# keypad_scan_ctrl_flat

keypad_scan_ctrl_flat, ports around the boundary:
(4 px per um) Pins as bars across the die edge, other pins in grey.
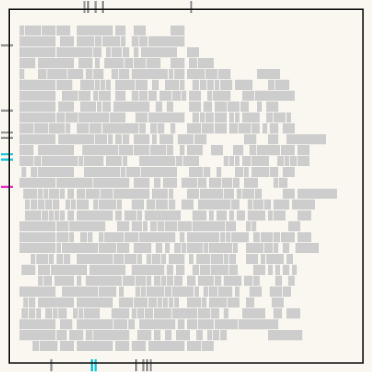

File: config.mk
export PLATFORM = sky130hd
export DESIGN_NAME = keypad_scan_ctrl_flat
export DESIGN_NICKNAME = d
export VERILOG_FILES = /design/src/rtl/keypad_scan_ctrl_pkg.sv /design/src/rtl/keypad_scan_ctrl_if.sv /design/src/rtl/keypad_scan_ctrl_frame_capture.sv /design/src/rtl/keypad_scan_ctrl.sv /design/src/flat_wrapper.sv
export SDC_FILE = /design/constraint.sdc
export NUM_CORES = 1
export LEC_CHECK = 0
export CORE_MARGIN = 2
export CORE_UTILIZATION = 62
export CTS_CLUSTER_DIAMETER = 200
export DETAILED_ROUTE_END_ITERATION = 8
export HOLD_SLACK_MARGIN = 0.1
export PLACE_DENSITY = 0.92
export SETUP_SLACK_MARGIN = 0.1
export SLEW_MARGIN = 20
export SYNTH_ARGS = -nofsm -noshare
export SYNTH_HDL_FRONTEND = slang
export SYNTH_HIERARCHICAL = 1
export SYNTH_SLANG_ARGS = --single-unit
File: constraint.sdc
create_clock -name clk -period 13.4 [get_ports clk]
set_input_delay 2.01 -clock clk [delete_from_list [all_inputs] [get_ports clk]]
set_output_delay 2.01 -clock clk [all_outputs]
set_load 0.01 [all_outputs]
File: src/rtl/keypad_scan_ctrl_pkg.sv
// Shared types and constants for the 4x4 keypad scan controller.
package keypad_pkg;

    typedef enum logic [1:0] {
        IDLE,
        PRESS_WAIT,
        PRESSED,
        RELEASE_WAIT
    } key_state_t;

    typedef enum logic [1:0] {
        NONE,
        SINGLE,
        MULTI
    } frame_class_t;

    localparam logic [3:0] COL_RESET = 4'b0001;
    localparam logic [3:0] COL0      = 4'b0001;
    localparam logic [3:0] COL1      = 4'b0010;
    localparam logic [3:0] COL2      = 4'b0100;
    localparam logic [3:0] COL3      = 4'b1000;

    // Key code = 4*row_index + col_index, which is just the two indices concatenated.
    function automatic logic [3:0] key_code_of(input logic [1:0] row_idx, input logic [1:0] col_idx);
        return {row_idx, col_idx};
    endfunction

endpackage

File: src/rtl/keypad_scan_ctrl_if.sv
// Valid/ready key event channel between the scan controller and its consumers.
interface keypad_scan_ctrl_if;
    logic [3:0] key_code;
    logic       key_valid;
    logic       key_ready;

    modport master (output key_code, output key_valid, input key_ready);
    modport slave  (input key_code, input key_valid, output key_ready);
endinterface

File: src/rtl/keypad_scan_ctrl_frame_capture.sv
// Row synchroniser, column-scan divider and 16-bit frame capture/classifier.
module keypad_frame_capture
    import keypad_pkg::*;
#(
    parameter int unsigned SCAN_DIV = 1000
) (
    input  logic         clk,
    input  logic         rst_n,
    input  logic         scan_en,
    input  logic [3:0]   row,
    output logic [3:0]   col,
    output logic         frame_done,
    output frame_class_t frame_class,
    output logic [3:0]   frame_code
);

    localparam int unsigned DW = $clog2(SCAN_DIV);

    logic [3:0]    row_s1;
    logic [3:0]    row_s2;
    logic [DW-1:0] div;
    logic [1:0]    col_idx;
    logic [15:0]   frame_acc;
    logic [15:0]   frame_now;
    logic          terminal;
    logic [4:0]    ones;

    assign terminal   = scan_en && (div == DW'(SCAN_DIV - 1));
    assign frame_done = terminal && (col_idx == 2'd3);
    assign col        = COL_RESET << col_idx;

    // Two-flop synchroniser for the asynchronous keypad rows.
    always_ff @(posedge clk or negedge rst_n) begin
        if (!rst_n) begin
            row_s1 <= '0;
            row_s2 <= '0;
        end else begin
            row_s1 <= row;
            row_s2 <= row_s1;
        end
    end

    // Column dwell divider, column rotation and partial-frame storage.
    always_ff @(posedge clk or negedge rst_n) begin
        if (!rst_n) begin
            div       <= '0;
            col_idx   <= '0;
            frame_acc <= '0;
        end else if (scan_en) begin
            if (terminal) begin
                div       <= '0;
                col_idx   <= col_idx + 2'd1;
                frame_acc <= frame_now;
            end else begin
                div <= div + 1'b1;
            end
        end
    end

    // Merge the live column sample into the frame and classify it.
    always_comb begin
        frame_now   = frame_acc;
        ones        = '0;
        frame_code  = '0;
        for (int unsigned r = 0; r < 4; r++) begin
            frame_now[key_code_of(2'(r), col_idx)] = row_s2[r];
        end
        for (int unsigned i = 0; i < 16; i++) begin
            if (frame_now[i]) begin
                ones       = ones + 5'd1;
                frame_code = 4'(i);
            end
        end
        if (ones == 5'd0)      frame_class = NONE;
        else if (ones == 5'd1) frame_class = SINGLE;
        else                   frame_class = MULTI;
    end

endmodule

File: src/rtl/keypad_scan_ctrl.sv
// Keypad scan controller: frame debounce FSM and key event handshake register.
module keypad_scan_ctrl
    import keypad_pkg::*;
#(
    parameter int unsigned SCAN_DIV        = 1000,
    parameter int unsigned DEBOUNCE_FRAMES = 4
) (
    input  logic                clk,
    input  logic                rst_n,
    input  logic                scan_en,
    input  logic [3:0]          row,
    output logic [3:0]          col,
    output logic                key_held,
    output logic                overrun,
    keypad_scan_ctrl_if.master  kif
);

    localparam int unsigned CW = $clog2(DEBOUNCE_FRAMES + 1);
    localparam logic [CW-1:0] CNT_DONE = CW'(DEBOUNCE_FRAMES);
    localparam logic [CW-1:0] CNT_ONE  = CW'(1);

    logic         frame_done;
    frame_class_t frame_class;
    logic [3:0]   frame_code;

    key_state_t   state, state_n;
    logic [3:0]   cand, cand_n;
    logic [CW-1:0] cnt, cnt_n, cnt_inc;
    logic         emit;

    keypad_frame_capture #(.SCAN_DIV(SCAN_DIV)) u_capture (
        .clk         (clk),
        .rst_n       (rst_n),
        .scan_en     (scan_en),
        .row         (row),
        .col         (col),
        .frame_done  (frame_done),
        .frame_class (frame_class),
        .frame_code  (frame_code)
    );

    // Debounce state, candidate code and frame counter.
    always_ff @(posedge clk or negedge rst_n) begin
        if (!rst_n) begin
            state <= IDLE;
            cand  <= '0;
            cnt   <= '0;
        end else begin
            state <= state_n;
            cand  <= cand_n;
            cnt   <= cnt_n;
        end
    end

    // Frame-end decisions; emit fires on the frame that completes a debounced press.
    always_comb begin
        state_n = state;
        cand_n  = cand;
        cnt_n   = cnt;
        emit    = 1'b0;
        cnt_inc = cnt + 1'b1;
        if (frame_done) begin
            case (state)
                IDLE: begin
                    if (frame_class == SINGLE) begin
                        cand_n = frame_code;
                        cnt_n  = CNT_ONE;
                        if (DEBOUNCE_FRAMES == 1) begin
                            state_n = PRESSED;
                            emit    = 1'b1;
                        end else begin
                            state_n = PRESS_WAIT;
                        end
                    end
                end
                PRESS_WAIT: begin
                    if (frame_class == SINGLE && frame_code == cand) begin
                        cnt_n = cnt_inc;
                        if (cnt_inc == CNT_DONE) begin
                            state_n = PRESSED;
                            emit    = 1'b1;
                        end
                    end else if (frame_class == SINGLE) begin
                        cand_n = frame_code;
                        cnt_n  = CNT_ONE;
                    end else begin
                        state_n = IDLE;
                        cnt_n   = '0;
                    end
                end
                PRESSED: begin
                    if (frame_class == NONE) begin
                        cnt_n = CNT_ONE;
                        if (DEBOUNCE_FRAMES == 1) begin
                            state_n = IDLE;
                            cnt_n   = '0;
                        end else begin
                            state_n = RELEASE_WAIT;
                        end
                    end
                end
                RELEASE_WAIT: begin
                    if (frame_class == NONE) begin
                        cnt_n = cnt_inc;
                        if (cnt_inc == CNT_DONE) begin
                            state_n = IDLE;
                            cnt_n   = '0;
                        end
                    end else begin
                        state_n = PRESSED;
                    end
                end
                default: state_n = IDLE;
            endcase
        end
    end

    // A key counts as held from the debounced press until the debounced release.
    always_comb begin
        key_held = (state == PRESSED) || (state == RELEASE_WAIT);
    end

    // Event register: load on emit when free or being drained, otherwise flag overrun.
    always_ff @(posedge clk or negedge rst_n) begin
        if (!rst_n) begin
            kif.key_code  <= '0;
            kif.key_valid <= 1'b0;
            overrun       <= 1'b0;
        end else begin
            overrun <= 1'b0;
            if (emit) begin
                if (!kif.key_valid || kif.key_ready) begin
                    kif.key_code  <= cand_n;
                    kif.key_valid <= 1'b1;
                end else begin
                    overrun <= 1'b1;
                end
            end else if (kif.key_valid && kif.key_ready) begin
                kif.key_valid <= 1'b0;
            end
        end
    end

endmodule
File: src/flat_wrapper.sv
// flat-port wrapper written by rule: the top's interface ports become plain ports
module keypad_scan_ctrl_flat import keypad_pkg::*;
#(
    parameter int unsigned SCAN_DIV        = 1000,
    parameter int unsigned DEBOUNCE_FRAMES = 4
)
  (clk, rst_n, scan_en, row, col, key_held, overrun, kif_key_code, kif_key_valid, kif_key_ready);
  keypad_scan_ctrl_if kif_i ();
  input  logic clk;
  input  logic rst_n;
  input  logic scan_en;
  input  logic [3:0] row;
  output logic [3:0] col;
  output logic key_held;
  output logic overrun;
  output wire logic [$bits(kif_i.key_code)-1:0] kif_key_code;
  output wire logic [$bits(kif_i.key_valid)-1:0] kif_key_valid;
  input wire logic [$bits(kif_i.key_ready)-1:0] kif_key_ready;
  assign kif_key_code = kif_i.key_code;
  assign kif_key_valid = kif_i.key_valid;
  assign kif_i.key_ready = kif_key_ready;
  keypad_scan_ctrl #(.SCAN_DIV(SCAN_DIV), .DEBOUNCE_FRAMES(DEBOUNCE_FRAMES)) u_core (.clk(clk), .rst_n(rst_n), .scan_en(scan_en), .row(row), .col(col), .key_held(key_held), .overrun(overrun), .kif(kif_i));
endmodule
# fp_mult_pipe

[src/rtl/fp_mult_pipe.sv]
// fp_mult_pipe: three-stage pipelined IEEE-754 single-precision multiplier.
// Numeric conventions follow the butterfly adder: denormals flush to zero,
// results truncate, zero is always +0, exponent 255 has no Inf/NaN meaning.
// One global enable stalls every stage whenever the output holds an
// unaccepted result.

module fp_mult_pipe (
   input  logic        clk,
   input  logic        rst,
   input  logic        in_valid,
   output logic        in_ready,
   input  logic [31:0] a,
   input  logic [31:0] b,
   output logic        out_valid,
   input  logic        out_ready,
   output logic [31:0] z
);

   // Stage valid bits
   logic v1_q, v2_q, v3_q;

   // Stage 1 state
   logic              s1_sign_q;
   logic              s1_zero_q;
   logic signed [9:0] s1_exp_q;
   logic [23:0]       s1_ma_q;
   logic [23:0]       s1_mb_q;

   // Stage 2 state
   logic              s2_sign_q;
   logic              s2_zero_q;
   logic signed [9:0] s2_exp_q;
   logic [47:0]       s2_prod_q;

   // Stage 3 (output) state
   logic [31:0]       z_q;

   logic              en_p;
   logic [7:0]        ea, eb;
   logic signed [9:0] exp_sum;
   logic [47:0]       prod;
   logic [22:0]       mant;
   logic signed [9:0] exp_norm;
   logic [31:0]       z_d;
   logic              prod_unused;

   // Only an unaccepted result at the output can stall the pipeline.
   assign en_p     = ~v3_q | out_ready;
   assign in_ready = en_p;

   assign ea      = a[30:23];
   assign eb      = b[30:23];
   // Biased sum stays within 10-bit signed range: -127 .. 383.
   assign exp_sum = signed'({2'b00, ea}) + signed'({2'b00, eb}) - 10'sd127;

   assign prod = 48'(s1_ma_q) * 48'(s1_mb_q);

   // Low product bits are discarded by truncation.
   assign prod_unused = ^s2_prod_q[22:0];

   // Normalize the product and pack the result with zero/underflow/overflow handling.
   always_comb begin
      mant     = '0;
      exp_norm = '0;
      z_d      = '0;
      if (s2_prod_q[47]) begin
         mant     = s2_prod_q[46:24];
         exp_norm = s2_exp_q + 10'sd1;
      end else begin
         mant     = s2_prod_q[45:23];
         exp_norm = s2_exp_q;
      end
      if (s2_zero_q) begin
         z_d = 32'h0000_0000;
      end else if (exp_norm <= 10'sd0) begin
         z_d = 32'h0000_0000;
      end else if (exp_norm >= 10'sd255) begin
         z_d = {s2_sign_q, 8'hFF, 23'b0};
      end else begin
         z_d = {s2_sign_q, exp_norm[7:0], mant};
      end
   end

   // Advance all stages together when enabled; hold everything otherwise.
   always_ff @(posedge clk) begin
      if (rst) begin
         v1_q      <= 1'b0;
         v2_q      <= 1'b0;
         v3_q      <= 1'b0;
         s1_sign_q <= 1'b0;
         s1_zero_q <= 1'b0;
         s1_exp_q  <= '0;
         s1_ma_q   <= '0;
         s1_mb_q   <= '0;
         s2_sign_q <= 1'b0;
         s2_zero_q <= 1'b0;
         s2_exp_q  <= '0;
         s2_prod_q <= '0;
         z_q       <= '0;
      end else if (en_p) begin
         v1_q      <= in_valid;
         v2_q      <= v1_q;
         v3_q      <= v2_q;
         s1_sign_q <= a[31] ^ b[31];
         s1_zero_q <= (ea == 8'd0) | (eb == 8'd0);
         s1_exp_q  <= exp_sum;
         s1_ma_q   <= {1'b1, a[22:0]};
         s1_mb_q   <= {1'b1, b[22:0]};
         s2_sign_q <= s1_sign_q;
         s2_zero_q <= s1_zero_q;
         s2_exp_q  <= s1_exp_q;
         s2_prod_q <= prod;
         z_q       <= z_d;
      end
   end

   assign out_valid = v3_q;
   assign z         = z_q;

endmodule

[config.mk]
export PLATFORM = sky130hd
export DESIGN_NAME = fp_mult_pipe
export DESIGN_NICKNAME = d
export VERILOG_FILES = /design/src/rtl/fp_mult_pipe.sv
export SDC_FILE = /design/constraint.sdc
export NUM_CORES = 2
export LEC_CHECK = 0
export CAP_MARGIN = 10
export CELL_PAD_IN_SITES_DETAIL_PLACEMENT = 0
export CELL_PAD_IN_SITES_GLOBAL_PLACEMENT = 1
export CORE_MARGIN = 2
export CORE_UTILIZATION = 28
export DETAILED_ROUTE_END_ITERATION = 7
export GPL_TIMING_DRIVEN = 1
export PLACE_DENSITY_LB_ADDON = 0.12
export SKIP_CTS_REPAIR_TIMING = 1
export SYNTH_ARGS = -nofsm -noshare
export SYNTH_HDL_FRONTEND = slang
export SYNTH_SLANG_ARGS = --single-unit
export TNS_END_PERCENT = 20
[constraint.sdc]
create_clock -name clk -period 18 [get_ports clk]
set_input_delay 2.7 -clock clk [delete_from_list [all_inputs] [get_ports clk]]
set_output_delay 2.7 -clock clk [all_outputs]
set_load 0.05 [all_outputs]
keypad_scan_ctrl_flat, M4 wires:
(4 px per um) Supply wires on this layer in grey. Cells faint in the background.
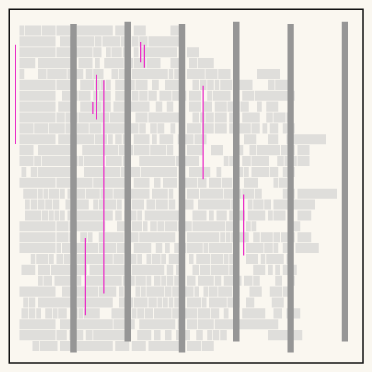
- main direction: vertical
- nets with wire on the layer: 9
- wire length on this layer: 158 um
- longest straight run: 53.0 um
- share of all routed wire: 1.7%
Vias: 3,540
routed wire length: 9290 um

Notes on 'ports around the boundary' of keypad_scan_ctrl_flat above:
- `scan_en`: magenta (pins 1; direction input; edge west)
- `row`: cyan (pins 4; direction input; edge 2 south, 2 west)
- all pins by edge: 7 west, 7 south, 5 north
DIE HEIGHT: 88.1 um
chip width: 88.1 um
Port-buffer cells: 18

==> impl_metrics.json, keypad_scan_ctrl_flat <==
{
  "grt_pass1_vias": 3461,
  "num_tap_cells": 96,
  "cts.path.max_buffers": 2,
  "setup_slack_ns": 1.69,
  "p_sw_w": 0.0000922,
  "ys_sh_simple_pct": 18.3,
  "synthesis.nets": 502,
  "reg2reg_from": "u_core/u_capture/col_idx[1]",
  "fp_util_pct": 64.2,
  "cts_buffers": 5,
  "top_cell": "nand2_1",
  "worst_pin_slew_ns": 0.806,
  "largest_reg_flops": 16,
  "finalHoldViolCount": 0,
  "p_per_area_mw_per_mm2": 67.4,
  "synthToLayoutAreaGrowth_pct": 6.88,
  "cp_max_fo": 14,
  "finalSetupTns_ns": 0,
  "fin_worst_hold_slack_ns": 0.350,
  "final_cells": 576,
  "status": "completed",
  "grtUsageMet1_pct": 33.5,
  "dp_slack_ns": 1.87,
  "ys_warn_count": 6,
  "power.group.top": "sequential cells",
  "dr.pass1.iters": 5,
  "ys.flops": 51,
  "holdBufCountCts": 0,
  "cpPeakStageDelay_ns": 0.56,
  "clkTransAtPathRegs_ns": 0.09,
  "p_clk_share_pct": 27.3,
  "async_flop_share_pct": 100,
  "synthAdderAreaFrac_pct": 6.28,
  "final_cell_mix": "58 x nand2_1, 51 x dfrtp_1, 35 x o21ai_0, 35 x xnor2_1, 29 x nor2_1",
  "cts_setup_buffers": 0,
  "power_sequential_w": 0.000174,
  "hpwl_um": 6880,
  "cap_violations": 0,
  "synthMuxAreaShare_pct": 12.0,
  "ys_cells": 472,
  "r2r_slack_ns": 1.69,
  "yosysTopAreaCell": "dfrtp_1",
  "signal_buffers": 18,
  "cts.sinks": 51,
  "edf_count": 0,
  "xor_share_pct": 16.7,
  "num_rows": 30,
  "cts_tree": "built",
  "route.met2.wl_um": 4740,
  "synth-area-yosys_sq_mm": 0.00438,
  "comb_power_share_pct": 17.6,
  "core_sq_mm": 0.00683,
  "lay_top_count": "nand2_1",
  "report.power.total_w": 0.000316,
  "p_clk_w": 0.0000863,
  "overflow": 0,
  "cpLargestDelayFamily": "adder cells",
  "power.internal_w": 0.000224,
  "clk_share_pct": 1.90
}
-- keypad_scan_ctrl_flat: worst max-delay path by stage --
stage	to	slack [ns]	depth (start not counted)
after floorplan	u_core/kif.key_code[2]	2.97	56
after global placement	u_core/kif.key_code[2]	2.44	54
after detailed placement	u_core/kif.key_code[0]	1.87	55
after CTS	u_core/kif.key_code[1]	1.76	55
after global routing	u_core/kif.key_code[1]	0.85	55
final	u_core/kif.key_code[1]	1.69	55
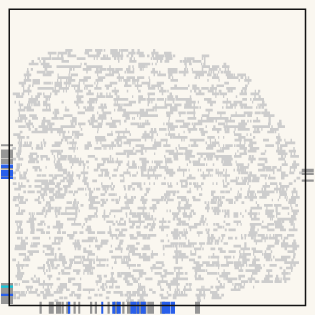
fp_mult_pipe: ports around the boundary
(1 px per um) Pins as bars across the die edge, other pins in grey.
- `a`: blue (pins 32; direction input; edge 24 south, 8 west)
- `out_ready`: cyan (pins 1; direction input; edge west)
- all pins by edge: 64 south, 34 west, 4 east
Port-buffer cells: 101
chip width: 295 um

==> impl_metrics.json, fp_mult_pipe <==
{
  "synthMuxAreaShare_pct": 1.14,
  "cts-root-buf": "clkbuf_16",
  "final_cells": 3888,
  "ys_warn_count": 0,
  "flops": 131,
  "crit_arrival_ns": 7.75,
  "power.internal_w": 0.00107,
  "critical_path.slowest_cell": "dfxtp_1",
  "synthToLayoutAreaGrowth_pct": 11.9,
  "num_tap_cells": 1134,
  "ios": 102,
  "cts.sinks": 131,
  "cts.path.max_buffers": 2,
  "max-vdd-ir-drop_mv": 0.0689,
  "required_ns": 18.33,
  "ctsHtreeMaxLevel": 4,
  "m1WireLength_um": 32800,
  "route.detailed.drc": 0,
  "top_cell": "inv_1",
  "setup_slack_ns": 10.58,
  "nonClockInverterCount": 572,
  "fp_util_pct": 28.3,
  "finalHoldViolCount": 0,
  "via_per_inst": 4.49,
  "yosysTopAreaCell": "fa_1",
  "yosys_most_used_dff": "dfxtp_1",
  "fin_worst_hold_slack_ns": 0.452,
  "worst_pin_slew_ns": 1.10,
  "edf_count": 0,
  "use_met3_pct": 1.73,
  "final_core_util_pct": 31.6,
  "finClkSkew_ns": 0.0201,
  "power.group.top": "combinational logic",
  "seq_power_share_pct": 17.7,
  "dieArea_sq_mm": 0.0869,
  "dp_slack_ns": 10.59,
  "p_leak_nw": 12.7,
  "num-clock-buffers": 17,
  "top_cell_area_share_pct": 40.8,
  "route.met2.wl_um": 36300,
  "hold_class": "reg2reg",
  "min_period_ns": 7.42,
  "status": "completed",
  "hpwl_um": 55100,
  "clk_share_pct": 2.13,
  "grt_pass1_wl_um": 115000,
  "maxClockFrequency_mhz": 135,
  "r2r-end": "s2_prod_q[46]",
  "sh_seq_area_pct": 9.94
}
-- fp_mult_pipe: layout by cell type (no fill, tap or decap), types with 21 or more instances in the layout --
cell and instances:
buf_4 48, dfxtp_1 124, and2_1 282, a21oi_1 124, o21ai_0 23, clkdlybuf4s50_1 100, fa_1 482, a22oi_1 25
nand2_1 483, nor2_1 54, xnor2_1 21, inv_1 570, ha_1 186, mux2_2 24

# sprite_draw_scheduler

sprite_draw_scheduler, M4 wires:
(4 px per um) Supply wires on this layer in grey. Cells faint in the background.
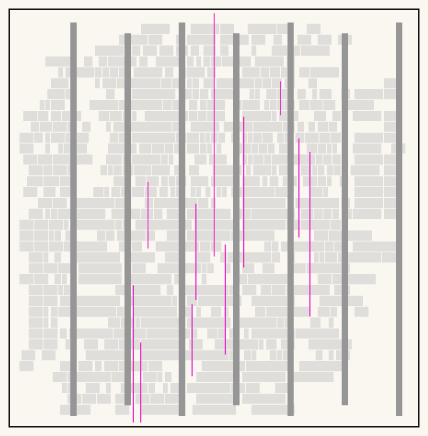

<file path="config.mk">
export PLATFORM = sky130hd
export DESIGN_NAME = sprite_draw_scheduler
export DESIGN_NICKNAME = d
export VERILOG_FILES = /design/src/rtl/sprite_draw_scheduler.sv
export SDC_FILE = /design/constraint.sdc
export NUM_CORES = 1
export LEC_CHECK = 0
export CORE_AREA = 2 2 100 102
export CTS_BUF_LIST = sky130_fd_sc_hd__clkbuf_4
export DETAILED_ROUTE_END_ITERATION = 6
export DIE_AREA = 0 0 102 104
export PLACE_DENSITY = 0.82
export SLEW_MARGIN = 0
export SYNTH_ARGS = -nofsm -noshare
export SYNTH_HDL_FRONTEND = slang
export SYNTH_SLANG_ARGS = --single-unit
</file>
<file path="constraint.sdc">
create_clock -name clock -period 3.67 [get_ports clock]
set_input_delay 0.9175 -clock clock [delete_from_list [all_inputs] [get_ports clock]]
set_output_delay 0.9175 -clock clock [all_outputs]
set_load 0.01 [all_outputs]
</file>
<file path="src/rtl/sprite_draw_scheduler.sv">
// Round-robin owner of the framebuffer plot port: erases each mover's previous
// rectangle and redraws it at its new position, one pixel per clock.
module sprite_draw_scheduler #(
   parameter int         CANNON_W   = 13,
   parameter int         CANNON_H   = 4,
   parameter int         ALIEN_W    = 8,
   parameter int         ALIEN_H    = 6,
   parameter int         SHOT_W     = 1,
   parameter int         SHOT_H     = 3,
   parameter logic [2:0] COL_CANNON = 3'b010,
   parameter logic [2:0] COL_ALIEN  = 3'b111,
   parameter logic [2:0] COL_SHOT   = 3'b110,
   parameter logic [2:0] COL_BG     = 3'b000
) (
   input  logic       clock,
   input  logic       reset,
   input  logic [2:0] req,
   input  logic [7:0] x0,
   input  logic [7:0] y0,
   input  logic [7:0] x1,
   input  logic [7:0] y1,
   input  logic [7:0] x2,
   input  logic [7:0] y2,
   output logic [7:0] vga_x,
   output logic [6:0] vga_y,
   output logic [2:0] colour,
   output logic       plot,
   output logic       busy,
   output logic [2:0] done
);

   typedef enum logic [1:0] {IDLE, ERASE, DRAW, DONE} state_t;

   state_t     state, state_next;
   logic [1:0] rr_ptr, winner, pick, idx;
   logic       found;
   logic [2:0] old_valid;
   logic [7:0] old_x [0:2];
   logic [7:0] old_y [0:2];
   logic [7:0] new_x, new_y;
   logic [3:0] w_m1, h_m1, cx, cy;
   logic [2:0] sprite_col;

   logic [7:0] pick_x, pick_y;
   logic [3:0] pick_w, pick_h;
   logic [2:0] pick_col;

   logic [7:0] base_x, base_y;
   logic [8:0] sum_x, sum_y;
   logic [2:0] px_col;
   logic       px_on, last_px, plot_next;

   // First asserted requester after the pointer, wrapping modulo 3.
   always_comb begin
      pick  = rr_ptr;
      found = 1'b0;
      idx   = 2'd0;
      for (int k = 1; k <= 3; k++) begin
         idx = 2'((int'(rr_ptr) + k) % 3);
         if (!found && req[idx]) begin
            pick  = idx;
            found = 1'b1;
         end
      end
   end

   always_comb begin
      case (pick)
         2'd0: begin
            pick_x = x0; pick_y = y0; pick_col = COL_CANNON;
            pick_w = 4'(CANNON_W - 1); pick_h = 4'(CANNON_H - 1);
         end
         2'd1: begin
            pick_x = x1; pick_y = y1; pick_col = COL_ALIEN;
            pick_w = 4'(ALIEN_W - 1); pick_h = 4'(ALIEN_H - 1);
         end
         default: begin
            pick_x = x2; pick_y = y2; pick_col = COL_SHOT;
            pick_w = 4'(SHOT_W - 1); pick_h = 4'(SHOT_H - 1);
         end
      endcase
   end

   assign last_px = (cx == w_m1) && (cy == h_m1);

   // NOTE: every signal gets a default first so no path leaves one unassigned (no latches).
   always_comb begin
      state_next = state;
      base_x     = 8'd0;
      base_y     = 8'd0;
      px_col     = COL_BG;
      px_on      = 1'b0;
      case (state)
         IDLE:  if (|req) state_next = old_valid[pick] ? ERASE : DRAW;
         ERASE: begin
            base_x = old_x[winner];
            base_y = old_y[winner];
            px_on  = 1'b1;
            if (last_px) state_next = DRAW;
         end
         DRAW: begin
            base_x = new_x;
            base_y = new_y;
            px_col = sprite_col;
            px_on  = 1'b1;
            if (last_px) state_next = DONE;
         end
         default: state_next = IDLE;
      endcase
      sum_x     = {1'b0, base_x} + {5'd0, cx};
      sum_y     = {1'b0, base_y} + {5'd0, cy};
      plot_next = px_on && (sum_x < 9'd160) && (sum_y < 9'd120);
   end

   always_ff @(posedge clock) begin
      if (!reset) state <= IDLE;
      else        state <= state_next;
   end

   always_ff @(posedge clock) begin
      if (!reset) begin
         vga_x     <= 8'd0;
         vga_y     <= 7'd0;
         colour    <= 3'd0;
         plot      <= 1'b0;
         busy      <= 1'b0;
         done      <= 3'd0;
         rr_ptr    <= 2'd2;
         winner    <= 2'd0;
         old_valid <= 3'd0;
         cx        <= 4'd0;
         cy        <= 4'd0;
      end else begin
         vga_x  <= sum_x[7:0];
         vga_y  <= sum_y[6:0];
         colour <= px_col;
         plot   <= plot_next;
         busy   <= (state_next != IDLE);
         done   <= (state == DONE) ? (3'b001 << winner) : 3'd0;
         case (state)
            IDLE: if (|req) begin
               winner <= pick;
               cx     <= 4'd0;
               cy     <= 4'd0;
            end
            ERASE, DRAW: begin
               if (cx == w_m1) begin
                  cx <= 4'd0;
                  cy <= (cy == h_m1) ? 4'd0 : cy + 4'd1;
               end else begin
                  cx <= cx + 4'd1;
               end
            end
            default: begin
               old_valid[winner] <= 1'b1;
               rr_ptr            <= winner;
            end
         endcase
      end
   end

   // NOTE: position storage is not reset; old_valid alone says whether it holds a drawn rectangle.
   always_ff @(posedge clock) begin
      if (state == IDLE && |req) begin
         new_x      <= pick_x;
         new_y      <= pick_y;
         w_m1       <= pick_w;
         h_m1       <= pick_h;
         sprite_col <= pick_col;
      end
      if (state == DONE) begin
         old_x[winner] <= new_x;
         old_y[winner] <= new_y;
      end
   end

endmodule

</file>
# multisim_irq_collector

[src/rtl/multisim_irq_collector.sv]
// Purpose: debounce the multisim server's quasi-static irq/finish pulls, latch irq rising edges as sticky pending bits, and sequence finish after pending drains or a timeout expires.
// Latency: a new input value reaches o_irq_level (and sets pending) STABLE_CYCLES edges after the edge that captures it; an accepted ack clears pending on that same edge.
// Backpressure: o_ack_ready drops for one cycle after each accepted ack, so acks complete at most every other cycle; the irq inputs are never stalled.
// Optional: define MULTISIM_IRQ_COLLECTOR_STATS_EN to add the o_glitch_count output.
module multisim_irq_collector #(
  parameter int DATA_WIDTH    = 32,
  parameter int STABLE_CYCLES = 4,
  parameter int DRAIN_TIMEOUT = 1024
) (
  input  logic                  clk,
  input  logic                  rst_n,
  input  logic [DATA_WIDTH-1:0] i_irq,
  input  logic                  i_finish,
  output logic [DATA_WIDTH-1:0] o_irq_level,
  output logic [DATA_WIDTH-1:0] o_irq_pending,
  output logic                  o_irq_any,
  input  logic                  i_ack_valid,
  input  logic [DATA_WIDTH-1:0] i_ack_mask,
  output logic                  o_ack_ready,
  output logic                  o_finish_req
`ifdef MULTISIM_IRQ_COLLECTOR_STATS_EN
  ,
  output logic [31:0]           o_glitch_count
`endif
);

  localparam int DRAIN_W = $clog2(DRAIN_TIMEOUT + 1);
  localparam logic [7:0] STAB_LAST = 8'(STABLE_CYCLES - 1);
  localparam logic [7:0] STAB_SAT  = 8'(STABLE_CYCLES);
  localparam logic [DRAIN_W-1:0] DRAIN_LAST = DRAIN_W'(DRAIN_TIMEOUT - 1);

  typedef enum logic [0:0] {ACK_IDLE, ACK_HOLD} ack_state_t;
  typedef enum logic [1:0] {FIN_RUN, FIN_DRAIN, FIN_DONE} fin_state_t;

  logic [DATA_WIDTH-1:0] irq_sample_q, irq_sample_d;
  logic [7:0]            irq_cnt_q, irq_cnt_d;
  logic [DATA_WIDTH-1:0] irq_level_q, irq_level_d;
  logic                  irq_change;

  logic                  fin_sample_q, fin_sample_d;
  logic [7:0]            fin_cnt_q, fin_cnt_d;
  logic                  fin_stable_q, fin_stable_d;

  logic [DATA_WIDTH-1:0] pending_q, pending_d;
  logic                  any_q, any_d;

  ack_state_t            ack_state_q, ack_state_d;
  logic [DATA_WIDTH-1:0] ack_clear;

  fin_state_t            fin_state_q, fin_state_d;
  logic [DRAIN_W-1:0]    drain_cnt_q, drain_cnt_d;

  // irq stability window: any change restarts it; the counter saturates once the value is accepted
  always_comb begin
    irq_sample_d = irq_sample_q;
    irq_cnt_d    = irq_cnt_q;
    irq_level_d  = irq_level_q;
    irq_change   = (i_irq != irq_sample_q);
    if (irq_change) begin
      irq_sample_d = i_irq;
      irq_cnt_d    = 8'd0;
    end else if (irq_cnt_q == STAB_LAST) begin
      irq_level_d  = irq_sample_q;
      irq_cnt_d    = STAB_SAT;
    end else if (irq_cnt_q < STAB_SAT) begin
      irq_cnt_d    = irq_cnt_q + 8'd1;
    end
  end

  // finish uses its own copy of the same stability window
  always_comb begin
    fin_sample_d = fin_sample_q;
    fin_cnt_d    = fin_cnt_q;
    fin_stable_d = fin_stable_q;
    if (i_finish != fin_sample_q) begin
      fin_sample_d = i_finish;
      fin_cnt_d    = 8'd0;
    end else if (fin_cnt_q == STAB_LAST) begin
      fin_stable_d = fin_sample_q;
      fin_cnt_d    = STAB_SAT;
    end else if (fin_cnt_q < STAB_SAT) begin
      fin_cnt_d    = fin_cnt_q + 8'd1;
    end
  end

  // ack handshake: accept in IDLE, then one dead HOLD cycle
  always_comb begin
    ack_state_d = ack_state_q;
    ack_clear   = '0;
    o_ack_ready = 1'b0;
    case (ack_state_q)
      ACK_IDLE: begin
        o_ack_ready = 1'b1;
        if (i_ack_valid) begin
          ack_clear   = i_ack_mask;
          ack_state_d = ACK_HOLD;
        end
      end
      ACK_HOLD: ack_state_d = ACK_IDLE;
      default:  ack_state_d = ACK_IDLE;
    endcase
  end

  // sticky pending: a rising edge of the filtered level beats a same-edge clear
  always_comb begin
    pending_d = (pending_q & ~ack_clear) | (irq_level_d & ~irq_level_q);
    any_d     = |pending_d;
  end

  // finish sequencing: wait for pending to drain or the drain timer to run out
  always_comb begin
    fin_state_d = fin_state_q;
    drain_cnt_d = drain_cnt_q;
    case (fin_state_q)
      FIN_RUN: begin
        if (fin_stable_q) begin
          fin_state_d = FIN_DRAIN;
          drain_cnt_d = '0;
        end
      end
      FIN_DRAIN: begin
        if (!fin_stable_q) begin
          fin_state_d = FIN_RUN;
          drain_cnt_d = '0;
        end else if ((pending_q == '0) || (drain_cnt_q == DRAIN_LAST)) begin
          fin_state_d = FIN_DONE;
        end else begin
          drain_cnt_d = drain_cnt_q + 1'b1;
        end
      end
      FIN_DONE: fin_state_d = FIN_DONE;
      default:  fin_state_d = FIN_RUN;
    endcase
  end

  // state registers
  always_ff @(posedge clk or negedge rst_n) begin
    if (!rst_n) begin
      irq_sample_q <= '0;
      irq_cnt_q    <= 8'd0;
      irq_level_q  <= '0;
      fin_sample_q <= 1'b0;
      fin_cnt_q    <= 8'd0;
      fin_stable_q <= 1'b0;
      pending_q    <= '0;
      any_q        <= 1'b0;
      ack_state_q  <= ACK_IDLE;
      fin_state_q  <= FIN_RUN;
      drain_cnt_q  <= '0;
    end else begin
      irq_sample_q <= irq_sample_d;
      irq_cnt_q    <= irq_cnt_d;
      irq_level_q  <= irq_level_d;
      fin_sample_q <= fin_sample_d;
      fin_cnt_q    <= fin_cnt_d;
      fin_stable_q <= fin_stable_d;
      pending_q    <= pending_d;
      any_q        <= any_d;
      ack_state_q  <= ack_state_d;
      fin_state_q  <= fin_state_d;
      drain_cnt_q  <= drain_cnt_d;
    end
  end

  assign o_irq_level   = irq_level_q;
  assign o_irq_pending = pending_q;
  assign o_irq_any     = any_q;
  assign o_finish_req  = (fin_state_q == FIN_DONE);

`ifdef MULTISIM_IRQ_COLLECTOR_STATS_EN
  logic [31:0] glitch_cnt_q, glitch_cnt_d;

  // count changes that arrive while a window is open but not yet accepted
  always_comb begin
    glitch_cnt_d = glitch_cnt_q;
    if (irq_change && (irq_cnt_q != 8'd0) && (irq_cnt_q < STAB_SAT) &&
        (glitch_cnt_q != 32'hFFFF_FFFF)) begin
      glitch_cnt_d = glitch_cnt_q + 32'd1;
    end
  end

  // glitch counter register
  always_ff @(posedge clk or negedge rst_n) begin
    if (!rst_n) glitch_cnt_q <= 32'd0;
    else        glitch_cnt_q <= glitch_cnt_d;
  end

  assign o_glitch_count = glitch_cnt_q;
`endif

endmodule

[config.mk]
export PLATFORM = sky130hd
export DESIGN_NAME = multisim_irq_collector
export DESIGN_NICKNAME = d
export VERILOG_FILES = /design/src/rtl/multisim_irq_collector.sv
export SDC_FILE = /design/constraint.sdc
export NUM_CORES = 1
export LEC_CHECK = 0
export ABC_AREA = 1
export CORE_MARGIN = 10
export CORE_UTILIZATION = 30
export DETAILED_ROUTE_END_ITERATION = 10
export SYNTH_ARGS = -nofsm -noshare
export SYNTH_HDL_FRONTEND = slang
export SYNTH_SLANG_ARGS = --single-unit
[constraint.sdc]
create_clock -name clk -period 3 [get_ports clk]
set_input_delay 0.6 -clock clk [delete_from_list [all_inputs] [get_ports clk]]
set_output_delay 0.6 -clock clk [all_outputs]
set_load 0.02 [all_outputs]
# game_ctrl_flat

--- config.mk ---
export PLATFORM = sky130hd
export DESIGN_NAME = game_ctrl_flat
export DESIGN_NICKNAME = d
export VERILOG_FILES = /design/src/rtl/game_ctrl_if.sv /design/src/rtl/game_ctrl.sv /design/src/flat_wrapper.sv
export SDC_FILE = /design/constraint.sdc
export NUM_CORES = 1
export LEC_CHECK = 0
export CORE_UTILIZATION = 51
export CTS_CLUSTER_DIAMETER = 50
export CTS_CLUSTER_SIZE = 10
export DETAILED_ROUTE_END_ITERATION = 8
export PLACE_DENSITY_LB_ADDON = 0.08
export SETUP_SLACK_MARGIN = 0.15
export SYNTH_ARGS = -nofsm -noshare
export SYNTH_HDL_FRONTEND = slang
export SYNTH_SLANG_ARGS = --single-unit
--- constraint.sdc ---
create_clock -name clk -period 2.2 [get_ports clk]
set_input_delay 0.44 -clock clk [delete_from_list [all_inputs] [get_ports clk]]
set_output_delay 0.44 -clock clk [all_outputs]
set_load 0.01 [all_outputs]
--- src/rtl/game_ctrl_if.sv ---
// Bus between the round sequencer and its surroundings: controls and keys in,
// ROM address/data, and the LED/status outputs.
interface game_ctrl_if;
  logic       start;
  logic       key_valid;
  logic [3:0] key;
  logic [3:0] rom_data;
  logic [3:0] rom_addr;
  logic [3:0] round;
  logic [3:0] leds;
  logic       showing;
  logic       await_input;
  logic       win;
  logic       lose;

  modport master (
    output start, key_valid, key, rom_data,
    input  rom_addr, round, leds, showing, await_input, win, lose
  );

  modport slave (
    input  start, key_valid, key, rom_data,
    output rom_addr, round, leds, showing, await_input, win, lose
  );
endinterface

--- src/rtl/game_ctrl.sv ---
// Memory-game round sequencer: plays back ROM[0..round] on the LEDs, then checks
// the player's keys against the same entries, advancing rounds until WIN or LOSE.
module game_ctrl #(
  parameter int unsigned DISP_CYCLES    = 8,
  parameter int unsigned GAP_CYCLES     = 2,
  parameter int unsigned MAX_ROUND      = 15,
  parameter int unsigned TIMEOUT_CYCLES = 64
) (
  input logic       clk,
  input logic       R,
  game_ctrl_if.slave bus
);

  localparam int unsigned MaxDg  = (DISP_CYCLES > GAP_CYCLES) ? DISP_CYCLES : GAP_CYCLES;
  localparam int unsigned MaxCyc = (MaxDg > TIMEOUT_CYCLES) ? MaxDg : TIMEOUT_CYCLES;
  localparam int unsigned TimerW = $clog2(MaxCyc + 1);

  localparam logic [TimerW-1:0] DispLast = TimerW'(DISP_CYCLES - 1);
  localparam logic [TimerW-1:0] GapLast  = TimerW'(GAP_CYCLES - 1);
  localparam logic [TimerW-1:0] ToLast   = TimerW'(TIMEOUT_CYCLES - 1);
  localparam logic [3:0]        RoundMax = 4'(MAX_ROUND);

  typedef enum logic [2:0] {
    StIdle, StShowOn, StShowOff, StWaitIn, StRoundUp, StWin, StLose
  } state_e;

  state_e             state_q, state_d;
  logic [3:0]         idx_q, idx_d;
  logic [3:0]         round_q, round_d;
  logic [TimerW-1:0]  timer_q, timer_d;

  always_ff @(posedge clk) begin
    if (R) begin
      state_q <= StIdle;
      idx_q   <= '0;
      round_q <= '0;
      timer_q <= '0;
    end else begin
      state_q <= state_d;
      idx_q   <= idx_d;
      round_q <= round_d;
      timer_q <= timer_d;
    end
  end

  always_comb begin
    state_d = state_q;
    idx_d   = idx_q;
    round_d = round_q;
    timer_d = timer_q;
    unique case (state_q)
      StIdle, StWin, StLose: begin
        if (bus.start) begin
          state_d = StShowOn;
          idx_d   = '0;
          round_d = '0;
          timer_d = '0;
        end
      end
      StShowOn: begin
        if (timer_q == DispLast) begin
          state_d = StShowOff;
          timer_d = '0;
        end else begin
          timer_d = timer_q + TimerW'(1);
        end
      end
      StShowOff: begin
        if (timer_q == GapLast) begin
          timer_d = '0;
          if (idx_q == round_q) begin
            state_d = StWaitIn;
            idx_d   = '0;
          end else begin
            state_d = StShowOn;
            idx_d   = idx_q + 4'd1;
          end
        end else begin
          timer_d = timer_q + TimerW'(1);
        end
      end
      StWaitIn: begin
        // A key arriving on the timeout cycle is judged as a key, not a timeout.
        if (bus.key_valid) begin
          timer_d = '0;
          if (bus.key != bus.rom_data) begin
            state_d = StLose;
          end else if (idx_q == round_q) begin
            state_d = StRoundUp;
          end else begin
            idx_d = idx_q + 4'd1;
          end
        end else if (timer_q == ToLast) begin
          state_d = StLose;
        end else begin
          timer_d = timer_q + TimerW'(1);
        end
      end
      StRoundUp: begin
        if (round_q == RoundMax) begin
          state_d = StWin;
        end else begin
          state_d = StShowOn;
          round_d = round_q + 4'd1;
          idx_d   = '0;
          timer_d = '0;
        end
      end
      default: state_d = StIdle;
    endcase
  end

  assign bus.rom_addr    = idx_q;
  assign bus.round       = round_q;
  assign bus.leds        = (state_q == StShowOn) ? bus.rom_data : 4'h0;
  assign bus.showing     = (state_q == StShowOn) || (state_q == StShowOff);
  assign bus.await_input = (state_q == StWaitIn);
  assign bus.win         = (state_q == StWin);
  assign bus.lose        = (state_q == StLose);

endmodule

--- src/flat_wrapper.sv ---
// flat-port wrapper written by rule: the top's interface ports become plain ports
module game_ctrl_flat 
#(
  parameter int unsigned DISP_CYCLES    = 8,
  parameter int unsigned GAP_CYCLES     = 2,
  parameter int unsigned MAX_ROUND      = 15,
  parameter int unsigned TIMEOUT_CYCLES = 64
)
  (clk, R, bus_start, bus_key_valid, bus_key, bus_rom_data, bus_rom_addr, bus_round, bus_leds, bus_showing, bus_await_input, bus_win, bus_lose);
  game_ctrl_if bus_i ();
  input logic clk;
  input logic R;
  input wire logic [$bits(bus_i.start)-1:0] bus_start;
  input wire logic [$bits(bus_i.key_valid)-1:0] bus_key_valid;
  input wire logic [$bits(bus_i.key)-1:0] bus_key;
  input wire logic [$bits(bus_i.rom_data)-1:0] bus_rom_data;
  output wire logic [$bits(bus_i.rom_addr)-1:0] bus_rom_addr;
  output wire logic [$bits(bus_i.round)-1:0] bus_round;
  output wire logic [$bits(bus_i.leds)-1:0] bus_leds;
  output wire logic [$bits(bus_i.showing)-1:0] bus_showing;
  output wire logic [$bits(bus_i.await_input)-1:0] bus_await_input;
  output wire logic [$bits(bus_i.win)-1:0] bus_win;
  output wire logic [$bits(bus_i.lose)-1:0] bus_lose;
  assign bus_i.start = bus_start;
  assign bus_i.key_valid = bus_key_valid;
  assign bus_i.key = bus_key;
  assign bus_i.rom_data = bus_rom_data;
  assign bus_rom_addr = bus_i.rom_addr;
  assign bus_round = bus_i.round;
  assign bus_leds = bus_i.leds;
  assign bus_showing = bus_i.showing;
  assign bus_await_input = bus_i.await_input;
  assign bus_win = bus_i.win;
  assign bus_lose = bus_i.lose;
  game_ctrl #(.DISP_CYCLES(DISP_CYCLES), .GAP_CYCLES(GAP_CYCLES), .MAX_ROUND(MAX_ROUND), .TIMEOUT_CYCLES(TIMEOUT_CYCLES)) u_core (.clk(clk), .R(R), .bus(bus_i));
endmodule
# input_port_unit

**src/rtl/noc_pkg.sv**
```systemverilog
// rtl/noc_pkg.sv - shared NoC definitions: port codes, flit types, flit field positions, XY route helper
//
// Purpose: single source of truth for encodings shared by the input port
// unit and the switch allocator.
package noc_pkg;

    // Output port codes seen by the switch allocator; PORT_NONE means "no request".
    typedef enum logic [2:0] {
        PORT_LOCAL = 3'd0,
        PORT_NORTH = 3'd1,
        PORT_EAST  = 3'd2,
        PORT_SOUTH = 3'd3,
        PORT_WEST  = 3'd4,
        PORT_NONE  = 3'd7
    } port_e;

    // Flit type carried in the top two bits of every flit.
    typedef enum logic [1:0] {
        FLIT_BODY   = 2'b00,
        FLIT_TAIL   = 2'b01,
        FLIT_HEAD   = 2'b10,
        FLIT_SINGLE = 2'b11
    } flit_type_e;

    // Input port unit wormhole state.
    typedef enum logic {
        IPU_IDLE   = 1'b0,
        IPU_ACTIVE = 1'b1
    } ipu_state_e;

    // Flit field positions.
    localparam int FLIT_TYPE_HI = 33;
    localparam int FLIT_TYPE_LO = 32;
    localparam int FLIT_DX_HI   = 31;
    localparam int FLIT_DX_LO   = 28;
    localparam int FLIT_DY_HI   = 27;
    localparam int FLIT_DY_LO   = 24;

    // Dimension-ordered routing: resolve X first, then Y, else deliver locally.
    function automatic port_e xy_route(
        input logic [3:0] dest_x,
        input logic [3:0] dest_y,
        input logic [3:0] cur_x,
        input logic [3:0] cur_y
    );
        port_e port;
        if (dest_x > cur_x) begin
            port = PORT_EAST;
        end else if (dest_x < cur_x) begin
            port = PORT_WEST;
        end else if (dest_y > cur_y) begin
            port = PORT_NORTH;
        end else if (dest_y < cur_y) begin
            port = PORT_SOUTH;
        end else begin
            port = PORT_LOCAL;
        end
        return port;
    endfunction

endpackage

```
**src/rtl/flit_fifo.sv**
```systemverilog
// rtl/flit_fifo.sv - synchronous flit buffer with full/empty flags
//
// Purpose: FIFO_DEPTH-entry first-word-fall-through buffer; rd_data always
// shows the oldest entry while empty is low.
// Ports:
//   clk, rst      - clock, asynchronous active-low reset (clears pointers/count)
//   wr_data/wr_en - write side; writes while full are ignored
//   full          - no free entry
//   rd_data/rd_en - read side; rd_en pops the front entry, ignored while empty
//   empty         - no stored entry
module flit_fifo #(
    parameter int FLIT_W = 34,
    parameter int DEPTH  = 4
) (
    input  logic              clk,
    input  logic              rst,
    input  logic [FLIT_W-1:0] wr_data,
    input  logic              wr_en,
    output logic              full,
    output logic [FLIT_W-1:0] rd_data,
    input  logic              rd_en,
    output logic              empty
);

    localparam int PTR_W = (DEPTH > 1) ? $clog2(DEPTH) : 1;
    localparam int CNT_W = $clog2(DEPTH + 1);

    logic [FLIT_W-1:0] mem_q [DEPTH];
    logic [PTR_W-1:0]  wr_ptr_q, wr_ptr_d;
    logic [PTR_W-1:0]  rd_ptr_q, rd_ptr_d;
    logic [CNT_W-1:0]  count_q, count_d;
    logic              push;
    logic              pop;

    assign full    = (count_q == CNT_W'(DEPTH));
    assign empty   = (count_q == '0);
    assign push    = wr_en && !full;
    assign pop     = rd_en && !empty;
    assign rd_data = mem_q[rd_ptr_q];

    always_comb begin
        wr_ptr_d = wr_ptr_q;
        rd_ptr_d = rd_ptr_q;
        count_d  = count_q;
        if (push) begin
            wr_ptr_d = (wr_ptr_q == PTR_W'(DEPTH - 1)) ? '0 : wr_ptr_q + PTR_W'(1);
        end
        if (pop) begin
            rd_ptr_d = (rd_ptr_q == PTR_W'(DEPTH - 1)) ? '0 : rd_ptr_q + PTR_W'(1);
        end
        // Simultaneous push and pop leave the occupancy unchanged.
        case ({push, pop})
            2'b10:   count_d = count_q + CNT_W'(1);
            2'b01:   count_d = count_q - CNT_W'(1);
            default: count_d = count_q;
        endcase
    end

    always_ff @(posedge clk or negedge rst) begin
        if (!rst) begin
            wr_ptr_q <= '0;
            rd_ptr_q <= '0;
            count_q  <= '0;
        end else begin
            wr_ptr_q <= wr_ptr_d;
            rd_ptr_q <= rd_ptr_d;
            count_q  <= count_d;
        end
    end

    // Storage needs no reset: contents are only observed while count is non-zero.
    always_ff @(posedge clk) begin
        if (push) begin
            mem_q[wr_ptr_q] <= wr_data;
        end
    end

endmodule

```
**src/rtl/input_port_unit.sv**
```systemverilog
// rtl/input_port_unit.sv - router input port: flit buffer, XY route computation, wormhole FSM
//
// Purpose: buffers flits from the upstream link, routes each packet head by
// XY routing, holds the route until the tail (wormhole) and forwards flits
// to the crossbar on allocator grants.
// Ports:
//   clk, rst            - clock, asynchronous active-low reset
//   flit_in, valid_in   - upstream flit; accepted when ready_out is high
//   ready_out           - buffer not full
//   request             - requested output port; 3'b111 = no request
//   ack                 - allocator grant for the current request
//   flit_out, valid_out - registered flit toward the crossbar
//   err                 - one-cycle pulse when an orphan body/tail is dropped
module input_port_unit
    import noc_pkg::*;
#(
    parameter int FLIT_W     = 34,
    parameter int FIFO_DEPTH = 4,
    parameter int CUR_X      = 0,
    parameter int CUR_Y      = 0,
    parameter int N_REGISTER = 3
) (
    input  logic                  clk,
    input  logic                  rst,
    input  logic [FLIT_W-1:0]     flit_in,
    input  logic                  valid_in,
    output logic                  ready_out,
    output logic [N_REGISTER-1:0] request,
    input  logic                  ack,
    output logic [FLIT_W-1:0]     flit_out,
    output logic                  valid_out,
    output logic                  err
);

    localparam logic [3:0] CUR_X4 = 4'(CUR_X);
    localparam logic [3:0] CUR_Y4 = 4'(CUR_Y);

    logic [FLIT_W-1:0] fifo_rd_data;
    logic              fifo_full;
    logic              fifo_empty;
    logic              fifo_pop;

    ipu_state_e        state_q, state_d;
    port_e             route_q, route_d;
    logic [FLIT_W-1:0] flit_out_q, flit_out_d;
    logic              valid_out_q, valid_out_d;
    logic              err_q, err_d;

    flit_type_e        front_type;
    port_e             req_port;

    flit_fifo #(
        .FLIT_W (FLIT_W),
        .DEPTH  (FIFO_DEPTH)
    ) u_fifo (
        .clk     (clk),
        .rst     (rst),
        .wr_data (flit_in),
        .wr_en   (valid_in),
        .full    (fifo_full),
        .rd_data (fifo_rd_data),
        .rd_en   (fifo_pop),
        .empty   (fifo_empty)
    );

    assign front_type = flit_type_e'(fifo_rd_data[FLIT_TYPE_HI:FLIT_TYPE_LO]);

    // A request is only raised while a flit of the open packet is waiting.
    assign req_port  = (state_q == IPU_ACTIVE && !fifo_empty) ? route_q : PORT_NONE;

    assign ready_out = !fifo_full;
    assign request   = N_REGISTER'(req_port);
    assign flit_out  = flit_out_q;
    assign valid_out = valid_out_q;
    assign err       = err_q;

    always_comb begin
        state_d     = state_q;
        route_d     = route_q;
        flit_out_d  = flit_out_q;
        valid_out_d = 1'b0;
        err_d       = 1'b0;
        fifo_pop    = 1'b0;

        case (state_q)
            IPU_IDLE: begin
                if (!fifo_empty) begin
                    if (front_type == FLIT_HEAD || front_type == FLIT_SINGLE) begin
                        // Route is computed here; the head itself stays queued
                        // and is forwarded from ACTIVE like any other flit.
                        route_d = xy_route(fifo_rd_data[FLIT_DX_HI:FLIT_DX_LO],
                                           fifo_rd_data[FLIT_DY_HI:FLIT_DY_LO],
                                           CUR_X4, CUR_Y4);
                        state_d = IPU_ACTIVE;
                    end else begin
                        // Body/tail with no open packet: drop and flag it.
                        fifo_pop = 1'b1;
                        err_d    = 1'b1;
                    end
                end
            end

            IPU_ACTIVE: begin
                if (req_port != PORT_NONE && ack) begin
                    fifo_pop    = 1'b1;
                    flit_out_d  = fifo_rd_data;
                    valid_out_d = 1'b1;
                    if (front_type == FLIT_TAIL || front_type == FLIT_SINGLE) begin
                        state_d = IPU_IDLE;
                        route_d = PORT_NONE;
                    end
                end
            end

            default: begin
                state_d = IPU_IDLE;
                route_d = PORT_NONE;
            end
        endcase
    end

    always_ff @(posedge clk or negedge rst) begin
        if (!rst) begin
            state_q     <= IPU_IDLE;
            route_q     <= PORT_NONE;
            flit_out_q  <= '0;
            valid_out_q <= 1'b0;
            err_q       <= 1'b0;
        end else begin
            state_q     <= state_d;
            route_q     <= route_d;
            flit_out_q  <= flit_out_d;
            valid_out_q <= valid_out_d;
            err_q       <= err_d;
        end
    end

endmodule

```
**config.mk**
```make
export PLATFORM = sky130hd
export DESIGN_NAME = input_port_unit
export DESIGN_NICKNAME = d
export VERILOG_FILES = /design/src/rtl/noc_pkg.sv /design/src/rtl/flit_fifo.sv /design/src/rtl/input_port_unit.sv
export SDC_FILE = /design/constraint.sdc
export NUM_CORES = 1
export LEC_CHECK = 0
export ABC_AREA = 0
export CAP_MARGIN = 20
export CORE_MARGIN = 5
export CORE_UTILIZATION = 30
export DETAILED_ROUTE_END_ITERATION = 12
export PLACE_DENSITY = 0.55
export RECOVER_POWER = 50
export SLEW_MARGIN = 30
export SYNTH_ARGS = -nofsm -noshare
export SYNTH_HDL_FRONTEND = slang
export SYNTH_SLANG_ARGS = --single-unit
```
**constraint.sdc**
```tcl
create_clock -name clk -period 2.9 [get_ports clk]
set_input_delay 0.725 -clock clk [delete_from_list [all_inputs] [get_ports clk]]
set_output_delay 0.725 -clock clk [all_outputs]
set_load 0.005 [all_outputs]
```
game_ctrl_flat, placed cells, one colour a class:
(10 px per um)
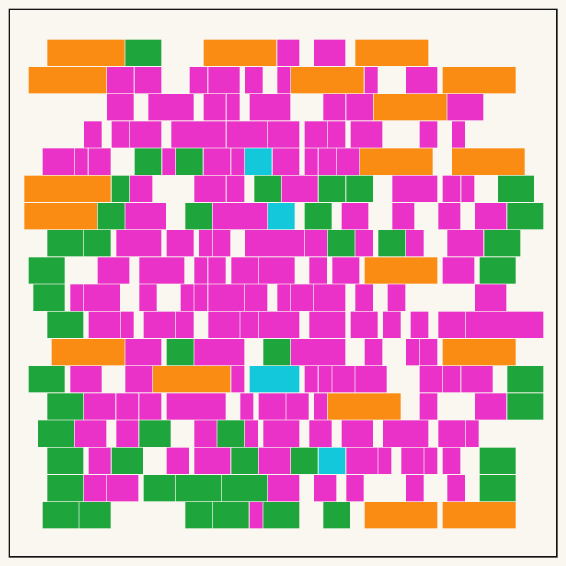
- clock drivers and dummy loads: cyan (cells 4)
- flip-flops: orange (cells 18)
- other buffers and delay cells: green (cells 46)
- all other logic: magenta (cells 149)
core area: 0.00254 sq mm
Finished Cell Area: 0.00192 sq mm

==> impl_metrics.json, game_ctrl_flat <==
{
  "cts_tree": "built",
  "final_cell_mix": "20 x clkdlybuf4s50_1, 18 x buf_4, 14 x dfxtp_1",
  "min-delay-start": "u_core.timer_q[0]",
  "avgSynthCellArea_sq_um": 8.06,
  "relSlewSlack_pct": 68.2,
  "synthAoiAreaFrac_pct": 29.7,
  "cp-end-kind": "flop",
  "synth_cells": 175,
  "gp_congestion": 0.905,
  "signal_buffers": 46,
  "ios": 28,
  "lay_top_count": "clkdlybuf4s50_1",
  "synthToLayoutAreaGrowth_pct": 36.3,
  "ys_top_logic_family": "AND-OR/OR-AND gates",
  "antenna_found_initial": 0,
  "max-vdd-ir-drop_mv": 0.830,
  "hold_class": "reg2reg",
  "holdBufCountCts": 0,
  "cts_buffers": 3,
  "cp_cell_sequence": "or4_4 -> o311ai_2 -> a21oi_2 -> or4_1 -> o211a_1",
  "die_h_um": 54.6,
  "cts.sinks": 18,
  "required_ns": 2.42,
  "grt_max_degree": 14,
  "comb_area_sq_mm": 0.00103,
  "critPathLaunchType": "flop",
  "holdPathStages": 1,
  "grt.met2_usage_pct": 46.4,
  "num_rows": 18,
  "cap_violations": 0,
  "drt_iter0_drc": 53,
  "critical_path.slowest_cell": "or4_4",
  "maxClockFrequency_mhz": 473,
  "grtUsageMet1_pct": 36.6,
  "slew_violations": 0,
  "sh_comb_area_pct": 53.6,
  "route.detailed.drc": 0,
  "grt_pass1_vias": 1355,
  "crit_arrival_ns": 2.33,
  "hpwl_um": 2880,
  "grt_pass1_wl_um": 6110,
  "power_sequential_w": 0.000454,
  "cpLargestDelayFamily": "simple AND/OR/NAND/NOR gates",
  "via_per_inst": 6.32,
  "detail-route-antenna-nets": 0,
  "setup_viol_count_final": 0,
  "nonClockInverterCount": 11,
  "dpl_cell_area_sq_mm": 0.00175,
  "timing_worst_setup_path_type": "reg2reg",
  "fin_worst_hold_slack_ns": 0.498,
  "flops": 18,
  "crit_path_start": "u_core.timer_q[3]",
  "status": "completed",
  "yosys_most_used_dff": "dfxtp_1",
  "finalHoldViolCount": 0,
  "tool_warnings": 29
}
-- game_ctrl_flat: cells in the mapped netlist, types with 2 or more instances --
master            n
inv_1            11
and3_1            2
o311ai_0          2
clkbuf_1          3
a221oi_1          2
or3_1             4
o211a_1           3
o31a_1            2
o31ai_1           2
a21oi_1          12
clkbuf_8          2
nand4_1           4
nor4_2            2
ha_1              4
dfxtp_1          18
or4_1             5
o21ai_0          10
nor3_1            4
nor2b_1           2
a211oi_1          5
nor2_1            8
xor2_1            4
nand2b_1          3
xnor2_1           4
clkdlybuf4s15_1   2
and2_1            6
o311a_1           2
nand3_1           8
o32ai_1           5
nand2_1          12
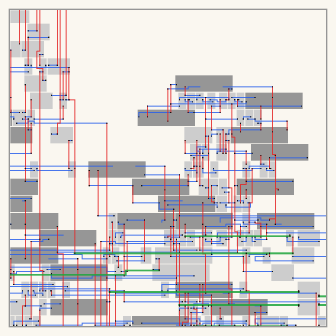
multisim_irq_collector: close-up of the layout
Window x 99 to 149, y 99 to 149 um. Cells in grey, sequential cells in the stronger grey; small squares are vias.
- met1: blue
- met3: green
- met2: red
- most frequent: nand2_1 (24), inv_1 (20), dfrtp_1 (20)
- cells with their middle in the window: 110
- netlist names of flops here include: `fin_cnt_q` (8), `o_irq_pending` (6), `drain_cnt_q` (2)
- sequential cells in the window: 20

==> impl_metrics.json, multisim_irq_collector <==
{
  "avgSynthCellArea_sq_um": 7.93,
  "cap_violations": 0,
  "max-vdd-ir-drop_mv": 0.399,
  "synthAdderAreaFrac_pct": 0.591,
  "tool_warnings": 26,
  "detail-route-antenna-nets": 0,
  "fin_worst_hold_slack_ns": 0.198,
  "finClkSkew_ns": 0.00917,
  "ys_sh_simple_pct": 24.0,
  "xor_share_pct": 3.45,
  "top_cell": "nand2_1",
  "final_core_util_pct": 40.6,
  "num_vias": 5322,
  "status": "completed",
  "synthesis.nets": 872,
  "reg2reg_from": "o_irq_pending[2]",
  "wl_met3_um": 1710,
  "crit_path_start": "o_irq_pending[2]",
  "portBuffers": 134,
  "dieArea_sq_mm": 0.0274,
  "power_sequential_w": 0.00183,
  "drive_gt1_share_pct": 7.58,
  "cpPeakStageDelay_ns": 0.58,
  "ios": 135,
  "cts_tree": "built",
  "report.power.total_w": 0.00443,
  "finalSetupTns_ns": 0,
  "fin_area_sq_mm": 0.00851,
  "grt_max_degree": 43,
  "period_used_pct": 79.6,
  "dp_slack_ns": 0.277,
  "final_cell_mix": "193 x nand2_1, 134 x inv_1, 133 x clkdlybuf4s50_1",
  "cts.path.max_buffers": 2,
  "postSynthSeqShare_pct": 50.8,
  "worst_pin_slew_ns": 0.623
}
[multisim_irq_collector: registers in the layout, indices dropped and copies added, names as in the netlist, 2 cells and up]
name and flops:
fin_cnt_q 8, irq_sample_q 32, drain_cnt_q 11, o_irq_level 32, fin_state_q 2, irq_cnt_q 8
o_irq_pending 32
[multisim_irq_collector: area by class of cell]
class                      instances  area (sq um)  area share, %
timing repair buffer             144          1450           17.1
inverter                         137           514           6.05
multi-input combinational        482          2350           27.6
clock inverter                    10           159           1.87
tap                              275           344           4.04
clock buffer                      21           460           5.41
sequential                       129          3230           37.9
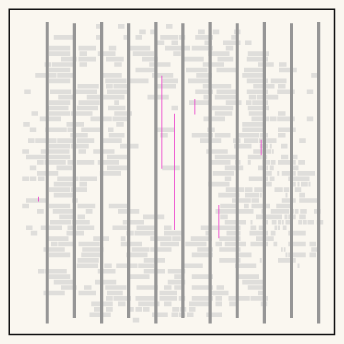
input_port_unit: M4 wires
(2 px per um) Supply wires on this layer in grey. Cells faint in the background.
- longest straight run: 57.8 um
- share of all routed wire: 1.0%
- wire length on this layer: 137 um
routed wire length: 13,300 um
Vias: 3,257

==> impl_metrics.json, input_port_unit <==
{
  "grtUsageMet1_pct": 13.8,
  "tool_warnings": 29,
  "wl_per_cell_um": 18.8,
  "fp_util_pct": 30.5,
  "antenna_found_initial": 1,
  "comb_area_sq_mm": 0.00156,
  "finalHoldViolCount": 0,
  "p_clk_share_pct": 25.7,
  "grt.met2_usage_pct": 17.6,
  "largest_class": "sequential cells",
  "ys_top_logic_family": "multiplexers",
  "slew_violations": 25,
  "dp_slack_ns": 0.153,
  "failed_checks": "capacitance limit, slew limit",
  "diodes": 0,
  "status": "finished, violations left",
  "clock_latency_ns": 0.42,
  "ios": 78,
  "finalSetupTns_ns": 0,
  "cts.path.max_buffers": 2,
  "holdBufCountCts": 0,
  "top_register": "u_fifo.mem_q",
  "setup_viol_count_final": 0,
  "cts.sinks": 183,
  "drive_gt1_share_pct": 28.5,
  "relSlewSlack_pct": -0.915,
  "final_cells": 710,
  "cts_tree": "built",
  "cap_violations": 1,
  "seq_power_share_pct": 42.5,
  "maxClockFrequency_mhz": 364,
  "finClkSkew_ns": 0.00824,
  "drt_iter0_drc": 222,
  "worst_pin_slew_ns": 1.51
}
input_port_unit: kinds of logic after synthesis:
group / after synthesis
adders and majority gates: 7
AOI/OAI and AO/OA: 7
xor gates and xnor gates: 3
buffers and inverters: 20
DFF: 183
muxes: 73
and+or+nand+nor: 24
input_port_unit: power by group through the flow:
stage	Clock [W]	Combinational [W]	Sequential (W)
after floorplan	0	0.00177	0.00390
after global placement	0	0.00298	0.00392
after detailed placement	0	0.00303	0.00395
after CTS	0.00243	0.00303	0.00390
after global routing	0.00254	0.00317	0.00397
final	0.00235	0.00291	0.00389
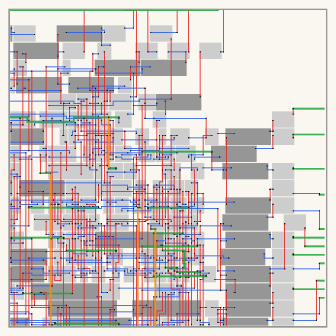
sprite_draw_scheduler: close-up of the layout
Window x 52 to 102, y 53 to 103 um. Cells in grey, sequential cells in the stronger grey; small squares are vias.
- met4: orange
- met3: green
- met1: blue
- met2: red
- cells with their middle in the window: 151
- netlist names of flops here include: `vga_x` (7), `vga_y` (7), `old_y` (4)
- sequential cells in the window: 27
- most frequent: dfxtp_1 (22), clkdlybuf4s50_1 (20)

## Picture notes: 'M4 wires' of sprite_draw_scheduler
- main direction: vertical
- nets with wire on the layer: 9
- longest straight run: 60.5 um
- share of all routed wire: 2.8%

==> impl_metrics.json, sprite_draw_scheduler <==
{
  "ys_warn_count": 0,
  "final_cells": 692,
  "grt_most_used_layer": "met2",
  "clk_share_pct": 2.60,
  "relSlewSlack_pct": 38.0,
  "multi_input_comb_cells": 323,
  "top_cell": "edfxtp_1",
  "p_leak_nw": 2.43,
  "r2r_slack_ns": 0.46,
  "portBuffers": 75,
  "xor_share_pct": 1.81,
  "comb_power_share_pct": 18.1,
  "fillers": 730,
  "overflow": 0,
  "avgSynthCellArea_sq_um": 11.1,
  "top_cell_area_share_pct": 38.9,
  "tool_warnings": 31,
  "fp_util_pct": 55.8,
  "synth-area-yosys_sq_mm": 0.00533,
  "p_clk_w": 0.000687,
  "p_clk_share_pct": 25.6,
  "comb_area_sq_mm": 0.00225,
  "dpl_cell_area_sq_mm": 0.00624,
  "cts_tree": "built",
  "lay_top_count": "clkdlybuf4s50_1",
  "holdBufCountCts": 0,
  "grtUsageMet1_pct": 26.9,
  "status": "completed",
  "route.detailed.drc": 0,
  "num-clock-buffers": 10,
  "postSynthSeqShare_pct": 54.6
}
==> sprite_draw_scheduler: final timing paths <==
kind / end / cells after the start
worst max-delay path: plot / 11
worst min-delay path: old_valid[2] / 1
worst max register to register: plot / 11
worst min register to register: old_valid[2] / 1
==> sprite_draw_scheduler: stage by stage <==
stage               hold WS (ns)  worst slack [ns]
floorplan                  0.433             0.549
CTS                        0.496             0.436
global route               0.508             0.162
finish                     0.490             0.458
global placement           0.458             0.222
detailed placement         0.464             0.151


==> layout pictures side by side <==
Metal 3.
shot_01.png
(4 px per um) Cells faint in the background.
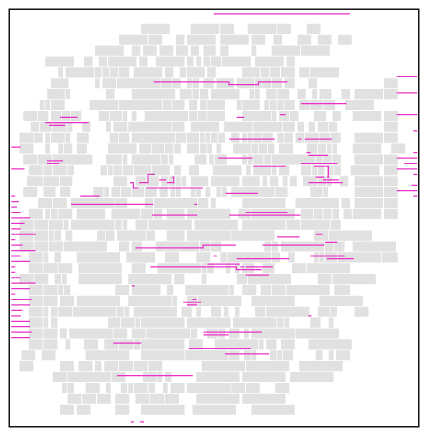
shot_02.png
(3 px per um) Cells faint in the background.
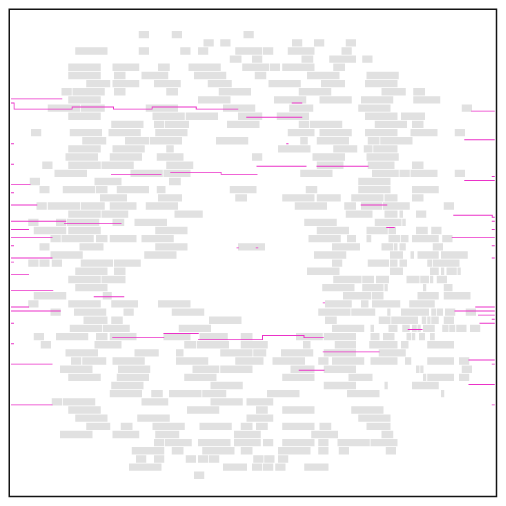
shot_03.png
(1.5 px per um) Cells faint in the background.
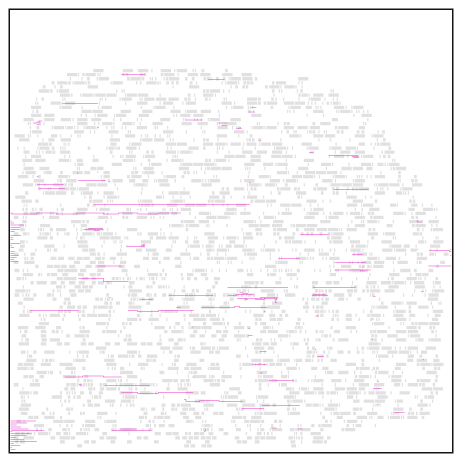
shot_04.png
(6 px per um) Cells faint in the background.
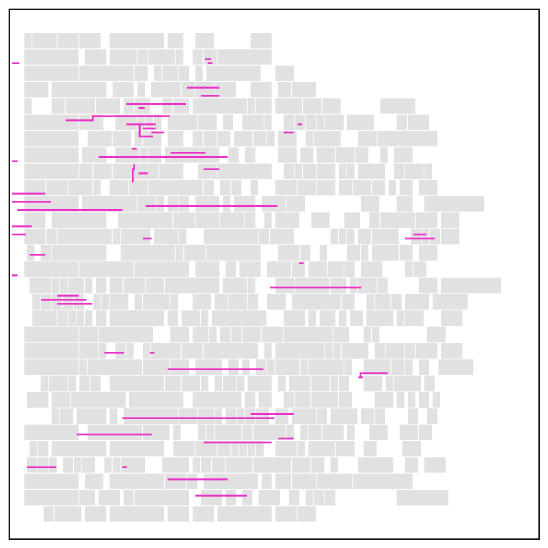
shot_05.png
(3 px per um) Cells faint in the background.
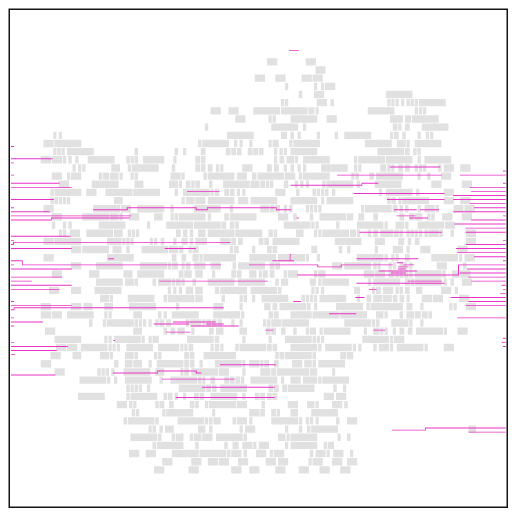
shot_06.png
(8 px per um) Cells faint in the background.
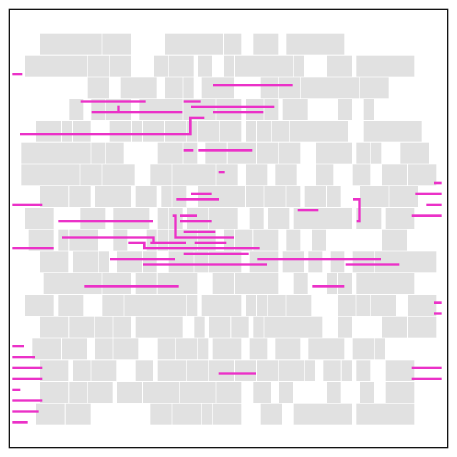
shot_05.png -> multisim_irq_collector
shot_04.png -> keypad_scan_ctrl_flat
shot_01.png -> sprite_draw_scheduler
shot_02.png -> input_port_unit
shot_03.png -> fp_mult_pipe
shot_06.png -> game_ctrl_flat


==> gallery <==
Ports around the boundary.
picture 1
(2 px per um) Pins as bars across the die edge, other pins in grey.
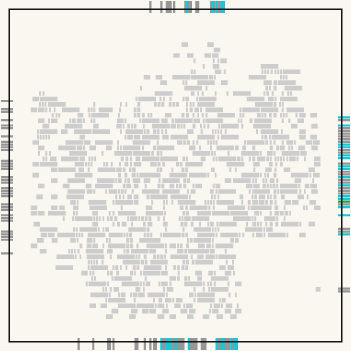
picture 2
(6 px per um) Pins as bars across the die edge, other pins in grey.
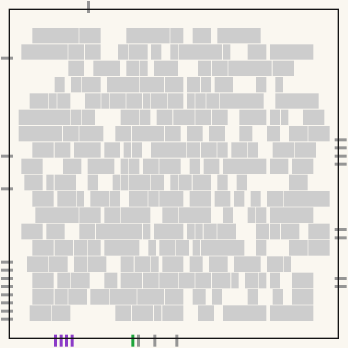
picture 3
(4 px per um) Pins as bars across the die edge, other pins in grey.
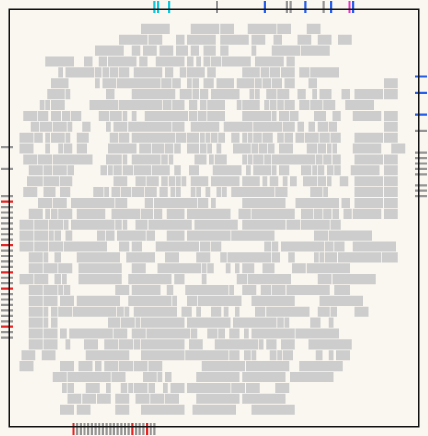
picture 4
(2 px per um) Pins as bars across the die edge, other pins in grey.
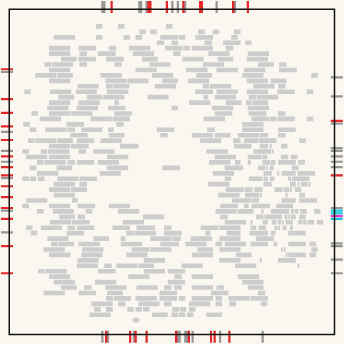
- most pins: picture 1
- smallest die: picture 2
sprite_draw_scheduler is picture 3.
multisim_irq_collector is picture 1.
input_port_unit is picture 4.
game_ctrl_flat is picture 2.

Key to picture 4:
- `flit_in`: red (pins 34; direction input; edge 14 west, 9 south, 9 north, 2 east)
- `ack`: magenta (pins 1; direction input; edge east)
- `request`: cyan (pins 3; direction output; edge east)
- all pins by edge: 21 west, 19 east, 19 south, 19 north

Power and IR drop assume default switching activity.
